==================== sd_iterativo
### Wiring by layer, sd_iterativo

(2 px per µm) Two of the layers only.
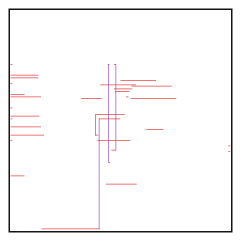

<file path="src/rtl/sd_iterativo.sv">
// Iterative generalised-Fibonacci bus datapath: {A,B} <- {B, A op B} repeated iter times, final B to C.
// Optional macro SAT_EN: ALU results saturate (carry -> all-ones, borrow -> zero) instead of wrapping.
module sd_iterativo #(
   parameter int unsigned N  = 8,
   parameter int unsigned IW = 4
) (
   input  logic          clk,
   input  logic          reset,
   input  logic          xs,
   input  logic          op,
   input  logic [IW-1:0] iter,
   input  logic [N-1:0]  a_in,
   input  logic [N-1:0]  b_in,
   output logic          busy,
   output logic          fin,
   output logic [N-1:0]  result,
   output logic          ovf
);

   typedef enum logic [2:0] {
      IDLE = 3'd0,
      TA   = 3'd1,
      ALU  = 3'd2,
      AB   = 3'd3,
      BAC  = 3'd4,
      WB   = 3'd5,
      FIN  = 3'd6
   } state_t;

   state_t        state;
   state_t        state_next;

   logic [N-1:0]  reg_a;
   logic [N-1:0]  reg_b;
   logic [N-1:0]  reg_t;
   logic [N-1:0]  reg_ac;
   logic [IW-1:0] cnt;
   logic          op_q;

   logic [N:0]    sum;
   logic [N-1:0]  diff;
   logic          borrow;
   logic [N-1:0]  alu_res;
   logic          alu_flag;

   // ALU between T and B; flag is carry-out for add, borrow for subtract
   always_comb begin
      sum      = {1'b0, reg_t} + {1'b0, reg_b};
      diff     = reg_t - reg_b;
      borrow   = (reg_t < reg_b);
      alu_res  = '0;
      alu_flag = 1'b0;
      if (!op_q) begin
         alu_flag = sum[N];
`ifdef SAT_EN
         alu_res  = sum[N] ? '1 : sum[N-1:0];
`else
         alu_res  = sum[N-1:0];
`endif
      end else begin
         alu_flag = borrow;
`ifdef SAT_EN
         alu_res  = borrow ? '0 : diff;
`else
         alu_res  = diff;
`endif
      end
   end

   // State register
   always_ff @(posedge clk) begin
      if (reset) begin
         state <= IDLE;
      end else begin
         state <= state_next;
      end
   end

   // Next-state logic; the last BAC step (cnt==1) exits to write-back
   always_comb begin
      state_next = state;
      case (state)
         IDLE: begin
            if (xs) begin
               state_next = (iter != '0) ? TA : WB;
            end
         end
         TA:      state_next = ALU;
         ALU:     state_next = AB;
         AB:      state_next = BAC;
         BAC:     state_next = (cnt != IW'(1)) ? TA : WB;
         WB:      state_next = FIN;
         FIN:     state_next = IDLE;
         default: state_next = IDLE;
      endcase
   end

   // Datapath registers: one bus transfer per micro-step
   always_ff @(posedge clk) begin
      if (reset) begin
         reg_a  <= '0;
         reg_b  <= '0;
         reg_t  <= '0;
         reg_ac <= '0;
         cnt    <= '0;
         op_q   <= 1'b0;
         result <= '0;
         ovf    <= 1'b0;
      end else begin
         case (state)
            IDLE: begin
               if (xs) begin
                  reg_a <= a_in;
                  reg_b <= b_in;
                  cnt   <= iter;
                  op_q  <= op;
                  ovf   <= 1'b0;
               end
            end
            TA:  reg_t <= reg_a;
            ALU: begin
               reg_ac <= alu_res;
               ovf    <= ovf | alu_flag;
            end
            AB:  reg_a <= reg_b;
            BAC: begin
               reg_b <= reg_ac;
               cnt   <= cnt - IW'(1);
            end
            WB:  result <= reg_b;
            default: ;
         endcase
      end
   end

   // Status outputs registered from the next state so they align with it
   always_ff @(posedge clk) begin
      if (reset) begin
         busy <= 1'b0;
         fin  <= 1'b0;
      end else begin
         busy <= (state_next != IDLE);
         fin  <= (state_next == FIN);
      end
   end

endmodule

</file>
<file path="config.mk">
export PLATFORM = sky130hd
export DESIGN_NAME = sd_iterativo
export DESIGN_NICKNAME = d
export VERILOG_FILES = /design/src/rtl/sd_iterativo.sv
export SDC_FILE = /design/constraint.sdc
export NUM_CORES = 1
export LEC_CHECK = 0
export ABC_AREA = 1
export CAP_MARGIN = 0
export CORE_MARGIN = 10
export CORE_UTILIZATION = 35
export CTS_CLUSTER_DIAMETER = 150
export DETAILED_ROUTE_END_ITERATION = 10
export PLACE_DENSITY = 0.57
export SLEW_MARGIN = 0
export SYNTH_ARGS = -nofsm -noshare
export SYNTH_HDL_FRONTEND = slang
export SYNTH_SLANG_ARGS = --single-unit
</file>
<file path="constraint.sdc">
create_clock -name clk -period 2.1 [get_ports clk]
set_input_delay 0.21 -clock clk [delete_from_list [all_inputs] [get_ports clk]]
set_output_delay 0.21 -clock clk [all_outputs]
set_load 0.01 [all_outputs]
</file>
==================== dbx_tile_sched
==> config.mk <==
export PLATFORM = sky130hd
export DESIGN_NAME = dbx_tile_sched
export DESIGN_NICKNAME = d
export VERILOG_FILES = /design/src/rtl/dbx_tile_sched.sv
export SDC_FILE = /design/constraint.sdc
export NUM_CORES = 1
export LEC_CHECK = 0
export CAP_MARGIN = 0
export CORE_AREA = 3 3 92 94
export DETAILED_ROUTE_END_ITERATION = 7
export DIE_AREA = 0 0 95 97
export GPL_ROUTABILITY_DRIVEN = 1
export PLACE_DENSITY = 0.68
export SYNTH_ARGS = -nofsm -noshare
export SYNTH_HDL_FRONTEND = slang
export SYNTH_SLANG_ARGS = --single-unit
==> constraint.sdc <==
create_clock -name clk -period 4.9 [get_ports clk]
set_input_delay 1.225 -clock clk [delete_from_list [all_inputs] [get_ports clk]]
set_output_delay 1.225 -clock clk [all_outputs]
set_load 0.03 [all_outputs]
==> src/rtl/dbx_tile_sched.sv <==
// dbx_tile_sched
//   Sequences a dBx multiplier array across one job of num_h heads x num_nt
//   N-tiles. Issues at most one (h, nt) pair per cycle, nt inner / h outer,
//   gated by credits for the downstream result FIFO. The {valid, h, nt, last}
//   tag of each issue travels down a MUL_LAT-stage shift line so it appears
//   alongside the matching dBx result.
//
// Ports
//   clk, rstn              clock, asynchronous active-low reset
//   start_i                start a job (only honoured in IDLE)
//   num_h_i, num_nt_i      job dimensions, latched when start_i is accepted
//   busy_o                 job in progress (RUN or DRAIN)
//   done_o                 one-cycle pulse when the job completes
//   issue_valid_o          valid into the dBx lanes
//   issue_h_o, issue_nt_o  operand address of the current issue
//   dbx_valid_i            result valid coming back from the dBx lanes
//   out_valid_o            result valid to the FIFO (mirrors dbx_valid_i)
//   out_h_o, out_nt_o      tag aligned with the result
//   out_last_o             marks the final result of the job
//   credit_ret_i           FIFO popped one entry
//   err_o                  sticky protocol error (credit overflow, tag/valid skew)

module dbx_tile_sched #(
  parameter int H_W     = 4,
  parameter int NT_W    = 4,
  parameter int MUL_LAT = 6,
  parameter int CREDITS = 8
) (
  input  logic            clk,
  input  logic            rstn,
  input  logic            start_i,
  input  logic [H_W-1:0]  num_h_i,
  input  logic [NT_W-1:0] num_nt_i,
  output logic            busy_o,
  output logic            done_o,
  output logic            issue_valid_o,
  output logic [H_W-1:0]  issue_h_o,
  output logic [NT_W-1:0] issue_nt_o,
  input  logic            dbx_valid_i,
  output logic            out_valid_o,
  output logic [H_W-1:0]  out_h_o,
  output logic [NT_W-1:0] out_nt_o,
  output logic            out_last_o,
  input  logic            credit_ret_i,
  output logic            err_o
);

  localparam int CW = $clog2(CREDITS + 1);
  // Results can only be outstanding for MUL_LAT cycles; one spare bit of headroom.
  localparam int FW = $clog2(MUL_LAT + 2) + 1;
  localparam logic [CW-1:0] CREDITS_MAX = CW'(CREDITS);

  typedef enum logic [1:0] {IDLE, RUN, DRAIN, DONE} state_e;

  typedef struct packed {
    logic            valid;
    logic [H_W-1:0]  h;
    logic [NT_W-1:0] nt;
    logic            last;
  } tag_t;

  state_e          state_q, state_d;
  logic [H_W-1:0]  num_h_q, num_h_d;
  logic [NT_W-1:0] num_nt_q, num_nt_d;
  logic [H_W-1:0]  h_q, h_d;
  logic [NT_W-1:0] nt_q, nt_d;
  logic [CW-1:0]   credit_q, credit_d;
  logic [FW-1:0]   inflight_q, inflight_d;
  logic            issue_valid_q, issue_valid_d;
  logic [H_W-1:0]  issue_h_q, issue_h_d;
  logic [NT_W-1:0] issue_nt_q, issue_nt_d;
  logic            issue_last_q, issue_last_d;
  logic            busy_q, busy_d;
  logic            done_q, done_d;
  logic            err_q, err_d;
  tag_t            tag_q [MUL_LAT];
  tag_t            tag_d [MUL_LAT];

  logic            zero_job;
  logic            last_idx;
  logic            issue;
  logic            credit_ovf;
  tag_t            tag_head;

  assign tag_head = tag_q[MUL_LAT-1];

  // NOTE: every signal assigned in this block gets a default at the top, so no
  // path through the case statement can leave one unassigned and infer a latch.
  always_comb begin
    state_d      = state_q;
    num_h_d      = num_h_q;
    num_nt_d     = num_nt_q;
    h_d          = h_q;
    nt_d         = nt_q;
    credit_d     = credit_q;
    inflight_d   = inflight_q;
    credit_ovf   = 1'b0;

    zero_job = (num_h_q == '0) || (num_nt_q == '0);
    last_idx = (h_q == num_h_q - 1'b1) && (nt_q == num_nt_q - 1'b1);
    // An issue consumes a credit; with none left the indices simply hold and a
    // bubble goes down the dBx pipe, which itself never stalls.
    issue    = (state_q == RUN) && !zero_job && (credit_q != '0);

    // Outstanding results: issue and return in the same cycle cancel out.
    if (issue && !dbx_valid_i) begin
      inflight_d = inflight_q + 1'b1;
    end else if (!issue && dbx_valid_i && (inflight_q != '0)) begin
      inflight_d = inflight_q - 1'b1;
    end

    // FIFO credits: a return while already full is a protocol error and is dropped.
    if (issue && !credit_ret_i) begin
      credit_d = credit_q - 1'b1;
    end else if (!issue && credit_ret_i) begin
      if (credit_q == CREDITS_MAX) begin
        credit_ovf = 1'b1;
      end else begin
        credit_d = credit_q + 1'b1;
      end
    end

    unique case (state_q)
      IDLE: begin
        if (start_i) begin
          num_h_d  = num_h_i;
          num_nt_d = num_nt_i;
          h_d      = '0;
          nt_d     = '0;
          state_d  = RUN;
        end
      end
      RUN: begin
        // An empty job passes through RUN for one cycle without issuing, which
        // keeps done_o at the same distance from start_i as the first issue.
        if (zero_job) begin
          state_d = DONE;
        end else if (issue) begin
          if (last_idx) begin
            state_d = DRAIN;
          end else if (nt_q == num_nt_q - 1'b1) begin
            nt_d = '0;
            h_d  = h_q + 1'b1;
          end else begin
            nt_d = nt_q + 1'b1;
          end
        end
      end
      DRAIN: begin
        // Leave as the final result comes back, not a cycle after it.
        if (inflight_d == '0) state_d = DONE;
      end
      DONE: begin
        state_d = IDLE;
      end
      default: state_d = IDLE;
    endcase

    issue_valid_d = issue;
    issue_h_d     = issue ? h_q  : '0;
    issue_nt_d    = issue ? nt_q : '0;
    issue_last_d  = issue && last_idx;

    busy_d = (state_d == RUN) || (state_d == DRAIN);
    done_d = (state_d == DONE);
    err_d  = err_q || credit_ovf || (dbx_valid_i != tag_head.valid);

    // The line is fed from the registered issue, so the head lines up with a
    // result that appears MUL_LAT cycles after issue_valid_o.
    tag_d[0].valid = issue_valid_q;
    tag_d[0].h     = issue_h_q;
    tag_d[0].nt    = issue_nt_q;
    tag_d[0].last  = issue_last_q;
    for (int i = 1; i < MUL_LAT; i++) begin
      tag_d[i] = tag_q[i-1];
    end
  end

  // NOTE: state is updated with non-blocking assignments so every flop samples
  // the pre-edge values, independent of statement order.
  always_ff @(posedge clk or negedge rstn) begin
    if (!rstn) begin
      state_q       <= IDLE;
      num_h_q       <= '0;
      num_nt_q      <= '0;
      h_q           <= '0;
      nt_q          <= '0;
      credit_q      <= CREDITS_MAX;
      inflight_q    <= '0;
      issue_valid_q <= 1'b0;
      issue_h_q     <= '0;
      issue_nt_q    <= '0;
      issue_last_q  <= 1'b0;
      busy_q        <= 1'b0;
      done_q        <= 1'b0;
      err_q         <= 1'b0;
      // NOTE: the tag line is reset, unlike a data RAM, because a stale valid
      // bit left in it after an aborted job would be flagged as a protocol error.
      for (int i = 0; i < MUL_LAT; i++) begin
        tag_q[i] <= '0;
      end
    end else begin
      state_q       <= state_d;
      num_h_q       <= num_h_d;
      num_nt_q      <= num_nt_d;
      h_q           <= h_d;
      nt_q          <= nt_d;
      credit_q      <= credit_d;
      inflight_q    <= inflight_d;
      issue_valid_q <= issue_valid_d;
      issue_h_q     <= issue_h_d;
      issue_nt_q    <= issue_nt_d;
      issue_last_q  <= issue_last_d;
      busy_q        <= busy_d;
      done_q        <= done_d;
      err_q         <= err_d;
      for (int i = 0; i < MUL_LAT; i++) begin
        tag_q[i] <= tag_d[i];
      end
    end
  end

  assign busy_o        = busy_q;
  assign done_o        = done_q;
  assign issue_valid_o = issue_valid_q;
  assign issue_h_o     = issue_h_q;
  assign issue_nt_o    = issue_nt_q;
  assign err_o         = err_q;

  // The result valid passes straight through; the tag is shown only with it.
  assign out_valid_o = dbx_valid_i;
  assign out_h_o     = dbx_valid_i ? tag_head.h    : '0;
  assign out_nt_o    = dbx_valid_i ? tag_head.nt   : '0;
  assign out_last_o  = dbx_valid_i ? tag_head.last : 1'b0;

endmodule

==================== seven_segment_reader
$ cat config.mk
export PLATFORM = sky130hd
export DESIGN_NAME = seven_segment_reader
export DESIGN_NICKNAME = d
export VERILOG_FILES = /design/src/rtl/seven_segment_reader_pkg.sv /design/src/rtl/seven_segment_reader_pattern_decode.sv /design/src/rtl/seven_segment_reader.sv
export SDC_FILE = /design/constraint.sdc
export NUM_CORES = 1
export LEC_CHECK = 0
export CAP_MARGIN = 40
export CORE_MARGIN = 1
export CORE_UTILIZATION = 45
export CTS_CLUSTER_SIZE = 14
export DETAILED_ROUTE_END_ITERATION = 8
export PLACE_DENSITY = 0.63
export SLEW_MARGIN = 15
export SYNTH_ARGS = -nofsm -noshare
export SYNTH_HDL_FRONTEND = slang
export SYNTH_SLANG_ARGS = --single-unit
$ cat constraint.sdc
create_clock -name clk -period 8.9 [get_ports clk]
set_input_delay 1.78 -clock clk [delete_from_list [all_inputs] [get_ports clk]]
set_output_delay 1.78 -clock clk [all_outputs]
set_load 0.05 [all_outputs]
$ cat src/rtl/seven_segment_reader_pkg.sv
// Shared seven-segment definitions used by the display encoder and the reader.
//   SEG_CODE  : active-low a..g patterns (bit0=a .. bit6=g) for hex 0..F
//   SEG_BLANK : all segments off
//   seg_encode: value -> pattern helper
//   reader_state_t : frame assembly states of the reader
package seven_segment_reader_pkg;

  localparam logic [6:0] SEG_BLANK = 7'h7F;

  localparam logic [6:0] SEG_CODE [16] = '{
    7'h40, 7'h79, 7'h24, 7'h30, 7'h19, 7'h12, 7'h02, 7'h78,
    7'h00, 7'h18, 7'h08, 7'h03, 7'h46, 7'h21, 7'h06, 7'h0E
  };

  typedef enum logic {
    COLLECT = 1'b0,
    HOLD    = 1'b1
  } reader_state_t;

  function automatic logic [6:0] seg_encode(input logic [3:0] value);
    return SEG_CODE[value];
  endfunction

endpackage

$ cat src/rtl/seven_segment_reader_pattern_decode.sv
// Combinational seven-segment pattern decoder.
//   pattern : active-low segment pattern (bit0=a .. bit6=g)
//   value   : decoded hex value, 0 when blank or bad
//   blank   : pattern is all segments off
//   bad     : pattern is neither a table entry nor blank
module seven_segment_pattern_decode
  import seven_segment_reader_pkg::*;
(
  input  logic [6:0] pattern,
  output logic [3:0] value,
  output logic       blank,
  output logic       bad
);

  logic hit;

  always_comb begin
    value = '0;
    hit   = 1'b0;
    for (int unsigned i = 0; i < 16; i++) begin
      if (pattern == SEG_CODE[i]) begin
        value = i[3:0];
        hit   = 1'b1;
      end
    end
    blank = (pattern == SEG_BLANK);
    bad   = !hit && !blank;
  end

endmodule

$ cat src/rtl/seven_segment_reader.sv
// Reads a multiplexed seven-segment display and assembles whole frames.
//   clk, reset_n   : system clock, asynchronous active-low reset
//   segments       : active-low segment lines, asynchronous to clk
//   anodes         : active-low one-hot digit select, asynchronous to clk
//   frame_digits   : decoded values, digit i at [4i+3:4i]
//   frame_blank    : per-digit blank flags
//   frame_bad      : per-digit undecodable flags
//   frame_valid    : frame held for the consumer
//   frame_ready    : consumer accepts the held frame
module seven_segment_reader
  import seven_segment_reader_pkg::*;
#(
  parameter int unsigned DIGITS        = 4,
  parameter int unsigned STABLE_CYCLES = 4
) (
  input  logic                  clk,
  input  logic                  reset_n,
  input  logic [6:0]            segments,
  input  logic [DIGITS-1:0]     anodes,
  output logic [4*DIGITS-1:0]   frame_digits,
  output logic [DIGITS-1:0]     frame_blank,
  output logic [DIGITS-1:0]     frame_bad,
  output logic                  frame_valid,
  input  logic                  frame_ready
);

  localparam logic [7:0] CNT_MAX = 8'(STABLE_CYCLES);
  localparam logic [7:0] CNT_CAP = 8'(STABLE_CYCLES - 1);

  logic [6:0]          seg_s1, seg_s2, seg_p;
  logic [DIGITS-1:0]   an_s1, an_s2, an_p;
  logic [7:0]          stable_cnt;
  logic                same, capture;
  logic [DIGITS-1:0]   cap_mask;

  logic [3:0]          dec_value;
  logic                dec_blank, dec_bad;

  logic [4*DIGITS-1:0] wk_digits, nx_digits;
  logic [DIGITS-1:0]   wk_blank, nx_blank, wk_bad, nx_bad;
  logic [DIGITS-1:0]   seen, seen_nx;

  reader_state_t       state, state_nx;
  logic                frame_done, frame_taken;

  always_ff @(posedge clk or negedge reset_n) begin
    if (!reset_n) begin
      seg_s1 <= '0;
      seg_s2 <= '0;
      seg_p  <= '0;
      an_s1  <= '0;
      an_s2  <= '0;
      an_p   <= '0;
    end else begin
      seg_s1 <= segments;
      seg_s2 <= seg_s1;
      seg_p  <= seg_s2;
      an_s1  <= anodes;
      an_s2  <= an_s1;
      an_p   <= an_s2;
    end
  end

  assign same = (seg_s2 == seg_p) && (an_s2 == an_p);

  // stable_cnt holds the number of cycles the current s2 value has been
  // present so far, excluding this cycle; capture fires on the one cycle
  // the count would step to STABLE_CYCLES.
  always_ff @(posedge clk or negedge reset_n) begin
    if (!reset_n)
      stable_cnt <= '0;
    else if (!same)
      stable_cnt <= 8'd1;
    else if (stable_cnt != CNT_MAX)
      stable_cnt <= stable_cnt + 8'd1;
  end

  assign capture  = same && (stable_cnt == CNT_CAP) && $onehot(~an_s2);
  assign cap_mask = capture ? ~an_s2 : '0;

  seven_segment_pattern_decode u_decode (
    .pattern (seg_s2),
    .value   (dec_value),
    .blank   (dec_blank),
    .bad     (dec_bad)
  );

  // Working slots including this cycle's capture, so a completing frame
  // carries the digit captured on the completion cycle.
  always_comb begin
    nx_digits = wk_digits;
    nx_blank  = wk_blank;
    nx_bad    = wk_bad;
    for (int unsigned i = 0; i < DIGITS; i++) begin
      if (cap_mask[i]) begin
        nx_digits[4*i +: 4] = dec_value;
        nx_blank[i]         = dec_blank;
        nx_bad[i]           = dec_bad;
      end
    end
    seen_nx = seen | cap_mask;
  end

  always_ff @(posedge clk or negedge reset_n) begin
    if (!reset_n)
      state <= COLLECT;
    else
      state <= state_nx;
  end

  always_comb begin
    state_nx    = state;
    frame_done  = 1'b0;
    frame_taken = 1'b0;
    case (state)
      COLLECT: begin
        if (&seen_nx) begin
          frame_done = 1'b1;
          state_nx   = HOLD;
        end
      end
      HOLD: begin
        if (frame_valid && frame_ready) begin
          frame_taken = 1'b1;
          state_nx    = COLLECT;
        end
      end
      default: state_nx = COLLECT;
    endcase
  end

  always_ff @(posedge clk or negedge reset_n) begin
    if (!reset_n) begin
      wk_digits    <= '0;
      wk_blank     <= '0;
      wk_bad       <= '0;
      seen         <= '0;
      frame_digits <= '0;
      frame_blank  <= '0;
      frame_bad    <= '0;
      frame_valid  <= 1'b0;
    end else begin
      wk_digits <= nx_digits;
      wk_blank  <= nx_blank;
      wk_bad    <= nx_bad;
      seen      <= frame_done ? '0 : seen_nx;
      if (frame_done) begin
        frame_digits <= nx_digits;
        frame_blank  <= nx_blank;
        frame_bad    <= nx_bad;
        frame_valid  <= 1'b1;
      end else if (frame_taken) begin
        frame_valid  <= 1'b0;
      end
    end
  end

endmodule


## Gallery

Clock distribution.
(4 px per µm)
image #1
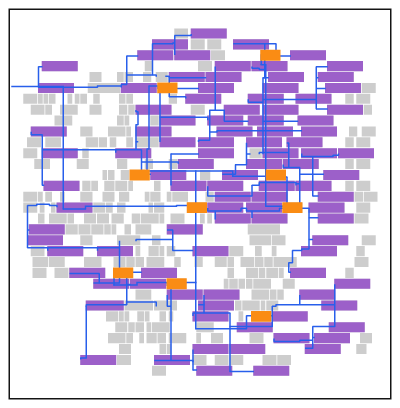
image #2
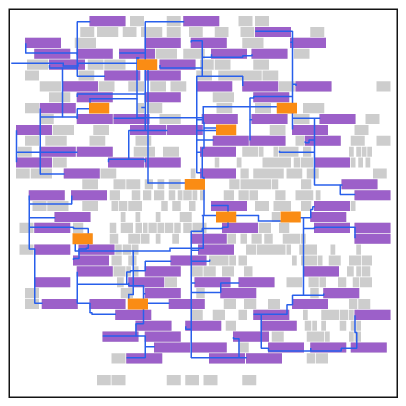
image #3
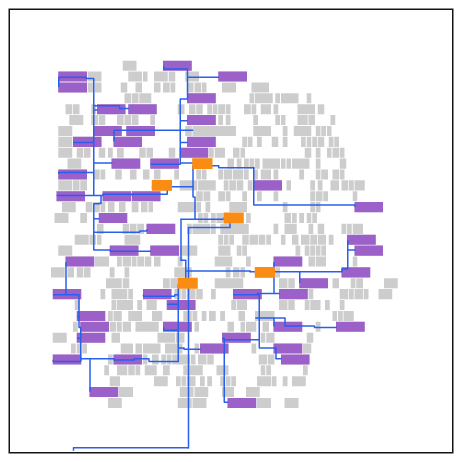
Image #1 comes from dbx_tile_sched.
Image #2 comes from seven_segment_reader.
Image #3 comes from sd_iterativo.

### Wiring by layer, dbx_tile_sched

(3 px per µm) Two of the layers only.
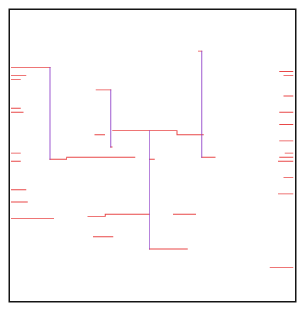
M4: in purple, wire length 124 µm. M3: in red, wire length 232 µm.
WL final: 5450 µm
drt wl/cell: 13.0 µm
Total GRT Usage: 0.132
vias: 2,060

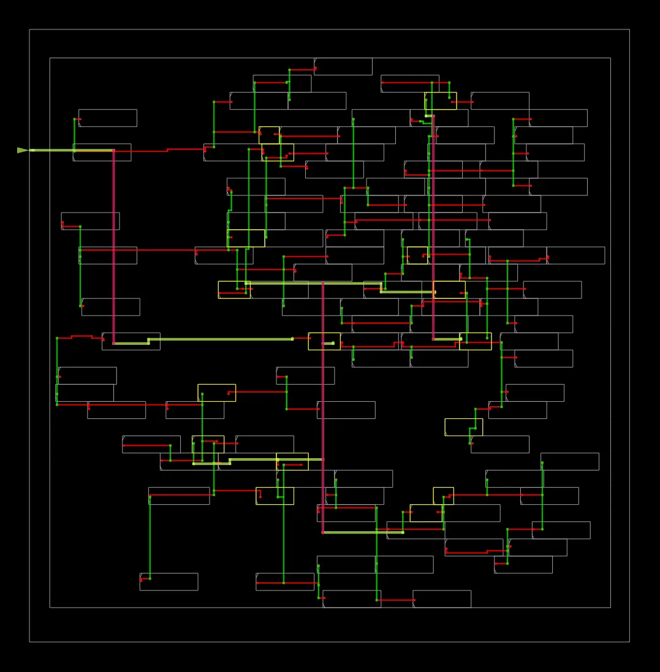
*Clock nets, dbx_tile_sched*
clk pwr: 0.000525 W
clkbuf count: 9
Clock Skew: 0.0125 ns

==> Changelog: implementation, dbx_tile_sched <==
### Changed

* Delay-heaviest family, CP: buffers and inverters
* Sequential power at 0.00120 W
* Syn_area_per_cell at 13.5 µm²
* Worst Slack Setup Final at 0.710 ns
* Fraction of met3 tracks used by global routing at 0.0412
* CTS tree: yes
* Inverters at 16
* Vias in the first global route at 1,979
* Placed wire-length estimate at 3770 µm
* Met2 WL at 2610 µm
* Status: completed
* Critical-path cell list: clkdlybuf4s50_1 > and2_1 > clkdlybuf4s50_1
* Net switching power figure at 0.000970 W
* 1st-iter DRT viols at 48
* Synth Area in Compound Gates at 0.0588
* Slew Limit Fails at 0
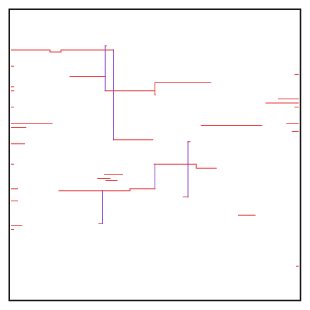
*Wiring by layer, seven_segment_reader*
(3 px per µm) Two of the layers only.
M4: in purple, wire length 82.3 µm. M3: in red, wire length 258 µm.
drt wl/cell: 15.3 µm
WL final: 6860 µm
vias: 2,337

==> Changelog: implementation, seven_segment_reader <==
### Changed

* Yosys stat cell total at 299
* FF-to-FF End: frame_bad[1]
* Worst Reg2Reg Path Length in Cells at 10
* Area taken by multi-input logic gates at 1520 µm²
* # diodes at 0
* Inverters at 10
* Synth area leader: dfrtp_1
* CP max stage delay at 0.55 ns
* Routed Antenna Nets at 0
* Max-Cap Viols at 0
* Worst vdd rail ir drop at 86.1 µV
* Final cycle utilization of the critical path at 0.462
* Pin count of the biggest net entering global routing at 57
* Synth top cell by count: dfrtp_1
* WP data required at 9.14 ns
* Clk latency late pin at 0.35 ns
* Die width at 96.6 µm
* First-pass GRT wire length at 12,200 µm
* CP bufs+invs at 1
* FF-to-FF Start: an_s2[0]
* Leakage power total at 2.15 nW
* Final std cells w/o fill at 447
* Most frequent cells in the layout: dfrtp_1 (95), clkdlybuf4s50_1 (37), mux2_2 (18), mux2_4 (18), nor2_1 (17)
* CTS tree: yes
* Max-area cell share at 0.590
* Met1 Wirelength at 3270 µm
* Flop share of the area at 0.511
* RD Place Congestion at 0.851
* CP Data Arrival Time at 4.36 ns
* Comb area leader: multiplexers
* EDFF count, synth at 0
* Filler Cells Inserted at 769
* Net switching power figure at 0.000167 W
* Synth cell types at 52
* Slowest-stage cell, CP: fa_1
* Final instance area at 4650 µm²
* CP most frequent cell: ha_1
* Critical path depth at 10
* Die H at 96.6 µm
* Vias per inst at 5.23
* Placeable Area at 8680 µm²
* Drt drc at 0
* Cell Area, Synth at 4030 µm²
* Clk tree area frac at 0.0425
* Synth flops at 95
* Pwr top: registers
* Synth Area in Compound Gates at 0.0590
* IO Pins at 39
* Clock buffer count from CTS at 9
* Status: completed
* Hold crit path type: reg -> reg
* Non-clk buf share at 0.0829
* Worst Slack Setup Final at 4.79 ns
* CP Max Fanout at 25
* Largest cell class by area: sequential cells
* Place WS at 4.76 ns
* Most frequent logic cell in the layout: dfrtp_1
* 1st-iter DRT viols at 71
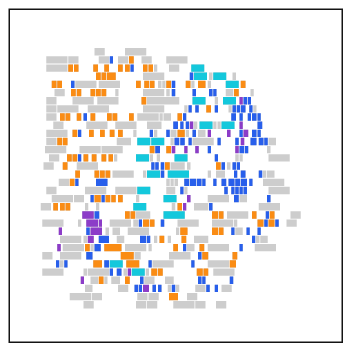
*Selected gate families, sd_iterativo*
(3 px per µm)
nor cells: in purple, cells 23, most used nor2_1. nand cells: in blue, cells 120, most used nand2_1. aoi and oai cells: in orange, cells 101, most used o21ai_0. fa/ha/maj cells: in cyan, cells 20, most used ha_1.
most frequent logic cell in the layout: nand2_1
logic share of the area: 0.449
final std cells w/o fill: 536

## Picture notes: 'Wiring by layer' of sd_iterativo
M3: in red, wire length 308 µm. M4: in purple, wire length 157 µm.
WL final: 7360 µm
Total GRT Usage: 0.119
drt wl/cell: 13.7 µm
vias: 2,559

==> Changelog: implementation, sd_iterativo <==
### Changed

* Filler Cells Inserted at 849
* Clock share of power at 0.262
* Pwr top: registers
* Simple Share, Synth at 0.219
* Longest Clk Path Bufs at 2
* Initial DRT Pass Iterations at 4
* Sink Count at 51
* Reg power frac at 0.425
* Synth cell types at 38
* RD Place Congestion at 0.880
* Routed Antenna Nets at 0
* Placed wire-length estimate at 5690 µm
* Clkbuf count at 6
* CTS Hold Buffers Added at 0
* Met2 WL at 3280 µm
* Post-Syn Nets at 443
* CP Data Arrival Time at 2.11 ns
* Pin count of the biggest net entering global routing at 45
* Hold path cells at 2
* Inverters at 59
* First-pass GRT wire length at 12,400 µm
* CTS root buf: clkbuf_8
* Setup TNS at 0 ns
* FF-to-FF Start: reg_b[0]
* Synth Area in Compound Gates at 0.212
* Switching share of total power at 0.344
* Layout overhead on the synthesized area at 19.3%
* Leakage power total at 1.51 nW
* Status: completed
* Post-synthesis sequential area ratio at 0.356
* Synth area leader: dfxtp_1
* Synth flops at 51
* Wire length on met3 at 307 µm
* Bufs w/o clock at 41
* Setup bufs post-CTS at 0
* Synth cell count leaders: nand2_1 (91), inv_1 (53), dfxtp_1 (51), o21ai_0 (48), a21oi_1 (33)
* Yosys stat cell total at 399
* Critical-path cell list: ha_1 > inv_1 > fa_1 > o21ai_0 > and2_1 > nand2_1 > o211ai_1 > nand3_1 > nand2_1 > inv_1
* Flop share of the area at 0.299
* Rows at 32
* Async S/R FF share, synth at 0
* Synth Flop Type: dfxtp_1
* Hold Fails Final Rpt at 0
* Drt drc at 0
* Die H at 110 µm
* Worst Reg2Reg Path Length in Cells at 10
* Worst Setup End Kind: flip-flop
* Net switching power figure at 0.000943 W
* Post-Synth Adder-Cell Area at 0.0926
* Cell Area, Synth at 2870 µm²

==================== bm_input_stage
### Clock nets, bm_input_stage

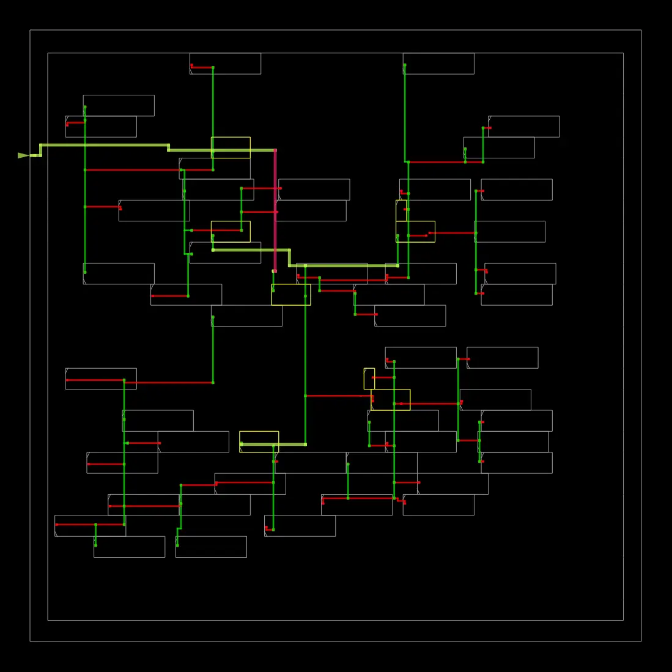

$ cat src/rtl/bm_pkg.sv
// Shared definitions for the AHB bus matrix: HTRANS/HBURST/HRESP encodings,
// the input-stage FSM state type and the address-phase attribute bundle.
package bm_pkg;

    localparam logic [1:0] HTRANS_IDLE   = 2'b00;
    localparam logic [1:0] HTRANS_BUSY   = 2'b01;
    localparam logic [1:0] HTRANS_NONSEQ = 2'b10;
    localparam logic [1:0] HTRANS_SEQ    = 2'b11;

    localparam logic [2:0] HBURST_SINGLE = 3'b000;
    localparam logic [2:0] HBURST_INCR   = 3'b001;
    localparam logic [2:0] HBURST_WRAP4  = 3'b010;
    localparam logic [2:0] HBURST_INCR4  = 3'b011;
    localparam logic [2:0] HBURST_WRAP8  = 3'b100;
    localparam logic [2:0] HBURST_INCR8  = 3'b101;
    localparam logic [2:0] HBURST_WRAP16 = 3'b110;
    localparam logic [2:0] HBURST_INCR16 = 3'b111;

    localparam logic HRESP_OKAY  = 1'b0;
    localparam logic HRESP_ERROR = 1'b1;

    // IDLE: nothing held; PEND: holding a transfer awaiting grant;
    // DATA: accepted transfer in its data phase.
    typedef enum logic [1:0] {
        ST_IDLE = 2'b00,
        ST_PEND = 2'b01,
        ST_DATA = 2'b10
    } bm_state_e;

    // Address-phase attributes other than the address itself.
    typedef struct packed {
        logic [1:0] trans;
        logic       write;
        logic [2:0] size;
        logic [2:0] burst;
        logic [3:0] prot;
        logic       lock;
    } bm_attr_t;

    // NONSEQ and SEQ are the only transfer types that carry real work.
    function automatic logic is_active(input logic [1:0] trans);
        return trans[1];
    endfunction

endpackage

$ cat src/rtl/bm_input_hold_reg.sv
// Address-phase holding register for one master port plus the mux that
// presents either the held transfer or the live master attributes.
module bm_input_hold_reg
    import bm_pkg::*;
#(
    parameter int ADDR_W = 32
) (
    input  logic              HCLK,
    input  logic              HRESETn,
    input  logic              load_i,
    input  logic              sel_hold_i,
    input  logic [ADDR_W-1:0] addr_i,
    input  bm_attr_t          attr_i,
    output logic [ADDR_W-1:0] addr_o,
    output bm_attr_t          attr_o
);

    logic [ADDR_W-1:0] addr_d, addr_q;
    bm_attr_t          attr_d, attr_q;

    // Load a new transfer only when told to; otherwise keep the held one.
    always_comb begin
        addr_d = addr_q;
        attr_d = attr_q;
        if (load_i) begin
            addr_d = addr_i;
            attr_d = attr_i;
        end
    end

    // Holding register, cleared to all zero on reset.
    always_ff @(posedge HCLK or negedge HRESETn) begin
        if (!HRESETn) begin
            addr_q <= '0;
            attr_q <= '0;
        end else begin
            addr_q <= addr_d;
            attr_q <= attr_d;
        end
    end

    // Present the held transfer when selected, the live inputs otherwise.
    always_comb begin
        addr_o = sel_hold_i ? addr_q : addr_i;
        attr_o = sel_hold_i ? attr_q : attr_i;
    end

endmodule

$ cat src/rtl/bm_input_stage.sv
// Master-side input stage of the AHB bus matrix. Holds an address phase the
// arbiter could not take immediately, requests until granted and stalls the
// master meanwhile. Optional feature macro: BM_INPUT_SEQ_REMAP_EN (present a
// held SEQ as NONSEQ/INCR and keep following live SEQ beats as INCR).
//
// Handshake: a transfer is offered whenever trans_req_o is high; it is taken
// in the cycle addr_accept_i is high, and the data phase completes in the
// cycle readyout_i is high. HREADYOUTS low means the master must hold.
module bm_input_stage
    import bm_pkg::*;
#(
    parameter int ADDR_W = 32
) (
    input  logic              HCLK,
    input  logic              HRESETn,
    input  logic              HSELS,
    input  logic [ADDR_W-1:0] HADDRS,
    input  logic [1:0]        HTRANSS,
    input  logic              HWRITES,
    input  logic [2:0]        HSIZES,
    input  logic [2:0]        HBURSTS,
    input  logic [3:0]        HPROTS,
    input  logic              HMASTLOCKS,
    input  logic              HREADYS,
    output logic              HREADYOUTS,
    output logic              HRESPS,
    output logic [ADDR_W-1:0] HADDRI,
    output logic [1:0]        HTRANSI,
    output logic              HWRITEI,
    output logic [2:0]        HSIZEI,
    output logic [2:0]        HBURSTI,
    output logic [3:0]        HPROTI,
    output logic              HMASTLOCKI,
    output logic              trans_req_o,
    input  logic              addr_accept_i,
    input  logic              readyout_i,
    input  logic              resp_i
);

    bm_state_e         state_d, state_q;
    logic              cap;
    logic              load;
    bm_attr_t          live_attr;
    bm_attr_t          mux_attr;
    bm_attr_t          out_attr;
    logic [ADDR_W-1:0] mux_addr;

    // Bundle the live master attributes for the holding register.
    always_comb begin
        live_attr.trans = HTRANSS;
        live_attr.write = HWRITES;
        live_attr.size  = HSIZES;
        live_attr.burst = HBURSTS;
        live_attr.prot  = HPROTS;
        live_attr.lock  = HMASTLOCKS;
    end

    // Next-state and hold-register load; DATA with readyout_i behaves as IDLE.
    always_comb begin
        cap     = HSELS & is_active(HTRANSS) & HREADYS;
        state_d = state_q;
        load    = 1'b0;
        unique case (state_q)
            ST_IDLE: begin
                if (cap) begin
                    state_d = addr_accept_i ? ST_DATA : ST_PEND;
                    load    = ~addr_accept_i;
                end
            end
            ST_PEND: begin
                if (addr_accept_i) begin
                    state_d = ST_DATA;
                end
            end
            ST_DATA: begin
                if (readyout_i) begin
                    if (cap) begin
                        state_d = addr_accept_i ? ST_DATA : ST_PEND;
                        load    = ~addr_accept_i;
                    end else begin
                        state_d = ST_IDLE;
                    end
                end
            end
            default: state_d = ST_IDLE;
        endcase
    end

    // FSM state register; reset discards any held transfer immediately.
    always_ff @(posedge HCLK or negedge HRESETn) begin
        if (!HRESETn) begin
            state_q <= ST_IDLE;
        end else begin
            state_q <= state_d;
        end
    end

    bm_input_hold_reg #(
        .ADDR_W (ADDR_W)
    ) u_hold (
        .HCLK       (HCLK),
        .HRESETn    (HRESETn),
        .load_i     (load),
        .sel_hold_i (state_q == ST_PEND),
        .addr_i     (HADDRS),
        .attr_i     (live_attr),
        .addr_o     (mux_addr),
        .attr_o     (mux_attr)
    );

`ifdef BM_INPUT_SEQ_REMAP_EN
    logic remap_d, remap_q;

    // Remap flag: set when a held SEQ is granted, cleared once the burst ends.
    always_comb begin
        remap_d = remap_q;
        if (remap_q && (!HSELS || HTRANSS == HTRANS_IDLE || HTRANSS == HTRANS_NONSEQ)) begin
            remap_d = 1'b0;
        end
        if (state_q == ST_PEND && addr_accept_i && mux_attr.trans == HTRANS_SEQ) begin
            remap_d = 1'b1;
        end
    end

    // Remap flag register.
    always_ff @(posedge HCLK or negedge HRESETn) begin
        if (!HRESETn) begin
            remap_q <= 1'b0;
        end else begin
            remap_q <= remap_d;
        end
    end

    // A held SEQ restarts as an undefined-length burst so the arbiter's
    // beat counting stays consistent after the lost grant.
    always_comb begin
        out_attr = mux_attr;
        if (state_q == ST_PEND && mux_attr.trans == HTRANS_SEQ) begin
            out_attr.trans = HTRANS_NONSEQ;
            out_attr.burst = HBURST_INCR;
        end else if (state_q != ST_PEND && remap_q && HSELS && HTRANSS == HTRANS_SEQ) begin
            out_attr.burst = HBURST_INCR;
        end
    end
`else
    // Held and live attributes are presented unmodified.
    always_comb begin
        out_attr = mux_attr;
    end
`endif

    // Outputs towards the master, the decoder and the arbiters.
    always_comb begin
        HADDRI      = mux_addr;
        HTRANSI     = out_attr.trans;
        HWRITEI     = out_attr.write;
        HSIZEI      = out_attr.size;
        HBURSTI     = out_attr.burst;
        HPROTI      = out_attr.prot;
        HMASTLOCKI  = out_attr.lock;
        trans_req_o = (state_q == ST_PEND) | cap;
        HREADYOUTS  = (state_q == ST_PEND) ? 1'b0 :
                      (state_q == ST_DATA) ? readyout_i : 1'b1;
        HRESPS      = (state_q == ST_DATA) ? resp_i : HRESP_OKAY;
    end

endmodule

$ cat config.mk
export PLATFORM = sky130hd
export DESIGN_NAME = bm_input_stage
export DESIGN_NICKNAME = d
export VERILOG_FILES = /design/src/rtl/bm_pkg.sv /design/src/rtl/bm_input_hold_reg.sv /design/src/rtl/bm_input_stage.sv
export SDC_FILE = /design/constraint.sdc
export NUM_CORES = 1
export LEC_CHECK = 0
export CORE_MARGIN = 2
export CORE_UTILIZATION = 43
export DETAILED_ROUTE_END_ITERATION = 16
export HOLD_SLACK_MARGIN = 0.06
export PLACE_DENSITY = 0.8
export SKIP_LAST_GASP = 1
export SLEW_MARGIN = 10
export SYNTH_ARGS = -nofsm -noshare
export SYNTH_HDL_FRONTEND = slang
export SYNTH_SLANG_ARGS = --single-unit
export TNS_END_PERCENT = 30
$ cat constraint.sdc
create_clock -name HCLK -period 2 [get_ports HCLK]
set_clock_uncertainty 0.2 [all_clocks]
set_input_delay 0.2 -clock HCLK [delete_from_list [all_inputs] [get_ports HCLK]]
set_output_delay 0.2 -clock HCLK [all_outputs]
set_load 0.02 [all_outputs]
==================== pe_stream_sequencer_flat
## config.mk

```make
export PLATFORM = sky130hd
export DESIGN_NAME = pe_stream_sequencer_flat
export DESIGN_NICKNAME = d
export VERILOG_FILES = /design/src/rtl/pe_stream_sequencer_if.sv /design/src/rtl/pe_stream_sequencer.sv /design/src/flat_wrapper.sv
export SDC_FILE = /design/constraint.sdc
export NUM_CORES = 1
export LEC_CHECK = 0
export CORE_ASPECT_RATIO = 1.5
export CORE_MARGIN = 3
export CORE_UTILIZATION = 46
export CTS_CLUSTER_DIAMETER = 60
export DETAILED_ROUTE_END_ITERATION = 8
export PLACE_DENSITY = 0.85
export SETUP_SLACK_MARGIN = 0.1
export SLEW_MARGIN = 10
export SYNTH_ARGS = -nofsm -noshare
export SYNTH_HDL_FRONTEND = slang
export SYNTH_SLANG_ARGS = --single-unit
```

## constraint.sdc

```tcl
create_clock -name clk_in -period 5.46 [get_ports clk_in]
set_input_delay 1.638 -clock clk_in [delete_from_list [all_inputs] [get_ports clk_in]]
set_output_delay 1.638 -clock clk_in [all_outputs]
set_load 0.01 [all_outputs]
```

## src/rtl/pe_stream_sequencer_if.sv

```systemverilog
// Bundled start/status, SRAM read port, PE stream and psum return of pe_stream_sequencer.
// The abort input exists only when PE_SEQ_ABORT_EN is defined.
interface pe_stream_sequencer_if #(
  parameter int ADDR_W = 8,
  parameter int WIDTH  = 14,
  parameter int IDX_W  = 2
);
  logic              start;
  logic              busy;
  logic              done;
  logic              mem_ren;
  logic [ADDR_W-1:0] mem_addr;
  logic [26:0]       mem_rdata;
  logic [26:0]       data_out;
  logic              data_valid;
  logic [WIDTH-1:0]  psum_in;
  logic [WIDTH-1:0]  psum_out;
  logic              psum_valid;
  logic [IDX_W-1:0]  psum_idx;

`ifdef PE_SEQ_ABORT_EN
  logic              abort;

  modport master (
    input  start, abort, mem_rdata, psum_in,
    output busy, done, mem_ren, mem_addr, data_out, data_valid,
           psum_out, psum_valid, psum_idx
  );

  modport slave (
    output start, abort, mem_rdata, psum_in,
    input  busy, done, mem_ren, mem_addr, data_out, data_valid,
           psum_out, psum_valid, psum_idx
  );
`else
  modport master (
    input  start, mem_rdata, psum_in,
    output busy, done, mem_ren, mem_addr, data_out, data_valid,
           psum_out, psum_valid, psum_idx
  );

  modport slave (
    output start, mem_rdata, psum_in,
    input  busy, done, mem_ren, mem_addr, data_out, data_valid,
           psum_out, psum_valid, psum_idx
  );
`endif
endinterface

```

## src/rtl/pe_stream_sequencer.sv

```systemverilog
// Host-side sequencer: streams SRAM words to the PE array, then captures the returned psums.
// Define PE_SEQ_ABORT_EN to add the abort input that cancels a run from any busy state.
module pe_stream_sequencer #(
  parameter int K          = 1,
  parameter int ROW_LENGTH = 7,
  parameter int O_CH       = 3,
  parameter int WIDTH      = 14,
  parameter int PSUM_WAIT  = 3,
  parameter int ADDR_W     = 8,
  parameter int IDX_W      = (O_CH > 1) ? $clog2(O_CH) : 1
) (
  input  logic                 clk_in,
  input  logic                 rst_in,
  pe_stream_sequencer_if.master bus
);
  localparam int TOTAL = (O_CH + 1) * ROW_LENGTH * K;
  localparam int CNT_W = $clog2(PSUM_WAIT + O_CH + 1) + 1;

  localparam logic [ADDR_W-1:0] LAST_ADDR = ADDR_W'(TOTAL - 1);
  localparam logic [CNT_W-1:0]  WAIT_LAST = CNT_W'(PSUM_WAIT);
  localparam logic [CNT_W-1:0]  ROW_LAST  = CNT_W'(O_CH - 1);
  localparam logic [CNT_W-1:0]  ROW_END   = CNT_W'(O_CH);

  typedef enum logic [1:0] {IDLE, FEED, DRAIN, COLLECT} state_t;

  state_t            state_q, state_d;
  logic [ADDR_W-1:0] mem_addr_q, mem_addr_d;
  logic              mem_ren_q, mem_ren_d;
  logic [CNT_W-1:0]  cnt_q, cnt_d;
  logic [WIDTH-1:0]  psum_out_q, psum_out_d;
  logic [IDX_W-1:0]  psum_idx_q, psum_idx_d;
  logic              psum_valid_q, psum_valid_d;
  logic              done_q, done_d;
  logic              rd_pend_q;
  logic              data_valid_q;
  logic [26:0]       data_out_q;
  logic              abort_hit;

`ifdef PE_SEQ_ABORT_EN
  assign abort_hit = bus.abort && (state_q != IDLE);
`else
  assign abort_hit = 1'b0;
`endif

  // NOTE: registers use non-blocking assignments so every flop samples pre-edge values.
  always_ff @(posedge clk_in or negedge rst_in) begin
    if (!rst_in) state_q <= IDLE;
    else         state_q <= state_d;
  end

  // NOTE: every always_comb output gets a default first, so no path can infer a latch.
  always_comb begin
    state_d = state_q;
    unique case (state_q)
      IDLE:    if (bus.start)                state_d = FEED;
      FEED:    if (mem_addr_q == LAST_ADDR)  state_d = DRAIN;
      DRAIN:   if (cnt_q == WAIT_LAST)       state_d = COLLECT;
      COLLECT: if (cnt_q == ROW_END)         state_d = IDLE;
      default:                               state_d = IDLE;
    endcase
    if (abort_hit) state_d = IDLE;
  end

  // DRAIN spans PSUM_WAIT+1 cycles: two cover the SRAM/output pipeline, the rest the array latency.
  // COLLECT spans O_CH sampling cycles plus the done cycle, so busy covers done.
  always_comb begin
    mem_ren_d    = 1'b0;
    mem_addr_d   = mem_addr_q;
    cnt_d        = cnt_q;
    psum_out_d   = psum_out_q;
    psum_idx_d   = psum_idx_q;
    psum_valid_d = 1'b0;
    done_d       = 1'b0;
    unique case (state_q)
      IDLE: begin
        if (bus.start) begin
          mem_ren_d  = 1'b1;
          mem_addr_d = '0;
        end
      end
      FEED: begin
        cnt_d = '0;
        if (mem_addr_q != LAST_ADDR) begin
          mem_ren_d  = 1'b1;
          mem_addr_d = mem_addr_q + 1'b1;
        end
      end
      DRAIN: begin
        cnt_d = (cnt_q == WAIT_LAST) ? '0 : cnt_q + 1'b1;
      end
      COLLECT: begin
        if (cnt_q != ROW_END) begin
          psum_out_d   = bus.psum_in;
          psum_idx_d   = IDX_W'(cnt_q);
          psum_valid_d = 1'b1;
          done_d       = (cnt_q == ROW_LAST);
          cnt_d        = cnt_q + 1'b1;
        end else begin
          cnt_d      = '0;
          mem_addr_d = '0;
        end
      end
      default: ;
    endcase
    if (abort_hit) begin
      mem_ren_d    = 1'b0;
      mem_addr_d   = '0;
      cnt_d        = '0;
      psum_valid_d = 1'b0;
      done_d       = 1'b0;
    end
  end

  always_ff @(posedge clk_in or negedge rst_in) begin
    if (!rst_in) begin
      mem_ren_q    <= 1'b0;
      mem_addr_q   <= '0;
      cnt_q        <= '0;
      psum_out_q   <= '0;
      psum_idx_q   <= '0;
      psum_valid_q <= 1'b0;
      done_q       <= 1'b0;
    end else begin
      mem_ren_q    <= mem_ren_d;
      mem_addr_q   <= mem_addr_d;
      cnt_q        <= cnt_d;
      psum_out_q   <= psum_out_d;
      psum_idx_q   <= psum_idx_d;
      psum_valid_q <= psum_valid_d;
      done_q       <= done_d;
    end
  end

  // rd_pend marks the cycle in which mem_rdata answers last cycle's read.
  always_ff @(posedge clk_in or negedge rst_in) begin
    if (!rst_in) begin
      rd_pend_q    <= 1'b0;
      data_valid_q <= 1'b0;
      data_out_q   <= '0;
    end else begin
      rd_pend_q    <= mem_ren_q && !abort_hit;
      data_valid_q <= rd_pend_q && !abort_hit;
      data_out_q   <= (rd_pend_q && !abort_hit) ? bus.mem_rdata : '0;
    end
  end

  assign bus.busy       = (state_q != IDLE);
  assign bus.done       = done_q;
  assign bus.mem_ren    = mem_ren_q;
  assign bus.mem_addr   = mem_addr_q;
  assign bus.data_out   = data_out_q;
  assign bus.data_valid = data_valid_q;
  assign bus.psum_out   = psum_out_q;
  assign bus.psum_valid = psum_valid_q;
  assign bus.psum_idx   = psum_idx_q;
endmodule

```

## src/flat_wrapper.sv

```systemverilog
// flat-port wrapper written by rule: the top's interface ports become plain ports
module pe_stream_sequencer_flat 
#(
  parameter int K          = 1,
  parameter int ROW_LENGTH = 7,
  parameter int O_CH       = 3,
  parameter int WIDTH      = 14,
  parameter int PSUM_WAIT  = 3,
  parameter int ADDR_W     = 8,
  parameter int IDX_W      = (O_CH > 1) ? $clog2(O_CH) : 1
)
  (clk_in, rst_in, bus_start, bus_mem_rdata, bus_psum_in, bus_busy, bus_done, bus_mem_ren, bus_mem_addr, bus_data_out, bus_data_valid, bus_psum_out, bus_psum_valid, bus_psum_idx);
  pe_stream_sequencer_if #(.ADDR_W(ADDR_W), .WIDTH(WIDTH), .IDX_W(IDX_W)) bus_i ();
  input  logic clk_in;
  input  logic rst_in;
  input wire logic [$bits(bus_i.start)-1:0] bus_start;
  input wire logic [$bits(bus_i.mem_rdata)-1:0] bus_mem_rdata;
  input wire logic [$bits(bus_i.psum_in)-1:0] bus_psum_in;
  output wire logic [$bits(bus_i.busy)-1:0] bus_busy;
  output wire logic [$bits(bus_i.done)-1:0] bus_done;
  output wire logic [$bits(bus_i.mem_ren)-1:0] bus_mem_ren;
  output wire logic [$bits(bus_i.mem_addr)-1:0] bus_mem_addr;
  output wire logic [$bits(bus_i.data_out)-1:0] bus_data_out;
  output wire logic [$bits(bus_i.data_valid)-1:0] bus_data_valid;
  output wire logic [$bits(bus_i.psum_out)-1:0] bus_psum_out;
  output wire logic [$bits(bus_i.psum_valid)-1:0] bus_psum_valid;
  output wire logic [$bits(bus_i.psum_idx)-1:0] bus_psum_idx;
  assign bus_i.start = bus_start;
  assign bus_i.mem_rdata = bus_mem_rdata;
  assign bus_i.psum_in = bus_psum_in;
  assign bus_busy = bus_i.busy;
  assign bus_done = bus_i.done;
  assign bus_mem_ren = bus_i.mem_ren;
  assign bus_mem_addr = bus_i.mem_addr;
  assign bus_data_out = bus_i.data_out;
  assign bus_data_valid = bus_i.data_valid;
  assign bus_psum_out = bus_i.psum_out;
  assign bus_psum_valid = bus_i.psum_valid;
  assign bus_psum_idx = bus_i.psum_idx;
  pe_stream_sequencer #(.K(K), .ROW_LENGTH(ROW_LENGTH), .O_CH(O_CH), .WIDTH(WIDTH), .PSUM_WAIT(PSUM_WAIT), .ADDR_W(ADDR_W), .IDX_W(IDX_W)) u_core (.clk_in(clk_in), .rst_in(rst_in), .bus(bus_i));
endmodule
```

==================== ex_data_packetizer_flat
$ cat src/rtl/ex_data_packetizer_if.sv
// Handshake bundle between the data packetizer, its prefetch FIFO read port
// and the downstream byte-stream sink.
interface ex_data_packetizer_if;
   logic        enable;
   logic        fifo_rd_vld;
   logic [7:0]  fifo_rd_data;
   logic        fifo_rd_en;
   logic        out_valid;
   logic [7:0]  out_data;
   logic        out_sop;
   logic        out_eop;
   logic        out_ready;
   logic        busy;
   logic [15:0] pkt_cnt;

   modport master (
      input  enable, fifo_rd_vld, fifo_rd_data, out_ready,
      output fifo_rd_en, out_valid, out_data, out_sop, out_eop, busy, pkt_cnt
   );

   modport slave (
      output enable, fifo_rd_vld, fifo_rd_data, out_ready,
      input  fifo_rd_en, out_valid, out_data, out_sop, out_eop, busy, pkt_cnt
   );
endinterface

$ cat src/rtl/ex_data_packetizer.sv
// Pops bytes from a prefetch FIFO and frames every PAYLOAD_LEN of them as
// SYNC0 SYNC1 SEQ LEN_HI LEN_LO payload CSUM on a registered valid/ready stream.
module ex_data_packetizer #(
   parameter int unsigned PAYLOAD_LEN = 256,
   parameter logic [7:0]  SYNC0       = 8'hA5,
   parameter logic [7:0]  SYNC1       = 8'h5A
) (
   input  logic                 clk,
   input  logic                 rst,
   ex_data_packetizer_if.master pkt_if
);
   localparam logic [15:0] LEN      = 16'(PAYLOAD_LEN);
   localparam logic [10:0] LAST_IDX = 11'(PAYLOAD_LEN - 1);

   typedef enum logic [2:0] {
      ST_IDLE = 3'd0,
      ST_HDR  = 3'd1,
      ST_PAY  = 3'd2,
      ST_CSUM = 3'd3,
      ST_DONE = 3'd4
   } state_t;

   state_t      state_q;
   logic [2:0]  hdr_idx_q;
   logic [10:0] pay_cnt_q;
   logic [7:0]  csum_q;
   logic [7:0]  seq_q;
   logic [15:0] pkt_cnt_q;
   logic        out_valid_q;
   logic [7:0]  out_data_q;
   logic        out_sop_q;
   logic        out_eop_q;

   logic        slot_free;
   logic        pop;
   logic [7:0]  hdr_byte_d;

   // Output slot availability, FIFO pop decode and header byte selection
   always_comb begin
      slot_free = !out_valid_q || pkt_if.out_ready;
      if (state_q == ST_PAY) begin
         pop = pkt_if.fifo_rd_vld && slot_free;
      end else begin
         pop = 1'b0;
      end
      case (hdr_idx_q)
         3'd1:    hdr_byte_d = SYNC1;
         3'd2:    hdr_byte_d = seq_q;
         3'd3:    hdr_byte_d = LEN[15:8];
         3'd4:    hdr_byte_d = LEN[7:0];
         default: hdr_byte_d = SYNC0;
      endcase
   end

   // Packet FSM with registered stream outputs; a free slot with nothing to load drains the register
   always_ff @(posedge clk or posedge rst) begin
      if (rst) begin
         state_q     <= ST_IDLE;
         hdr_idx_q   <= 3'd0;
         pay_cnt_q   <= 11'd0;
         csum_q      <= 8'd0;
         seq_q       <= 8'd0;
         pkt_cnt_q   <= 16'd0;
         out_valid_q <= 1'b0;
         out_data_q  <= 8'd0;
         out_sop_q   <= 1'b0;
         out_eop_q   <= 1'b0;
      end else begin
         if (slot_free) begin
            out_valid_q <= 1'b0;
            out_sop_q   <= 1'b0;
            out_eop_q   <= 1'b0;
         end
         case (state_q)
            ST_IDLE: begin
               if (slot_free && pkt_if.enable && pkt_if.fifo_rd_vld) begin
                  out_valid_q <= 1'b1;
                  out_data_q  <= SYNC0;
                  out_sop_q   <= 1'b1;
                  hdr_idx_q   <= 3'd1;
                  state_q     <= ST_HDR;
               end
            end
            ST_HDR: begin
               if (slot_free) begin
                  out_valid_q <= 1'b1;
                  out_data_q  <= hdr_byte_d;
                  hdr_idx_q   <= hdr_idx_q + 3'd1;
                  if (hdr_idx_q == 3'd4) begin
                     pay_cnt_q <= 11'd0;
                     csum_q    <= 8'd0;
                     state_q   <= ST_PAY;
                  end
               end
            end
            ST_PAY: begin
               if (pop) begin
                  out_valid_q <= 1'b1;
                  out_data_q  <= pkt_if.fifo_rd_data;
                  csum_q      <= csum_q + pkt_if.fifo_rd_data;
                  pay_cnt_q   <= pay_cnt_q + 11'd1;
                  if (pay_cnt_q == LAST_IDX) begin
                     state_q <= ST_CSUM;
                  end
               end
            end
            ST_CSUM: begin
               if (slot_free) begin
                  out_valid_q <= 1'b1;
                  out_data_q  <= csum_q;
                  out_eop_q   <= 1'b1;
                  state_q     <= ST_DONE;
               end
            end
            ST_DONE: begin
               if (out_valid_q && pkt_if.out_ready && out_eop_q) begin
                  seq_q     <= seq_q + 8'd1;
                  pkt_cnt_q <= pkt_cnt_q + 16'd1;
                  state_q   <= ST_IDLE;
               end
            end
            default: begin
               state_q <= ST_IDLE;
            end
         endcase
      end
   end

   assign pkt_if.fifo_rd_en = pop;
   assign pkt_if.out_valid  = out_valid_q;
   assign pkt_if.out_data   = out_data_q;
   assign pkt_if.out_sop    = out_sop_q;
   assign pkt_if.out_eop    = out_eop_q;
   assign pkt_if.busy       = (state_q != ST_IDLE);
   assign pkt_if.pkt_cnt    = pkt_cnt_q;
endmodule

$ cat src/flat_wrapper.sv
// flat-port wrapper written by rule: the top's interface ports become plain ports
module ex_data_packetizer_flat 
#(
   parameter int unsigned PAYLOAD_LEN = 256,
   parameter logic [7:0]  SYNC0       = 8'hA5,
   parameter logic [7:0]  SYNC1       = 8'h5A
)
  (clk, rst, pkt_if_enable, pkt_if_fifo_rd_vld, pkt_if_fifo_rd_data, pkt_if_out_ready, pkt_if_fifo_rd_en, pkt_if_out_valid, pkt_if_out_data, pkt_if_out_sop, pkt_if_out_eop, pkt_if_busy, pkt_if_pkt_cnt);
  ex_data_packetizer_if pkt_if_i ();
  input  logic clk;
  input  logic rst;
  input wire logic [$bits(pkt_if_i.enable)-1:0] pkt_if_enable;
  input wire logic [$bits(pkt_if_i.fifo_rd_vld)-1:0] pkt_if_fifo_rd_vld;
  input wire logic [$bits(pkt_if_i.fifo_rd_data)-1:0] pkt_if_fifo_rd_data;
  input wire logic [$bits(pkt_if_i.out_ready)-1:0] pkt_if_out_ready;
  output wire logic [$bits(pkt_if_i.fifo_rd_en)-1:0] pkt_if_fifo_rd_en;
  output wire logic [$bits(pkt_if_i.out_valid)-1:0] pkt_if_out_valid;
  output wire logic [$bits(pkt_if_i.out_data)-1:0] pkt_if_out_data;
  output wire logic [$bits(pkt_if_i.out_sop)-1:0] pkt_if_out_sop;
  output wire logic [$bits(pkt_if_i.out_eop)-1:0] pkt_if_out_eop;
  output wire logic [$bits(pkt_if_i.busy)-1:0] pkt_if_busy;
  output wire logic [$bits(pkt_if_i.pkt_cnt)-1:0] pkt_if_pkt_cnt;
  assign pkt_if_i.enable = pkt_if_enable;
  assign pkt_if_i.fifo_rd_vld = pkt_if_fifo_rd_vld;
  assign pkt_if_i.fifo_rd_data = pkt_if_fifo_rd_data;
  assign pkt_if_i.out_ready = pkt_if_out_ready;
  assign pkt_if_fifo_rd_en = pkt_if_i.fifo_rd_en;
  assign pkt_if_out_valid = pkt_if_i.out_valid;
  assign pkt_if_out_data = pkt_if_i.out_data;
  assign pkt_if_out_sop = pkt_if_i.out_sop;
  assign pkt_if_out_eop = pkt_if_i.out_eop;
  assign pkt_if_busy = pkt_if_i.busy;
  assign pkt_if_pkt_cnt = pkt_if_i.pkt_cnt;
  ex_data_packetizer #(.PAYLOAD_LEN(PAYLOAD_LEN), .SYNC0(SYNC0), .SYNC1(SYNC1)) u_core (.clk(clk), .rst(rst), .pkt_if(pkt_if_i));
endmodule
$ cat config.mk
export PLATFORM = sky130hd
export DESIGN_NAME = ex_data_packetizer_flat
export DESIGN_NICKNAME = d
export VERILOG_FILES = /design/src/rtl/ex_data_packetizer_if.sv /design/src/rtl/ex_data_packetizer.sv /design/src/flat_wrapper.sv
export SDC_FILE = /design/constraint.sdc
export NUM_CORES = 1
export LEC_CHECK = 0
export CAP_MARGIN = 20
export CORE_AREA = 2 2 77 79
export CTS_BUF_LIST = sky130_fd_sc_hd__clkbuf_8
export CTS_CLUSTER_DIAMETER = 150
export DETAILED_ROUTE_END_ITERATION = 8
export DIE_AREA = 0 0 79 81
export GPL_TIMING_DRIVEN = 0
export HOLD_SLACK_MARGIN = 0.03
export PLACE_DENSITY_LB_ADDON = 0.05
export SYNTH_ARGS = -nofsm -noshare
export SYNTH_HDL_FRONTEND = slang
export SYNTH_SLANG_ARGS = --single-unit
$ cat constraint.sdc
create_clock -name clk -period 3.74 [get_ports clk]
set_clock_uncertainty 0.05 [all_clocks]
set_input_delay 0.935 -clock clk [delete_from_list [all_inputs] [get_ports clk]]
set_output_delay 0.935 -clock clk [all_outputs]
set_load 0.1 [all_outputs]
==================== counter_job_scheduler
[src/rtl/counter_job_scheduler.sv]
// counter_job_scheduler: round-robin arbiter and sequencer for two counting
// jobs. It drives the load/clear/mode/enable controls of an external up/down
// counter and returns the counter value once a job completes.
module counter_job_scheduler #(
    parameter int W = 4,
    parameter int S = 4
) (
    input  logic         clk,
    input  logic         rst_n,
    input  logic         flush,
    input  logic         req_a,
    input  logic         req_b,
    input  logic [W-1:0] start_a,
    input  logic [W-1:0] start_b,
    input  logic         up_a,
    input  logic         up_b,
    input  logic [S-1:0] steps_a,
    input  logic [S-1:0] steps_b,
    output logic         gnt_a,
    output logic         gnt_b,
    output logic         done_a,
    output logic         done_b,
    output logic [W-1:0] result,
    output logic         busy,
    output logic [W-1:0] cnt_data_in,
    output logic         cnt_load,
    output logic         cnt_clear,
    output logic         cnt_mode,
    output logic         cnt_enable,
    input  logic [W-1:0] cnt_value
);

    typedef enum logic [1:0] {IDLE, LOAD, RUN, DONE} state_t;

    state_t       state, state_nxt;
    logic         owner;      // 0 = A, 1 = B
    logic         rr_ptr;     // 0 = A preferred on contention
    logic [S-1:0] step_cnt;
    logic [W-1:0] l_start;
    logic         l_up;
    logic [S-1:0] l_steps;
    logic         pick_b;

    // B wins when it is the only requester or when both ask and rr points at B.
    assign pick_b = req_b & (~req_a | rr_ptr);

    // Clear is the only control not decoded from registered state.
    assign cnt_clear = ~rst_n | flush;

    // State register plus job latches, step counter, result and rr pointer.
    always_ff @(posedge clk) begin
        if (!rst_n) begin
            state    <= IDLE;
            owner    <= 1'b0;
            rr_ptr   <= 1'b0;
            step_cnt <= '0;
            l_start  <= '0;
            l_up     <= 1'b0;
            l_steps  <= '0;
            result   <= '0;
        end else begin
            state <= state_nxt;
            // A flush leaves every datapath register untouched.
            if (!flush) begin
                case (state)
                    IDLE: begin
                        if (req_a | req_b) begin
                            owner   <= pick_b;
                            l_start <= pick_b ? start_b : start_a;
                            l_up    <= pick_b ? up_b    : up_a;
                            l_steps <= pick_b ? steps_b : steps_a;
                        end
                    end
                    LOAD: step_cnt <= l_steps;
                    RUN:  step_cnt <= step_cnt - S'(1);
                    DONE: begin
                        result <= cnt_value;
                        rr_ptr <= ~rr_ptr;
                    end
                    default: ;
                endcase
            end
        end
    end

    // Next-state decode; flush overrides every transition.
    always_comb begin
        state_nxt = state;
        case (state)
            IDLE: if (req_a | req_b) state_nxt = LOAD;
            LOAD: state_nxt = (l_steps == '0) ? DONE : RUN;
            RUN:  if (step_cnt == S'(1)) state_nxt = DONE;
            DONE: state_nxt = IDLE;
            default: state_nxt = IDLE;
        endcase
        if (flush) state_nxt = IDLE;
    end

    // Output decode from registered state, owner and latched job fields.
    always_comb begin
        busy        = (state != IDLE);
        gnt_a       = busy & ~owner;
        gnt_b       = busy &  owner;
        done_a      = (state == DONE) & ~owner;
        done_b      = (state == DONE) &  owner;
        cnt_load    = (state == LOAD);
        cnt_data_in = (state == LOAD) ? l_start : '0;
        cnt_enable  = (state == RUN);
        cnt_mode    = (state == RUN) & l_up;
    end

endmodule

[config.mk]
export PLATFORM = sky130hd
export DESIGN_NAME = counter_job_scheduler
export DESIGN_NICKNAME = d
export VERILOG_FILES = /design/src/rtl/counter_job_scheduler.sv
export SDC_FILE = /design/constraint.sdc
export NUM_CORES = 1
export LEC_CHECK = 0
export CAP_MARGIN = 20
export CORE_ASPECT_RATIO = 1.25
export CORE_MARGIN = 2
export CORE_UTILIZATION = 40
export CTS_CLUSTER_DIAMETER = 150
export DETAILED_ROUTE_END_ITERATION = 7
export PLACE_DENSITY = 0.72
export SLEW_MARGIN = 20
export SYNTH_ARGS = -nofsm -noshare
export SYNTH_HDL_FRONTEND = slang
export SYNTH_SLANG_ARGS = --single-unit
[constraint.sdc]
create_clock -name clk -period 4.55 [get_ports clk]
set_input_delay 1.365 -clock clk [delete_from_list [all_inputs] [get_ports clk]]
set_output_delay 1.365 -clock clk [all_outputs]
set_load 0.01 [all_outputs]
### Clock nets, ex_data_packetizer_flat

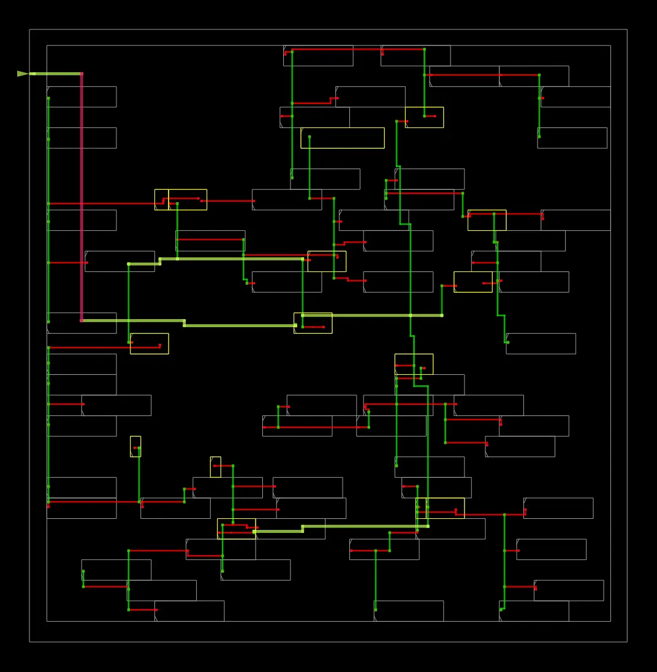
Sink Count: 60
clock buffer count from CTS: 9
clk latency late pin: 0.33 ns
Flops: 60

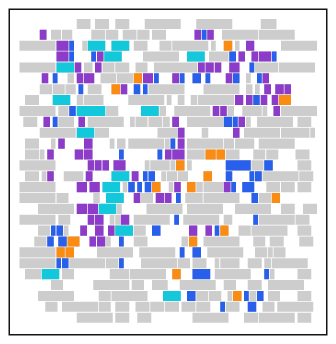
*Selected gate families, ex_data_packetizer_flat*
(4 px per µm)
and/or cells: in orange, cells 18. nand cells: in blue, cells 60, most used nand2_1, where widely spread. aoi and oai cells: in purple, cells 74, most used a21oi_1. fa/ha/maj cells: in cyan, cells 16, most used ha_1.
logic share of the area: 0.421
most frequent logic cell in the layout: dfrtp_1
final std cells w/o fill: 461

==> Changelog: implementation, ex_data_packetizer_flat <==
### Changed

* Clkbuf count at 10
* H-tree depth at 3
* DP Area at 3780 µm²
* Flop share of the area at 0.378
* DIE AREA at 6400 µm²
* Xor/xnor share at 0.0699
* Max-Cap Viols at 0
* Layout overhead on the synthesized area at 22.0%
* Clk pwr at 0.000549 W
* Hold_sp: u_core.seq_q[7]
* CP Data Arrival Time at 2.56 ns
* FF-to-FF End: u_core.csum_q[6]
* Combinational gate count at 249
* Status: completed
* Filler Cells Inserted at 456
* Slew Limit Fails at 0
* Pin count of the biggest net entering global routing at 38
* RD Place Congestion at 0.888
* CTS tree: yes
* GRT Residual Overflow at 0
* Synth Flop Type: dfrtp_1
* Max transition margin at 0.344
* Met1 usage at 0.352
* Placeable Area at 5680 µm²
* Leakage power total at 1.83 nW
* EDFF count, synth at 0
* Synthesis warning total at 0
* Largest cell class by area: multi-input combinational cells
* Met1 Wirelength at 3430 µm
* DR top layer: met4
* RSZ-0062 raised after global routing: false
* Crit path from: pkt_if_out_ready
* Synth cell count leaders: dfrtp_1 (60), nand2_1 (34), a21oi_1 (24), xnor2_1 (19)
* Wire length on met3 at 296 µm
* WHS Endpoint: u_core.seq_q[7]
* Synth top cell by count: dfrtp_1
* Log Warnings at 29
* Worst Slack Setup Final at 0.191 ns
* Synth cell types at 46
* Fmax at 282 MHz
* Cells after DPL at 447
* CP Launch Type: primary input
* Clk tree area frac at 0.0463
* Share of cells above drive strength 1 at 0.0959
* Fin Hold WS at 0.424 ns
* Vias at 2,598
* First-pass GRT wire length at 12,100 µm
* Die H at 81 µm
* Routed Antenna Nets at 0
* Final instance area at 3970 µm²
* Crit path kind: in -> out
* Vias per inst at 5.64
* Fin nets at 411
* Drt drc at 0
* Area taken by multi-input logic gates at 1670 µm²
* Hold crit path type: reg -> reg
* Bufs w/o clock at 52
* Worst Reg2Reg Path Length in Cells at 7
* Max-area cell share at 0.461
* Critical path destination: pkt_if_fifo_rd_en
* Yosys stat area at 3260 µm²
* Async S/R FF share, synth at 1.00
* Worst vdd rail ir drop at 558 µV
* Pwr top: combinational cells
* # diodes at 0
* Post-Syn Nets at 359
* Slowest-stage cell, CP: clkdlybuf4s50_1
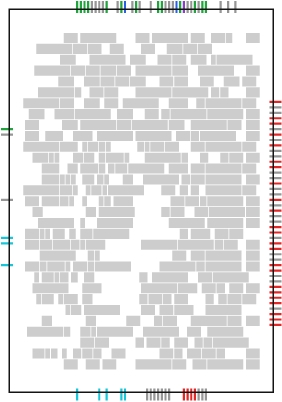
*Pin map, pe_stream_sequencer_flat*
(4 px per µm) Pins as bars across the die edge, other pins in grey.
bus_done: in purple, pins 1, direction output, edge top. bus_data_out: in red, pins 27, direction output, edge 23 right, 4 bottom. bus_mem_addr: in cyan, pins 8, direction output, edge 5 bottom, 3 left. bus_psum_idx: in blue, pins 2, direction output, edge top. bus_psum_in: in green, pins 14, direction input, edge 13 top, 1 left.
PortBufs: 99
Die H: 95.4 µm
die width: 65.6 µm

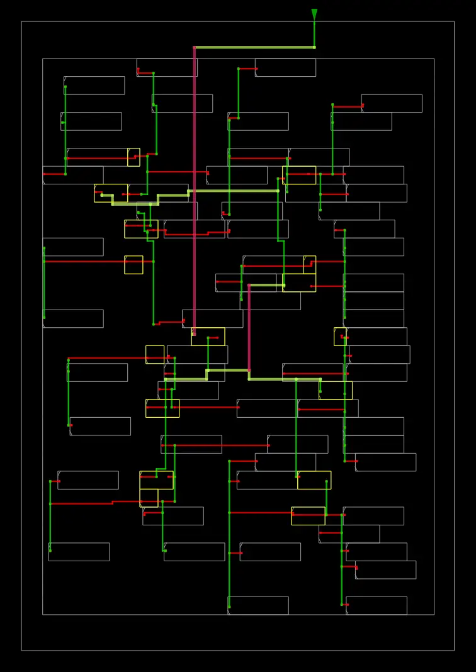
*Clock nets, pe_stream_sequencer_flat*
clock buffer count from CTS: 9
clk latency late pin: 0.32 ns
Clock Skew: 0.00609 ns
clk pwr: 0.000341 W

==> Changelog: implementation, pe_stream_sequencer_flat <==
### Changed

* Most frequent logic cell in the layout: clkdlybuf4s50_1
* Fin nets at 350
* Leakage power total at 1.61 nW
* Sequential power at 0.000691 W
* # diodes at 0
* Total GRT Usage at 0.178
* CP Max Fanout at 10
* RD Place Congestion at 0.782
* Clk slew on worst S/H paths at 0.07 ns
* CP max stage delay at 0.51 ns
* Tapcells at 66
* Clkbuf count at 10
* Synth area leader: dfrtp_1
* Fmax at 291 MHz
* Worst Setup End Kind: output port
* Logic share of the area at 0.230
* Max reg flops at 27
* Log Warnings at 31
* Xor/xnor share at 0
* FP Core Util at 0.490
* Resized cells post-CTS at 0
* Critical path depth at 4
* Tot Pwr at 0.00174 W
* 1st-iter DRT viols at 86
* Simple Share, Synth at 0.170
* Hold crit path type: reg -> reg
* MUX area fraction at 0.0735
* Combinational power share at 0.407
* Delay-heaviest family, CP: buffers and inverters
* Synth Flop Type: dfrtp_1
* Final design utilization at 0.734
* Routed Antenna Nets at 0
* Area taken by multi-input logic gates at 845 µm²
* WL final at 5300 µm
* Vias at 1,778
* Net switching power figure at 0.000565 W
* WHS Endpoint: u_core.rd_pend_q
* Largest cell class by area: sequential cells
* Placeable Area at 5000 µm²
* GRT Residual Overflow at 0
* Sink Count at 62
* Drt drc at 0
* Status: completed
* Yosys stat cell total at 194
* Worst Slack Setup Final at 2.03 ns
* Reg power frac at 0.397
* Setup bufs post-CTS at 0
* Initial antenna violation count at 0
* Place WS at 2.09 ns
* Syn_area_per_cell at 12.6 µm²
* Non-clk buf share at 0.270
* Register area at 1550 µm²
* DP Area at 3500 µm²
* Fin Hold WS at 0.391 ns
* Crit path from: u_core.state_q[0]
* Hold_sp: u_core.bus.mem_ren
* Final min period at 3.43 ns
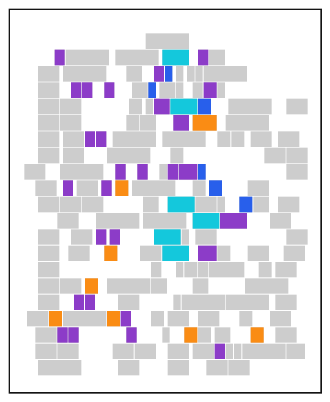
*Selected gate families, counter_job_scheduler*
(6 px per µm)
aoi and oai cells: in purple, cells 28, most used o21ai_0. and/or cells: in orange, cells 8, most used and2_1. nand cells: in blue, cells 6. fa/ha/maj cells: in cyan, cells 6, most used ha_1.
final std cells w/o fill: 203
most frequent logic cell in the layout: clkdlybuf4s50_1
logic share of the area: 0.403

==> Changelog: implementation, counter_job_scheduler <==
### Changed

* Total combinational power at 0.0000898 W
* Async S/R FF share, synth at 0
* FF-to-FF Start: state[0]
* Synthesis warning total at 0
* Critical-path cell list: clkdlybuf4s50_1 > nand2b_1 > clkdlybuf4s50_1
* Longest Clk Path Bufs at 2
* Critical path depth at 3
* Layout overhead on the synthesized area at 41.9%
* Worst slew pin tran at 0.606 ns
* Slowest-stage cell, CP: clkdlybuf4s50_1
* Log Warnings at 30
* CP Max Fanout at 6
* Final design utilization at 0.598
* Comb area leader: simple AND/OR/NAND/NOR gates
* Leakage power total at 0.647 nW
* Filler Cells Inserted at 249
* Synth Area in Compound Gates at 0.177
* Inverters at 8
* IO Pins at 44
* MUX area fraction at 0.132
* PwrDens at 236 nW/µm²
* Status: completed
* Synth top cell by count: dfxtp_1
* Setup violators final at 0
* Hold Fails Final Rpt at 0
* Delay-heaviest family, CP: buffers and inverters
* Vias in the first global route at 1,023
* FP Core Util at 0.421
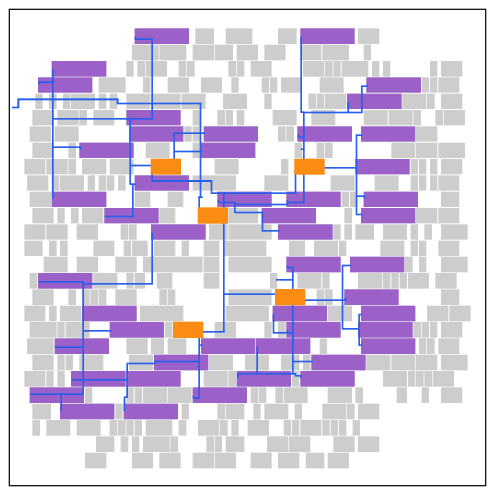
*Clock distribution, bm_input_stage*
(6 px per µm)
clock wires: in blue, length 518 µm. clock-net drivers: in orange, count 5. flip-flops: in purple, count 48.
There are 6 routed clock nets.
clk pwr: 0.000574 W
clock share of power: 0.213

## Picture notes: 'Clock nets' of bm_input_stage
clock buffer count from CTS: 5
Flops: 48

==> Changelog: implementation, bm_input_stage <==
### Changed

* Status: finished with violations
* Failing checks: setup timing
* Simple Share, Synth at 0.234
* CP max stage delay at 0.60 ns
* Gr busiest metal: met2
* Drt drc at 0
* CP most frequent cell: nand2_1
* Crit path kind: reg -> out
* CP Max Fanout at 35
* FF-to-FF End: u_hold.attr_q[12]
* Bufs w/o clock at 115
* Fmax at 448 MHz
* Pin count of the biggest net entering global routing at 36
* Setup violators final at 21
* Share of cells above drive strength 1 at 0.114
* Logic share of the area at 0.303
* CTS root buf: clkbuf_8
* # diodes at 0
* Clk slew on worst S/H paths at 0.08 ns
* Worst Slack Setup Final at -0.232 ns
* Syn_area_per_cell at 9.34 µm²
* Async S/R FF share, synth at 1.00

==================== sub_pack_rx_flat
### Pin map, sub_pack_rx_flat

(3 px per µm) Pins as bars across the die edge, other pins in grey.
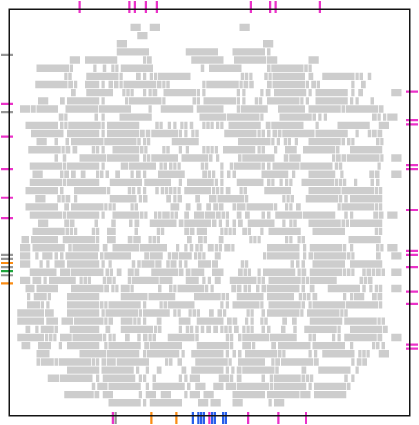

==> config.mk <==
export PLATFORM = sky130hd
export DESIGN_NAME = sub_pack_rx_flat
export DESIGN_NICKNAME = d
export VERILOG_FILES = /design/src/rtl/sub_pack_rx_if.sv /design/src/rtl/sub_pack_rx.sv /design/src/flat_wrapper.sv
export SDC_FILE = /design/constraint.sdc
export NUM_CORES = 1
export LEC_CHECK = 0
export ABC_AREA = 1
export CAP_MARGIN = 10
export CORE_AREA = 2 2 131 133
export CTS_CLUSTER_DIAMETER = 40
export DETAILED_ROUTE_END_ITERATION = 10
export DIE_AREA = 0 0 133 135
export GPL_TIMING_DRIVEN = 0
export PLACE_DENSITY = 0.7
export SYNTH_ARGS = -nofsm -noshare
export SYNTH_HDL_FRONTEND = slang
export SYNTH_SLANG_ARGS = --single-unit
==> constraint.sdc <==
create_clock -name i_clk -period 3.65 [get_ports i_clk]
set_clock_uncertainty 0.05 [all_clocks]
set_input_delay 0.365 -clock i_clk [delete_from_list [all_inputs] [get_ports i_clk]]
set_output_delay 0.365 -clock i_clk [all_outputs]
set_load 0.1 [all_outputs]
==> src/rtl/sub_pack_rx_if.sv <==
// Stream bundle between the sub1 narrow sender, the packer and the sub2 consumers.
// The narrow side (i_sig_valid/o_sig_ready/i_sig_data/i_sig_last) carries DW-bit
// words. The wide side (o_sig_valid/i_sig_ready/o_sig_data/o_sig_keep/o_sig_last)
// carries packed words. Defining SUB_PACK_RX_PARITY_EN adds i_sig_par and o_par_err.
// Modports: slave = packer view; master = sender/consumer (testbench) view.
interface sub_pack_rx_if #(
  parameter int DW    = 8,
  parameter int RATIO = 4
);
  // Narrow input stream
  logic                i_sig_valid;
  logic                o_sig_ready;
  logic [DW-1:0]       i_sig_data;
  logic                i_sig_last;
  // Wide output stream
  logic                o_sig_valid;
  logic                i_sig_ready;
  logic [DW*RATIO-1:0] o_sig_data;
  logic [RATIO-1:0]    o_sig_keep;
  logic                o_sig_last;
`ifdef SUB_PACK_RX_PARITY_EN
  logic                i_sig_par;
  logic                o_par_err;

  modport slave (
    input  i_sig_valid, i_sig_data, i_sig_last, i_sig_par, i_sig_ready,
    output o_sig_ready, o_sig_valid, o_sig_data, o_sig_keep, o_sig_last, o_par_err
  );
  modport master (
    output i_sig_valid, i_sig_data, i_sig_last, i_sig_par, i_sig_ready,
    input  o_sig_ready, o_sig_valid, o_sig_data, o_sig_keep, o_sig_last, o_par_err
  );
`else
  modport slave (
    input  i_sig_valid, i_sig_data, i_sig_last, i_sig_ready,
    output o_sig_ready, o_sig_valid, o_sig_data, o_sig_keep, o_sig_last
  );
  modport master (
    output i_sig_valid, i_sig_data, i_sig_last, i_sig_ready,
    input  o_sig_ready, o_sig_valid, o_sig_data, o_sig_keep, o_sig_last
  );
`endif
endinterface

==> src/rtl/sub_pack_rx.sv <==
// sub_pack_rx: packs up to RATIO narrow DW-bit words (fewer when a word is
// marked last) into one wide word and buffers packed words in a DEPTH-entry
// first-word-fall-through FIFO toward the sub2 consumers.
// Optional feature macro: SUB_PACK_RX_PARITY_EN (even parity per narrow word;
// a bad word sets a sticky error and drops the rest of its packet).
module sub_pack_rx #(
  parameter int DW    = 8,
  parameter int RATIO = 4,
  parameter int DEPTH = 4
) (
  input  logic         i_clk,
  input  logic         i_rst_n,
  sub_pack_rx_if.slave sig
);

  localparam int WW = DW * RATIO;
  localparam int LW = $clog2(RATIO);
  localparam int AW = $clog2(DEPTH);

  typedef struct packed {
    logic [WW-1:0]    data;
    logic [RATIO-1:0] keep;
    logic             last;
  } entry_t;

`ifdef SUB_PACK_RX_PARITY_EN
  typedef enum logic [1:0] {S_IDLE, S_FILL, S_DROP} state_t;
`else
  typedef enum logic {S_IDLE, S_FILL} state_t;
`endif

  state_t        state_q, state_d;
  logic [LW-1:0] lane_q, lane_d;
  logic [WW-1:0] pack_q, pack_d;
  logic [WW-1:0] merged;
  logic          ready_q;
  logic [AW:0]   count_q, count_d;
  logic [AW-1:0] wr_ptr_q, rd_ptr_q;
  entry_t        mem_q [DEPTH];
  entry_t        push_entry;
  entry_t        head;
  logic          acc, push, pop, fifo_valid;

  assign acc        = sig.i_sig_valid & ready_q;
  assign fifo_valid = (count_q != '0);
  assign pop        = fifo_valid & sig.i_sig_ready;
  assign count_d    = count_q + {{AW{1'b0}}, push} - {{AW{1'b0}}, pop};

`ifdef SUB_PACK_RX_PARITY_EN
  logic par_err_q;
  logic par_bad;
  // Even parity over data plus parity bit: any odd count is an error.
  assign par_bad       = ^{sig.i_sig_data, sig.i_sig_par};
  assign sig.o_par_err = par_err_q;
`endif

  // Packing FSM next state: merge the accepted word into its lane and decide on flush.
  always_comb begin
    // NOTE: every signal written here gets a default first so no latch is inferred.
    state_d = state_q;
    lane_d  = lane_q;
    pack_d  = pack_q;
    push    = 1'b0;
    merged  = (state_q == S_IDLE) ? '0 : pack_q;
    merged[int'(lane_q)*DW +: DW] = sig.i_sig_data;
    push_entry.data = merged;
    for (int k = 0; k < RATIO; k++) begin
      push_entry.keep[k] = (k <= int'(lane_q));
    end
    push_entry.last = sig.i_sig_last;
    if (acc) begin
      unique case (state_q)
        S_IDLE, S_FILL: begin
`ifdef SUB_PACK_RX_PARITY_EN
          if (par_bad) begin
            state_d = sig.i_sig_last ? S_IDLE : S_DROP;
            lane_d  = '0;
          end else
`endif
          if (sig.i_sig_last || lane_q == LW'(RATIO - 1)) begin
            push    = 1'b1;
            state_d = S_IDLE;
            lane_d  = '0;
          end else begin
            pack_d  = merged;
            lane_d  = lane_q + 1'b1;
            state_d = S_FILL;
          end
        end
`ifdef SUB_PACK_RX_PARITY_EN
        S_DROP: begin
          if (sig.i_sig_last) state_d = S_IDLE;
        end
`endif
        default: state_d = S_IDLE;
      endcase
    end
  end

  // Control registers: FSM, lane, partial word, FIFO pointers/count, input ready.
  always_ff @(posedge i_clk or negedge i_rst_n) begin
    // NOTE: sequential state uses non-blocking assignments only.
    if (!i_rst_n) begin
      state_q  <= S_IDLE;
      lane_q   <= '0;
      pack_q   <= '0;
      ready_q  <= 1'b0;
      count_q  <= '0;
      wr_ptr_q <= '0;
      rd_ptr_q <= '0;
    end else begin
      state_q  <= state_d;
      lane_q   <= lane_d;
      pack_q   <= pack_d;
      ready_q  <= (count_d < (AW+1)'(DEPTH));
      count_q  <= count_d;
      if (push) wr_ptr_q <= wr_ptr_q + 1'b1;
      if (pop)  rd_ptr_q <= rd_ptr_q + 1'b1;
    end
  end

  // FIFO storage write.
  always_ff @(posedge i_clk) begin
    // NOTE: storage is not reset; the count gates every read, so stale entries are never visible.
    if (push) mem_q[wr_ptr_q] <= push_entry;
  end

`ifdef SUB_PACK_RX_PARITY_EN
  // Sticky parity error flag, cleared only by reset.
  always_ff @(posedge i_clk or negedge i_rst_n) begin
    if (!i_rst_n)          par_err_q <= 1'b0;
    else if (acc & par_bad) par_err_q <= 1'b1;
  end
`endif

  // First-word-fall-through head; outputs read as zero while the FIFO is empty.
  assign head            = mem_q[rd_ptr_q];
  assign sig.o_sig_ready = ready_q;
  assign sig.o_sig_valid = fifo_valid;
  assign sig.o_sig_data  = fifo_valid ? head.data : '0;
  assign sig.o_sig_keep  = fifo_valid ? head.keep : '0;
  assign sig.o_sig_last  = fifo_valid ? head.last : 1'b0;

endmodule

==> src/flat_wrapper.sv <==
// flat-port wrapper written by rule: the top's interface ports become plain ports
module sub_pack_rx_flat 
#(
  parameter int DW    = 8,
  parameter int RATIO = 4,
  parameter int DEPTH = 4
)
  (i_clk, i_rst_n, sig_i_sig_valid, sig_i_sig_data, sig_i_sig_last, sig_i_sig_ready, sig_o_sig_ready, sig_o_sig_valid, sig_o_sig_data, sig_o_sig_keep, sig_o_sig_last);
  sub_pack_rx_if #(.DW(DW), .RATIO(RATIO)) sig_i ();
  input  logic i_clk;
  input  logic i_rst_n;
  input wire logic [$bits(sig_i.i_sig_valid)-1:0] sig_i_sig_valid;
  input wire logic [$bits(sig_i.i_sig_data)-1:0] sig_i_sig_data;
  input wire logic [$bits(sig_i.i_sig_last)-1:0] sig_i_sig_last;
  input wire logic [$bits(sig_i.i_sig_ready)-1:0] sig_i_sig_ready;
  output wire logic [$bits(sig_i.o_sig_ready)-1:0] sig_o_sig_ready;
  output wire logic [$bits(sig_i.o_sig_valid)-1:0] sig_o_sig_valid;
  output wire logic [$bits(sig_i.o_sig_data)-1:0] sig_o_sig_data;
  output wire logic [$bits(sig_i.o_sig_keep)-1:0] sig_o_sig_keep;
  output wire logic [$bits(sig_i.o_sig_last)-1:0] sig_o_sig_last;
  assign sig_i.i_sig_valid = sig_i_sig_valid;
  assign sig_i.i_sig_data = sig_i_sig_data;
  assign sig_i.i_sig_last = sig_i_sig_last;
  assign sig_i.i_sig_ready = sig_i_sig_ready;
  assign sig_o_sig_ready = sig_i.o_sig_ready;
  assign sig_o_sig_valid = sig_i.o_sig_valid;
  assign sig_o_sig_data = sig_i.o_sig_data;
  assign sig_o_sig_keep = sig_i.o_sig_keep;
  assign sig_o_sig_last = sig_i.o_sig_last;
  sub_pack_rx #(.DW(DW), .RATIO(RATIO), .DEPTH(DEPTH)) u_core (.i_clk(i_clk), .i_rst_n(i_rst_n), .sig(sig_i));
endmodule
==================== qpsk_symbol_demapper
### src/rtl/qpsk_symbol_demapper.sv
// QPSK hard-decision demapper: slices recovered symbols to dibits and uses the timing error to
// decide lock. While locked it packs dibits MSB-first into bytes and queues them in a 4-entry FIFO.
module qpsk_symbol_demapper #(
    parameter int unsigned LOCK_THR   = 4096,
    parameter int unsigned LOCK_CNT   = 32,
    parameter int unsigned UNLOCK_CNT = 8
) (
    input  logic               clk,
    input  logic               reset,
    input  logic               sym_valid,
    input  logic signed [15:0] sym_i,
    input  logic signed [15:0] sym_q,
    input  logic signed [15:0] m_in,
    output logic        [7:0]  byte_data,
    output logic               byte_valid,
    input  logic               byte_ready,
    output logic               locked,
    output logic               overflow
);

    localparam int unsigned GoodW = $clog2(LOCK_CNT + 1);
    localparam int unsigned BadW  = $clog2(UNLOCK_CNT + 1);

    typedef enum logic {StSearch, StLocked} state_e;

    state_e           state_q;
    logic [GoodW-1:0] good_q;
    logic [BadW-1:0]  bad_q;
    logic [1:0]       pack_cnt_q;
    logic [5:0]       pack_buf_q;
    logic [7:0]       mem_q [4];
    logic [1:0]       wr_ptr_q;
    logic [1:0]       rd_ptr_q;
    logic [2:0]       count_q;
    logic             locked_q;
    logic             overflow_q;

    logic [15:0] m_abs;
    logic        sym_good;
    logic [1:0]  dibit;
    logic        pack_en;
    logic        unlocking;
    logic        push;
    logic [7:0]  push_byte;
    logic        pop;
    logic        full;
    logic        push_ok;

    always_comb begin
        // -32768 has no positive twin in 16 bits, so it saturates.
        m_abs = 16'h7fff;
        if (m_in != -16'sd32768) begin
            m_abs = m_in[15] ? (~m_in + 16'd1) : m_in;
        end
        sym_good  = ({16'd0, m_abs} <= LOCK_THR);
        dibit     = {sym_i < 16'sd0, sym_q < 16'sd0};
        pack_en   = sym_valid && (state_q == StLocked);
        unlocking = pack_en && !sym_good && (bad_q == BadW'(UNLOCK_CNT - 1));
        push      = pack_en && (pack_cnt_q == 2'd3);
        push_byte = {pack_buf_q, dibit};
        full      = (count_q == 3'd4);
        pop       = (count_q != 3'd0) && byte_ready;
        push_ok   = push && (!full || pop);
    end

    always_ff @(posedge clk) begin
        if (!reset) begin
            state_q    <= StSearch;
            good_q     <= '0;
            bad_q      <= '0;
            pack_cnt_q <= '0;
            pack_buf_q <= '0;
            for (int k = 0; k < 4; k++) mem_q[k] <= '0;
            wr_ptr_q   <= '0;
            rd_ptr_q   <= '0;
            count_q    <= '0;
            locked_q   <= 1'b0;
            overflow_q <= 1'b0;
        end else begin
            if (sym_valid) begin
                unique case (state_q)
                    StSearch: begin
                        if (!sym_good) begin
                            good_q <= '0;
                        end else if (good_q == GoodW'(LOCK_CNT - 1)) begin
                            state_q  <= StLocked;
                            locked_q <= 1'b1;
                            good_q   <= '0;
                            bad_q    <= '0;
                        end else begin
                            good_q <= good_q + 1'b1;
                        end
                    end
                    StLocked: begin
                        if (sym_good) begin
                            bad_q <= '0;
                        end else if (unlocking) begin
                            state_q  <= StSearch;
                            locked_q <= 1'b0;
                            good_q   <= '0;
                            bad_q    <= '0;
                        end else begin
                            bad_q <= bad_q + 1'b1;
                        end
                    end
                    default: state_q <= StSearch;
                endcase
            end

            // The unlocking symbol may still complete a byte (push), but any partial is dropped.
            if (unlocking) begin
                pack_cnt_q <= '0;
                pack_buf_q <= '0;
            end else if (pack_en) begin
                pack_cnt_q <= pack_cnt_q + 1'b1;
                pack_buf_q <= push_byte[5:0];
            end

            if (push_ok) begin
                mem_q[wr_ptr_q] <= push_byte;
                wr_ptr_q        <= wr_ptr_q + 1'b1;
            end
            if (pop) begin
                rd_ptr_q <= rd_ptr_q + 1'b1;
            end
            if (push_ok && !pop) begin
                count_q <= count_q + 1'b1;
            end else if (!push_ok && pop) begin
                count_q <= count_q - 1'b1;
            end
            if (push && !push_ok) begin
                overflow_q <= 1'b1;
            end
        end
    end

    assign byte_valid = (count_q != 3'd0);
    assign byte_data  = byte_valid ? mem_q[rd_ptr_q] : 8'h00;
    assign locked     = locked_q;
    assign overflow   = overflow_q;

endmodule

### config.mk
export PLATFORM = sky130hd
export DESIGN_NAME = qpsk_symbol_demapper
export DESIGN_NICKNAME = d
export VERILOG_FILES = /design/src/rtl/qpsk_symbol_demapper.sv
export SDC_FILE = /design/constraint.sdc
export NUM_CORES = 1
export LEC_CHECK = 0
export CAP_MARGIN = 20
export CORE_UTILIZATION = 45
export CTS_BUF_LIST = sky130_fd_sc_hd__clkbuf_16
export DETAILED_ROUTE_END_ITERATION = 10
export GPL_TIMING_DRIVEN = 0
export PLACE_DENSITY = 0.71
export SLEW_MARGIN = 0
export SYNTH_ARGS = -nofsm -noshare
export SYNTH_HDL_FRONTEND = slang
export SYNTH_SLANG_ARGS = --single-unit
export TNS_END_PERCENT = 30
### constraint.sdc
create_clock -name clk -period 9.4 [get_ports clk]
set_clock_uncertainty 0.05 [all_clocks]
set_input_delay 1.88 -clock clk [delete_from_list [all_inputs] [get_ports clk]]
set_output_delay 1.88 -clock clk [all_outputs]
set_load 0.01 [all_outputs]
==================== battle_engine
## config.mk

```make
export PLATFORM = sky130hd
export DESIGN_NAME = battle_engine
export DESIGN_NICKNAME = d
export VERILOG_FILES = /design/src/rtl/sap_pkg.sv /design/src/rtl/battle_slot.sv /design/src/rtl/battle_engine.sv
export SDC_FILE = /design/constraint.sdc
export NUM_CORES = 1
export LEC_CHECK = 0
export ABC_AREA = 1
export CAP_MARGIN = 20
export CORE_MARGIN = 10
export CORE_UTILIZATION = 55
export CTS_CLUSTER_DIAMETER = 80
export CTS_CLUSTER_SIZE = 14
export DETAILED_ROUTE_END_ITERATION = 7
export PLACE_DENSITY = 0.77
export SYNTH_ARGS = -nofsm -noshare
export SYNTH_HDL_FRONTEND = slang
export SYNTH_SLANG_ARGS = --single-unit
```

## constraint.sdc

```tcl
create_clock -name clk -period 2.6 [get_ports clk]
set_clock_uncertainty 0.05 [all_clocks]
set_input_delay 0.26 -clock clk [delete_from_list [all_inputs] [get_ports clk]]
set_output_delay 0.26 -clock clk [all_outputs]
set_load 0.005 [all_outputs]
```

## src/rtl/sap_pkg.sv

```systemverilog
// sap_pkg: shared types for the SuperAutoPets battle resolver.
//   species_t       3-bit species code (0..3 real pets, 4..7 empty)
//   PET_EMPTY       code published for empty or fainted slots
//   stats_t         packed {hp, atk} record
//   species_stats   constant base-stats lookup
//   battle_state_t  resolver FSM states
package sap_pkg;

    localparam int unsigned SPECIES_W = 3;
    localparam int unsigned STAT_W    = 4;
    localparam int unsigned STEPS_W   = 4;

    typedef logic [SPECIES_W-1:0] species_t;

    localparam species_t PET_EMPTY = 3'd4;

    typedef struct packed {
        logic [STAT_W-1:0] hp;
        logic [STAT_W-1:0] atk;
    } stats_t;

    typedef enum logic [2:0] {
        ST_IDLE  = 3'd0,
        ST_LOAD  = 3'd1,
        ST_FIGHT = 3'd2,
        ST_CHECK = 3'd3,
        ST_DONE  = 3'd4
    } battle_state_t;

    // Base stats per species; every code outside 0..3 is an empty slot.
    function automatic stats_t species_stats(input species_t code);
        stats_t s;
        case (code)
            3'd0:    s = '{hp: 4'd3, atk: 4'd2};
            3'd1:    s = '{hp: 4'd2, atk: 4'd3};
            3'd2:    s = '{hp: 4'd4, atk: 4'd1};
            3'd3:    s = '{hp: 4'd5, atk: 4'd2};
            default: s = '{hp: 4'd0, atk: 4'd0};
        endcase
        return s;
    endfunction

endpackage

```

## src/rtl/battle_slot.sv

```systemverilog
// battle_slot: one fighter (player or opponent) in the battle resolver.
//   clk, reset   clock, async active-low reset
//   i_load       latch i_code and load hp from the stats table
//   i_code       species code to latch
//   i_dmg_en     subtract i_dmg from hp (saturating at 0)
//   i_dmg        incoming damage (attacker's atk)
//   i_faint      retire the slot if its hp has reached 0
//   o_status     species code while alive, PET_EMPTY otherwise
//   o_hp         current hit points
//   o_atk        attack of this fighter, 0 once dead or empty
module battle_slot
    import sap_pkg::*;
#(
    parameter int unsigned HP_W = 4
) (
    input  logic                clk,
    input  logic                reset,
    input  logic                i_load,
    input  logic [2:0]          i_code,
    input  logic                i_dmg_en,
    input  logic [3:0]          i_dmg,
    input  logic                i_faint,
    output logic [2:0]          o_status,
    output logic [HP_W-1:0]     o_hp,
    output logic [3:0]          o_atk
);

    // Compare hp against damage at a width that holds both operands.
    localparam int unsigned CMP_W = (HP_W > STAT_W) ? HP_W : STAT_W;

    logic [2:0]      r_code;
    logic [HP_W-1:0] r_hp;
    logic            r_alive;
    logic [2:0]      r_status;

    logic            w_valid;
    logic [CMP_W-1:0] w_hp_ext;
    logic [CMP_W-1:0] w_dmg_ext;
    stats_t          w_load_stats;
    stats_t          w_cur_stats;

    assign w_valid      = (i_code[2] == 1'b0);
    assign w_load_stats = species_stats(i_code);
    assign w_cur_stats  = species_stats(r_code);
    assign w_hp_ext     = CMP_W'(r_hp);
    assign w_dmg_ext    = CMP_W'(i_dmg);

    // Load wins over damage; damage and faint never coincide in the FSM.
    always_ff @(posedge clk or negedge reset) begin
        if (!reset) begin
            r_code   <= PET_EMPTY;
            r_hp     <= '0;
            r_alive  <= 1'b0;
            r_status <= PET_EMPTY;
        end else if (i_load) begin
            r_code   <= i_code;
            r_hp     <= HP_W'(w_load_stats.hp);
            r_alive  <= w_valid;
            r_status <= w_valid ? i_code : PET_EMPTY;
        end else if (i_dmg_en) begin
            r_hp     <= (w_hp_ext > w_dmg_ext) ? HP_W'(w_hp_ext - w_dmg_ext) : '0;
        end else if (i_faint && (r_hp == '0)) begin
            r_alive  <= 1'b0;
            r_status <= PET_EMPTY;
        end
    end

    assign o_status = r_status;
    assign o_hp     = r_hp;
    assign o_atk    = r_alive ? w_cur_stats.atk : 4'd0;

endmodule

```

## src/rtl/battle_engine.sv

```systemverilog
// battle_engine: sequential front-line battle resolver for SuperAutoPets.
// Optional feature: define SAP_BATTLE_TIMEOUT_EN to force a loss once
// `steps` reaches MAX_STEPS without a winner.
//   clk, reset                clock, async active-low reset
//   start                     pulse: begin a battle (IDLE/DONE only)
//   step                      pulse: one attack exchange (FIGHT only)
//   pet1, pet2, opp1, opp2    species codes, latched at start
//   pet1_status, pet2_status  species code while alive, 4 when fainted/empty
//   battle_done, battle_win   result flags (win valid while done)
//   busy                      high in LOAD, FIGHT and CHECK
//   steps                     attack ticks taken, saturating at 15
module battle_engine
    import sap_pkg::*;
#(
    parameter int unsigned MAX_STEPS = 15,
    parameter int unsigned HP_W      = 4
) (
    input  logic       clk,
    input  logic       reset,
    input  logic       start,
    input  logic       step,
    input  logic [2:0] pet1,
    input  logic [2:0] pet2,
    input  logic [2:0] opp1,
    input  logic [2:0] opp2,
    output logic [2:0] pet1_status,
    output logic [2:0] pet2_status,
    output logic       battle_done,
    output logic       battle_win,
    output logic       busy,
    output logic [3:0] steps
);

    battle_state_t      r_state;
    logic               r_done;
    logic               r_win;
    logic               r_busy;
    logic [STEPS_W-1:0] r_steps;

    logic [2:0]      w_p1_status, w_p2_status, w_o1_status, w_o2_status;
    logic [HP_W-1:0] w_p1_hp, w_p2_hp, w_o1_hp, w_o2_hp;
    logic [3:0]      w_p1_atk, w_p2_atk, w_o1_atk, w_o2_atk;

    logic       w_load, w_hit, w_faint;
    logic       w_p1_alive, w_p2_alive, w_o1_alive, w_o2_alive;
    logic [3:0] w_p_front_atk, w_o_front_atk;
    logic       w_p1_dmg, w_p2_dmg, w_o1_dmg, w_o2_dmg;
    logic       w_p_any, w_o_any;
    logic       w_timeout;

    // Slot controls decoded from the registered state.
    assign w_load  = start && ((r_state == ST_IDLE) || (r_state == ST_DONE));
    assign w_hit   = step && (r_state == ST_FIGHT);
    assign w_faint = (r_state == ST_CHECK);

    // Front = first slot of each team whose status still shows a pet.
    assign w_p1_alive = (w_p1_status != PET_EMPTY);
    assign w_p2_alive = (w_p2_status != PET_EMPTY);
    assign w_o1_alive = (w_o1_status != PET_EMPTY);
    assign w_o2_alive = (w_o2_status != PET_EMPTY);

    assign w_p_front_atk = w_p1_alive ? w_p1_atk : w_p2_atk;
    assign w_o_front_atk = w_o1_alive ? w_o1_atk : w_o2_atk;

    assign w_p1_dmg = w_hit && w_p1_alive;
    assign w_p2_dmg = w_hit && !w_p1_alive && w_p2_alive;
    assign w_o1_dmg = w_hit && w_o1_alive;
    assign w_o2_dmg = w_hit && !w_o1_alive && w_o2_alive;

    // Survivors judged on post-exchange hp, before statuses are retired.
    assign w_p_any = (w_p1_hp != '0) || (w_p2_hp != '0);
    assign w_o_any = (w_o1_hp != '0) || (w_o2_hp != '0);

`ifdef SAP_BATTLE_TIMEOUT_EN
    assign w_timeout = (r_steps == STEPS_W'(MAX_STEPS));
`else
    // Constant false; the parameter reference folds away.
    assign w_timeout = 1'b0 && (MAX_STEPS == 0);
`endif

    battle_slot #(.HP_W(HP_W)) u_pet1 (
        .clk(clk), .reset(reset), .i_load(w_load), .i_code(pet1),
        .i_dmg_en(w_p1_dmg), .i_dmg(w_o_front_atk), .i_faint(w_faint),
        .o_status(w_p1_status), .o_hp(w_p1_hp), .o_atk(w_p1_atk)
    );

    battle_slot #(.HP_W(HP_W)) u_pet2 (
        .clk(clk), .reset(reset), .i_load(w_load), .i_code(pet2),
        .i_dmg_en(w_p2_dmg), .i_dmg(w_o_front_atk), .i_faint(w_faint),
        .o_status(w_p2_status), .o_hp(w_p2_hp), .o_atk(w_p2_atk)
    );

    battle_slot #(.HP_W(HP_W)) u_opp1 (
        .clk(clk), .reset(reset), .i_load(w_load), .i_code(opp1),
        .i_dmg_en(w_o1_dmg), .i_dmg(w_p_front_atk), .i_faint(w_faint),
        .o_status(w_o1_status), .o_hp(w_o1_hp), .o_atk(w_o1_atk)
    );

    battle_slot #(.HP_W(HP_W)) u_opp2 (
        .clk(clk), .reset(reset), .i_load(w_load), .i_code(opp2),
        .i_dmg_en(w_o2_dmg), .i_dmg(w_p_front_atk), .i_faint(w_faint),
        .o_status(w_o2_status), .o_hp(w_o2_hp), .o_atk(w_o2_atk)
    );

    // Resolver FSM with registered result outputs.
    always_ff @(posedge clk or negedge reset) begin
        if (!reset) begin
            r_state <= ST_IDLE;
            r_done  <= 1'b0;
            r_win   <= 1'b0;
            r_busy  <= 1'b0;
            r_steps <= '0;
        end else begin
            case (r_state)
                ST_IDLE, ST_DONE: begin
                    if (start) begin
                        r_state <= ST_LOAD;
                        r_done  <= 1'b0;
                        r_win   <= 1'b0;
                        r_busy  <= 1'b1;
                        r_steps <= '0;
                    end
                end
                // Go straight to CHECK so empty teams resolve without a tick.
                ST_LOAD: begin
                    r_state <= ST_CHECK;
                end
                ST_FIGHT: begin
                    if (step) begin
                        r_state <= ST_CHECK;
                        if (r_steps != {STEPS_W{1'b1}}) begin
                            r_steps <= r_steps + STEPS_W'(1);
                        end
                    end
                end
                ST_CHECK: begin
                    if (!w_o_any && w_p_any) begin
                        r_state <= ST_DONE;
                        r_done  <= 1'b1;
                        r_win   <= 1'b1;
                        r_busy  <= 1'b0;
                    end else if (!w_p_any || w_timeout) begin
                        r_state <= ST_DONE;
                        r_done  <= 1'b1;
                        r_win   <= 1'b0;
                        r_busy  <= 1'b0;
                    end else begin
                        r_state <= ST_FIGHT;
                    end
                end
                default: begin
                    r_state <= ST_IDLE;
                    r_done  <= 1'b0;
                    r_win   <= 1'b0;
                    r_busy  <= 1'b0;
                    r_steps <= '0;
                end
            endcase
        end
    end

    assign pet1_status = w_p1_status;
    assign pet2_status = w_p2_status;
    assign battle_done = r_done;
    assign battle_win  = r_win;
    assign busy        = r_busy;
    assign steps       = r_steps;

endmodule
```

==================== multi_edge_detect
**config.mk**
```make
export PLATFORM = sky130hd
export DESIGN_NAME = multi_edge_detect
export DESIGN_NICKNAME = d
export VERILOG_FILES = /design/src/rtl/multi_edge_detect.sv
export SDC_FILE = /design/constraint.sdc
export NUM_CORES = 1
export LEC_CHECK = 0
export ABC_AREA = 1
export CORE_UTILIZATION = 35
export DETAILED_ROUTE_END_ITERATION = 6
export PLACE_DENSITY = 0.58
export SETUP_SLACK_MARGIN = 0.4
export SLEW_MARGIN = 10
export SYNTH_ARGS = -nofsm -noshare
export SYNTH_HDL_FRONTEND = slang
export SYNTH_SLANG_ARGS = --single-unit
```
**constraint.sdc**
```tcl
create_clock -name clk -period 3 [get_ports clk]
set_input_delay 0.45 -clock clk [delete_from_list [all_inputs] [get_ports clk]]
set_output_delay 0.45 -clock clk [all_outputs]
set_load 0.01 [all_outputs]
```
**src/rtl/multi_edge_detect.sv**
```systemverilog
// Multi-channel synchronised edge detector: stretched pulses, sticky flags and a saturating event counter.
// Optional glitch filter between synchroniser and edge compare is enabled by defining MULTI_EDGE_FILTER_EN.
module multi_edge_detect #(
    parameter int NUM_CH      = 4,
    parameter int SYNC_STAGES = 2,
    parameter int PULSE_LEN   = 1,
    parameter int CNT_W       = 8,
    parameter int FILTER_LEN  = 3
) (
    input  logic                  clk,
    input  logic                  reset,
    input  logic [NUM_CH-1:0]     in,
    input  logic [2*NUM_CH-1:0]   mode,
    input  logic [NUM_CH-1:0]     sticky_clr,
    input  logic                  cnt_clr,
    output logic [NUM_CH-1:0]     out,
    output logic [NUM_CH-1:0]     sticky,
    output logic [CNT_W-1:0]      event_cnt
);

`ifdef MULTI_EDGE_FILTER_EN
    localparam int ARM_LEN = SYNC_STAGES + 1 + FILTER_LEN;
`else
    localparam int ARM_LEN = SYNC_STAGES + 1;
`endif
    localparam int ARM_W = $clog2(ARM_LEN + 1);
    localparam int STR_W = $clog2(PULSE_LEN + 1);
    localparam int POP_W = $clog2(NUM_CH + 1);
    localparam int SUM_W = ((CNT_W > POP_W) ? CNT_W : POP_W) + 1;
    localparam logic [SUM_W-1:0] SAT = {{(SUM_W-CNT_W){1'b0}}, {CNT_W{1'b1}}};

    if (NUM_CH < 1 || NUM_CH > 32 || SYNC_STAGES < 2 || PULSE_LEN < 1 || FILTER_LEN < 1) begin : g_bad_param
        $error("multi_edge_detect: parameter out of range");
    end

    logic [NUM_CH-1:0] sync_q [SYNC_STAGES];
    logic [NUM_CH-1:0] sync_out;
    logic [NUM_CH-1:0] filt;
    logic [NUM_CH-1:0] lvl;
    logic [NUM_CH-1:0] rise_en;
    logic [NUM_CH-1:0] fall_en;
    logic [NUM_CH-1:0] q;
    logic [NUM_CH-1:0] out_nxt;
    logic [ARM_W-1:0]  arm_cnt;
    logic              armed;
    logic [STR_W-1:0]  stretch     [NUM_CH];
    logic [STR_W-1:0]  stretch_nxt [NUM_CH];
    logic [POP_W-1:0]  pop;
    logic [SUM_W-1:0]  sum;
    logic [CNT_W-1:0]  cnt_nxt;

    always_ff @(posedge clk) begin
        if (reset) begin
            for (int unsigned s = 0; s < SYNC_STAGES; s++) begin
                sync_q[s] <= '0;
            end
        end else begin
            sync_q[0] <= in;
            for (int unsigned s = 1; s < SYNC_STAGES; s++) begin
                sync_q[s] <= sync_q[s-1];
            end
        end
    end

    assign sync_out = sync_q[SYNC_STAGES-1];

`ifdef MULTI_EDGE_FILTER_EN
    localparam int FLT_W = $clog2(FILTER_LEN + 1);
    logic [FLT_W-1:0] flt_cnt [NUM_CH];

    // filt only takes a new value once sync_out has disagreed for FILTER_LEN straight cycles
    always_ff @(posedge clk) begin
        if (reset) begin
            filt <= '0;
            for (int unsigned i = 0; i < NUM_CH; i++) begin
                flt_cnt[i] <= '0;
            end
        end else begin
            for (int unsigned i = 0; i < NUM_CH; i++) begin
                if (sync_out[i] != filt[i]) begin
                    if (flt_cnt[i] == FLT_W'(FILTER_LEN - 1)) begin
                        filt[i]    <= sync_out[i];
                        flt_cnt[i] <= '0;
                    end else begin
                        flt_cnt[i] <= flt_cnt[i] + FLT_W'(1);
                    end
                end else begin
                    flt_cnt[i] <= '0;
                end
            end
        end
    end
`else
    assign filt = sync_out;
`endif

    assign armed = (arm_cnt == ARM_W'(ARM_LEN));

    always_comb begin
        rise_en = '0;
        fall_en = '0;
        for (int unsigned i = 0; i < NUM_CH; i++) begin
            rise_en[i] = mode[2*i];
            fall_en[i] = mode[2*i+1];
        end
    end

    assign q = armed ? ((filt & ~lvl & rise_en) | (~filt & lvl & fall_en)) : '0;

    always_comb begin
        out_nxt = '0;
        pop     = '0;
        for (int unsigned i = 0; i < NUM_CH; i++) begin
            if (q[i]) begin
                stretch_nxt[i] = STR_W'(PULSE_LEN);
            end else if (stretch[i] != '0) begin
                stretch_nxt[i] = stretch[i] - STR_W'(1);
            end else begin
                stretch_nxt[i] = '0;
            end
            out_nxt[i] = (stretch_nxt[i] != '0);
            pop        = pop + POP_W'(q[i]);
        end
    end

    // cnt_clr drops the old total but still counts this cycle's events
    always_comb begin
        sum     = (cnt_clr ? '0 : SUM_W'(event_cnt)) + SUM_W'(pop);
        cnt_nxt = (sum > SAT) ? '1 : sum[CNT_W-1:0];
    end

    always_ff @(posedge clk) begin
        if (reset) begin
            lvl       <= '0;
            arm_cnt   <= '0;
            out       <= '0;
            sticky    <= '0;
            event_cnt <= '0;
            for (int unsigned i = 0; i < NUM_CH; i++) begin
                stretch[i] <= '0;
            end
        end else begin
            lvl <= filt;
            if (!armed) begin
                arm_cnt <= arm_cnt + ARM_W'(1);
            end
            for (int unsigned i = 0; i < NUM_CH; i++) begin
                stretch[i] <= stretch_nxt[i];
            end
            out       <= out_nxt;
            sticky    <= (sticky & ~sticky_clr) | q;
            event_cnt <= cnt_nxt;
        end
    end

endmodule

```

## Gallery

Selected gate families.
(a)
(3 px per µm)
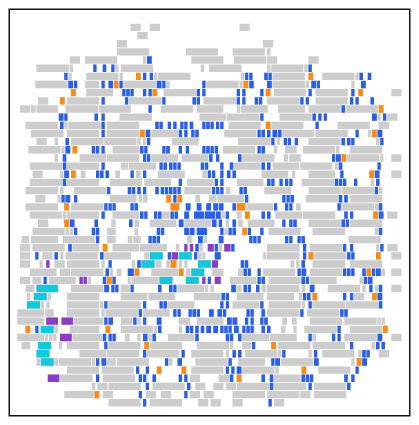
(b)
(4 px per µm)
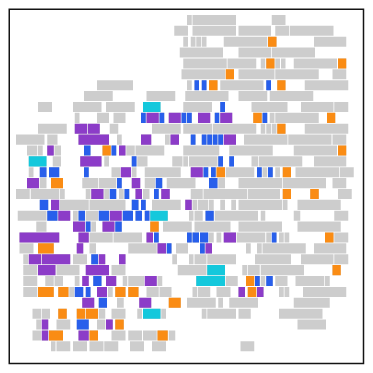
(c)
(4 px per µm)
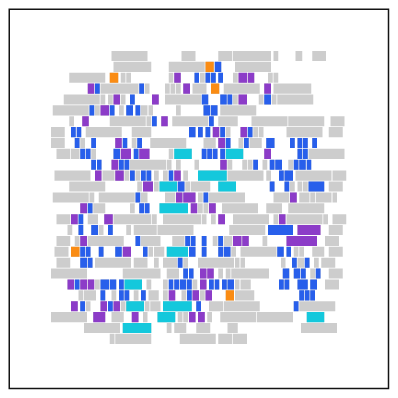
(d)
(6 px per µm)
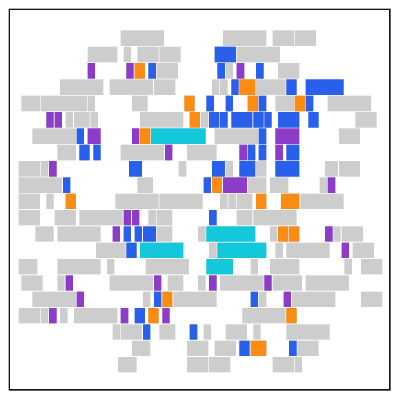
- largest die: (a)
- most cells: (a)
- sub_pack_rx_flat = (a)
- multi_edge_detect = (d)
- qpsk_symbol_demapper = (b)
- battle_engine = (c)

### Clock nets, sub_pack_rx_flat

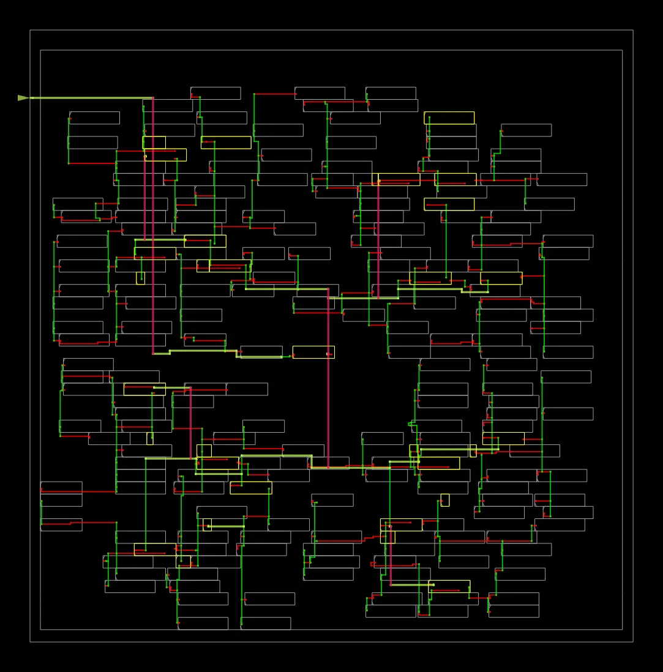
Flops: 187
clk latency late pin: 0.43 ns

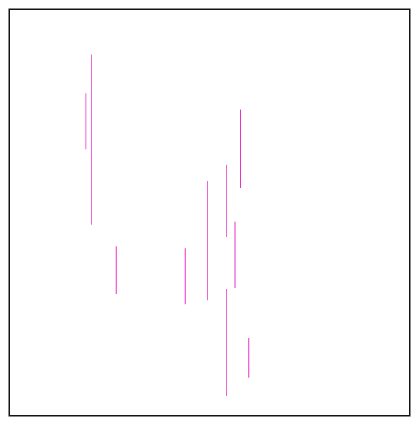
*Met4 routing, sub_pack_rx_flat*
(3 px per µm)
The longest straight run is 56.4 µm. 6 nets have wire on it. The layer holds 1.5% of the routed length. The wires run mostly vertical. The layer carries 268 µm of wire.
vias: 5,755
WL final: 18,000 µm

## Picture notes: 'Pin map' of sub_pack_rx_flat
sig_i_sig_data: in blue, pins 8, direction input, edge bottom. sig_i_sig_ready: in green, pins 1, direction input, edge left. sig_o_sig_data: in magenta, pins 32, direction output, edge 13 right, 9 top, 5 bottom, 5 left. sig_o_sig_keep: in orange, pins 4, direction output, edge 2 left, 2 bottom.
All pins by edge: 16 bottom, 14 left, 13 right, 9 top.
Die H: 135 µm
die width: 133 µm

==> Changelog: implementation, sub_pack_rx_flat <==
### Changed

* Status: completed
* CP most frequent cell: nand2_1
* Comb area leader: simple AND/OR/NAND/NOR gates
* Sink Count at 187
* WP data required at 3.23 ns
* Bufs w/o clock at 90
* Max-Cap Viols at 0
* CP Data Arrival Time at 2.89 ns
* Combinational gate count at 534
* Tapcells at 220
* Hold crit path type: in -> async
* Vias per inst at 4.94
* Final cycle utilization of the critical path at 0.907
* Synth flops at 187
* DP Area at 9270 µm²
* Setup bufs post-CTS at 0
* DR top layer: met4
* Place WS at 0.775 ns
* Placed wire-length estimate at 12,200 µm
* Flop share of the area at 0.547
* Initial DRT Pass Iterations at 5
* RSZ-0062 raised after global routing: false
* Worst Slack Setup Final at 0.340 ns
* Initial antenna violation count at 0
* 1st-iter DRT viols at 452
* Crit path kind: reg -> out
* GR Util met2 at 0.355
* Fmax at 302 MHz
* Met1 usage at 0.282
* PortBufs at 51
* Post-synthesis sequential area ratio at 0.648
* Post-Syn Nets at 884
* Share of cells above drive strength 1 at 0.0920
* Wire length on met3 at 883 µm
* Simple Share, Synth at 0.224
* Hold Fails Final Rpt at 0
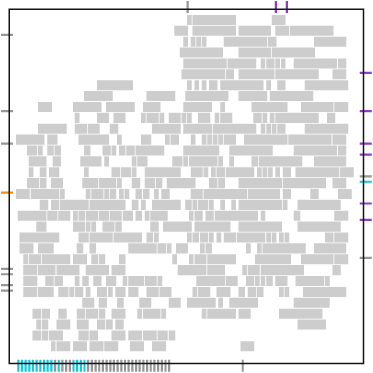
*Pin map, qpsk_symbol_demapper*
(4 px per µm) Pins as bars across the die edge, other pins in grey.
sym_i: in cyan, pins 16, direction input, edge 15 bottom, 1 right. byte_data: in purple, pins 8, direction output, edge 6 right, 2 top. reset: in orange, pins 1, direction input, edge left.
All pins by edge: 43 bottom, 9 right, 8 left, 3 top.
PortBufs: 30
Die H: 88.2 µm
die width: 88.2 µm

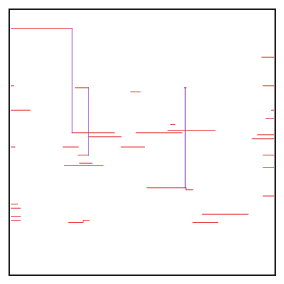
*Wiring by layer, qpsk_symbol_demapper*
(3 px per µm) Two of the layers only.
M4: in purple, wire length 90.4 µm. M3: in red, wire length 218 µm.
Total GRT Usage: 0.203
drt wl/cell: 14.9 µm
WL final: 7050 µm

==> Changelog: implementation, qpsk_symbol_demapper <==
### Changed

* Place WS at 4.16 ns
* Comb area leader: simple AND/OR/NAND/NOR gates
* Synth area leader: edfxtp_1
* H-tree depth at 3
* Fin nets at 428
* Worst Setup End Kind: flip-flop
* Drt drc at 0
* # diodes at 0
* Logic share of the area at 0.397
* 1st-iter DRT viols at 136
* First-pass GRT wire length at 11,800 µm
* CP bufs+invs at 3
* WP data required at 9.54 ns
* Critical path destination: pack_cnt_q[0]
* Area taken by multi-input logic gates at 1640 µm²
* Initial antenna violation count at 0
* Layout overhead on the synthesized area at 23.6%
* Routed Antenna Nets at 0
* Initial DRT Pass Iterations at 4
* CTS root buf: clkbuf_16
* Max-area cell share at 0.288
* Cells after DPL at 457
* FP Core Util at 0.463
* Slowest-stage cell, CP: o31ai_4
* Placeable Area at 7210 µm²
* Synthesis warning total at 0
* DIE AREA at 7770 µm²
* CP Launch Type: primary input
* Clk tree area frac at 0.0839
* Post-Syn Nets at 384
* WHS Endpoint: locked
* Largest regs: mem_q: 32 flops, good_q: 6 flops, pack_buf_q: 6 flops
* Fraction of met3 tracks used by global routing at 0.0405
* Status: completed
* Max transition margin at 0.488
* Bufs w/o clock at 48
* Met2 WL at 3700 µm
* Final design utilization at 0.572
* GRT Residual Overflow at 0
* Register area at 1560 µm²
* Xor/xnor share at 0.0258
* Crit path kind: in -> reg
* FF-to-FF Start: state_q
* Hold crit path type: reg -> reg
* Worst slew pin tran at 0.766 ns
* Filler Cells Inserted at 643
* Synth flops at 62
* Syn_area_per_cell at 10.2 µm²
* Most frequent logic cell in the layout: nand2_1
* IO Pins at 63
* Post-Synth Adder-Cell Area at 0.0247
* Clk latency late pin at 0.33 ns
* Inverters at 20
* Worst Slack Setup Final at 4.53 ns
* Crit path from: m_in[0]
* Cell Area, Synth at 3340 µm²
* EDFF count, synth at 32
* Flops at 62
* Synth Flop Type: edfxtp_1
* Most frequent cells in the layout: nand2_1 (37), edfxtp_1 (32), nor2_1 (31)
* Longest Clk Path Bufs at 2
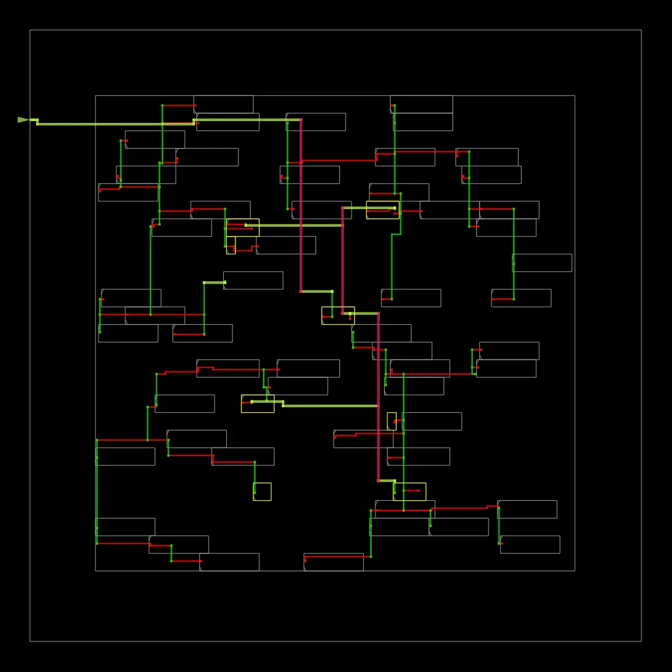
*Clock nets, battle_engine*
Flops: 54
clkbuf count: 7
Sink Count: 54
clock buffer count from CTS: 5

==> Changelog: implementation, battle_engine <==
### Changed

* Status: completed
* Slew Limit Fails at 0
* Post-Synthesis Cells at 387
* Post-Syn Nets at 416
* Flop share of the area at 0.384
* Worst Slack Setup Final at 0.285 ns
* Simple Share, Synth at 0.263
* CP bufs+invs at 1
* Synthesis warning total at 0
* Max transition margin at 0.603
* Share of cells above drive strength 1 at 0.0986
* DIE AREA at 8920 µm²
* CP max stage delay at 0.53 ns
* WP data required at 2.79 ns
* Syn_area_per_cell at 7.88 µm²
* Final design utilization at 0.651
* Synth cell count leaders: nand2_1 (103), inv_1 (60), dfrtp_1 (46), nor2_1 (38), o21ai_0 (35)
* GR Util met2 at 0.251
* CTS root buf: clkbuf_8
* Clk tree area frac at 0.0237
* Drt drc at 0
* Initial DRT Pass Iterations at 4
* Setup violators final at 0
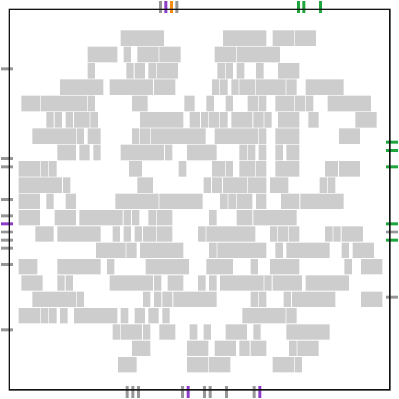
*Pin map, multi_edge_detect*
(6 px per µm) Pins as bars across the die edge, other pins in grey.
sticky: in purple, pins 4, direction output, edge 2 bottom, 1 top, 1 left. reset: in orange, pins 1, direction input, edge top. event_cnt: in green, pins 8, direction output, edge 5 right, 3 top.
All pins by edge: 11 left, 10 bottom, 7 right, 7 top.
die width: 63.2 µm
PortBufs: 34
Die H: 63.2 µm

==> Changelog: implementation, multi_edge_detect <==
### Changed

* Status: completed
* 1st-iter DRT viols at 30
* Async S/R FF share, synth at 0
* Share of cells above drive strength 1 at 0.180
* First-pass GRT wire length at 4530 µm
* Critical path depth at 12
* WL final at 2500 µm
* CTS Hold Buffers Added at 0
* # diodes at 0
* Yosys stat cell total at 167
* IO Pins at 35
* Met1 usage at 0.160
* Simple Share, Synth at 0.252
* Layout overhead on the synthesized area at 41.4%
* Worst Slack Setup Final at 0.530 ns
* Vias at 1,126
* Slowest-stage cell, CP: fa_1
* Post-Syn Nets at 191
* Delay-heaviest family, CP: adder cells
* Logic share of the area at 0.308
* Flops at 30
* MUX area fraction at 0
* Fin Hold WS at 0.399 ns
* Clk latency late pin at 0.29 ns
* RD Place Congestion at 0.837
* H-tree depth at 2


==> layout pictures side by side <==
Wiring by layer.
picture 1
(3 px per µm) Two of the layers only.
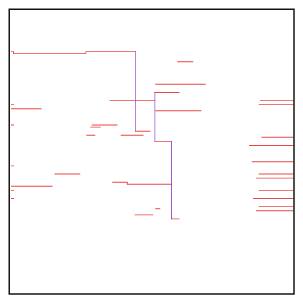
picture 2
(4 px per µm) Two of the layers only.
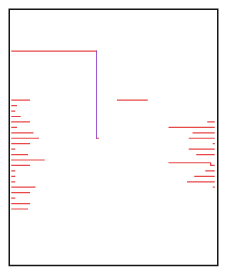
picture 3
(3 px per µm) Two of the layers only.
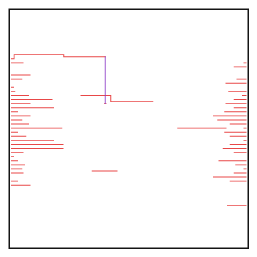
picture 4
(4 px per µm) Two of the layers only.
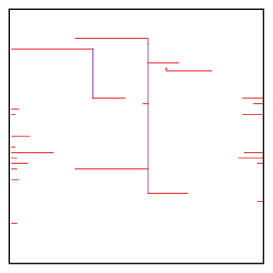
picture 5
(3 px per µm) Two of the layers only.
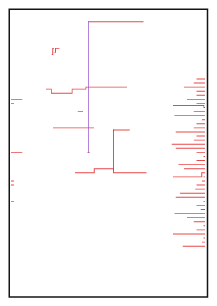
picture 6
(3 px per µm) Two of the layers only.
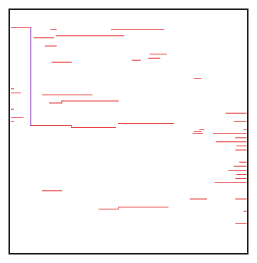
picture 3 -> bm_input_stage
picture 4 -> multi_edge_detect
picture 6 -> ex_data_packetizer_flat
picture 5 -> pe_stream_sequencer_flat
picture 2 -> counter_job_scheduler
picture 1 -> battle_engine
- smallest die: picture 2

Key to picture 1:
M4: in purple, wire length 68.7 µm. M3: in red, wire length 332 µm.


==> screenshots <==
Selected gate families.
(4 px per µm)
Plate I
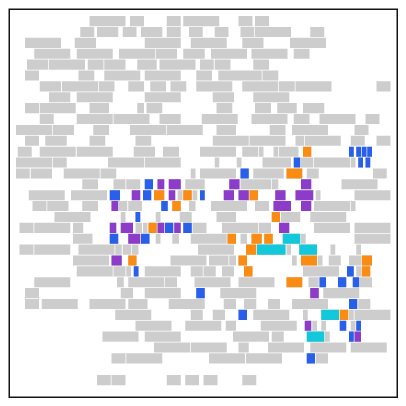
Plate II
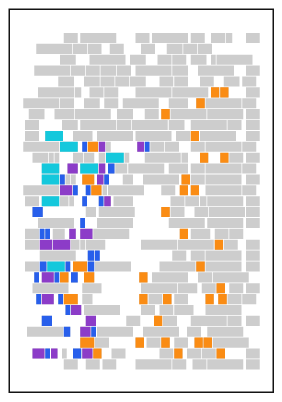
Plate III
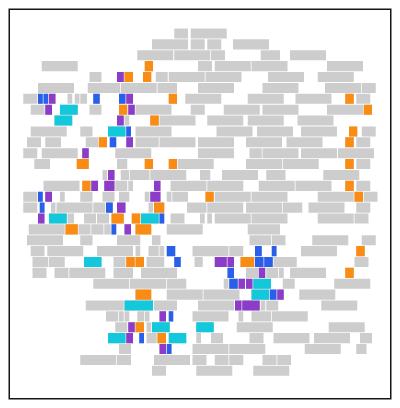
Plate IV
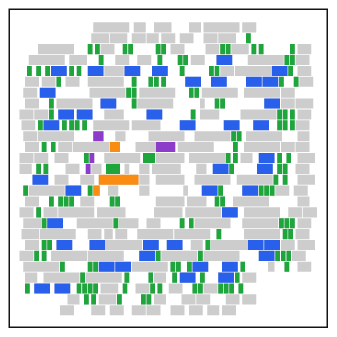
Plate II is pe_stream_sequencer_flat.
Plate I is seven_segment_reader.
Plate IV is bm_input_stage.
Plate III is dbx_tile_sched.

Power is estimated from default activity; no workload was simulated.
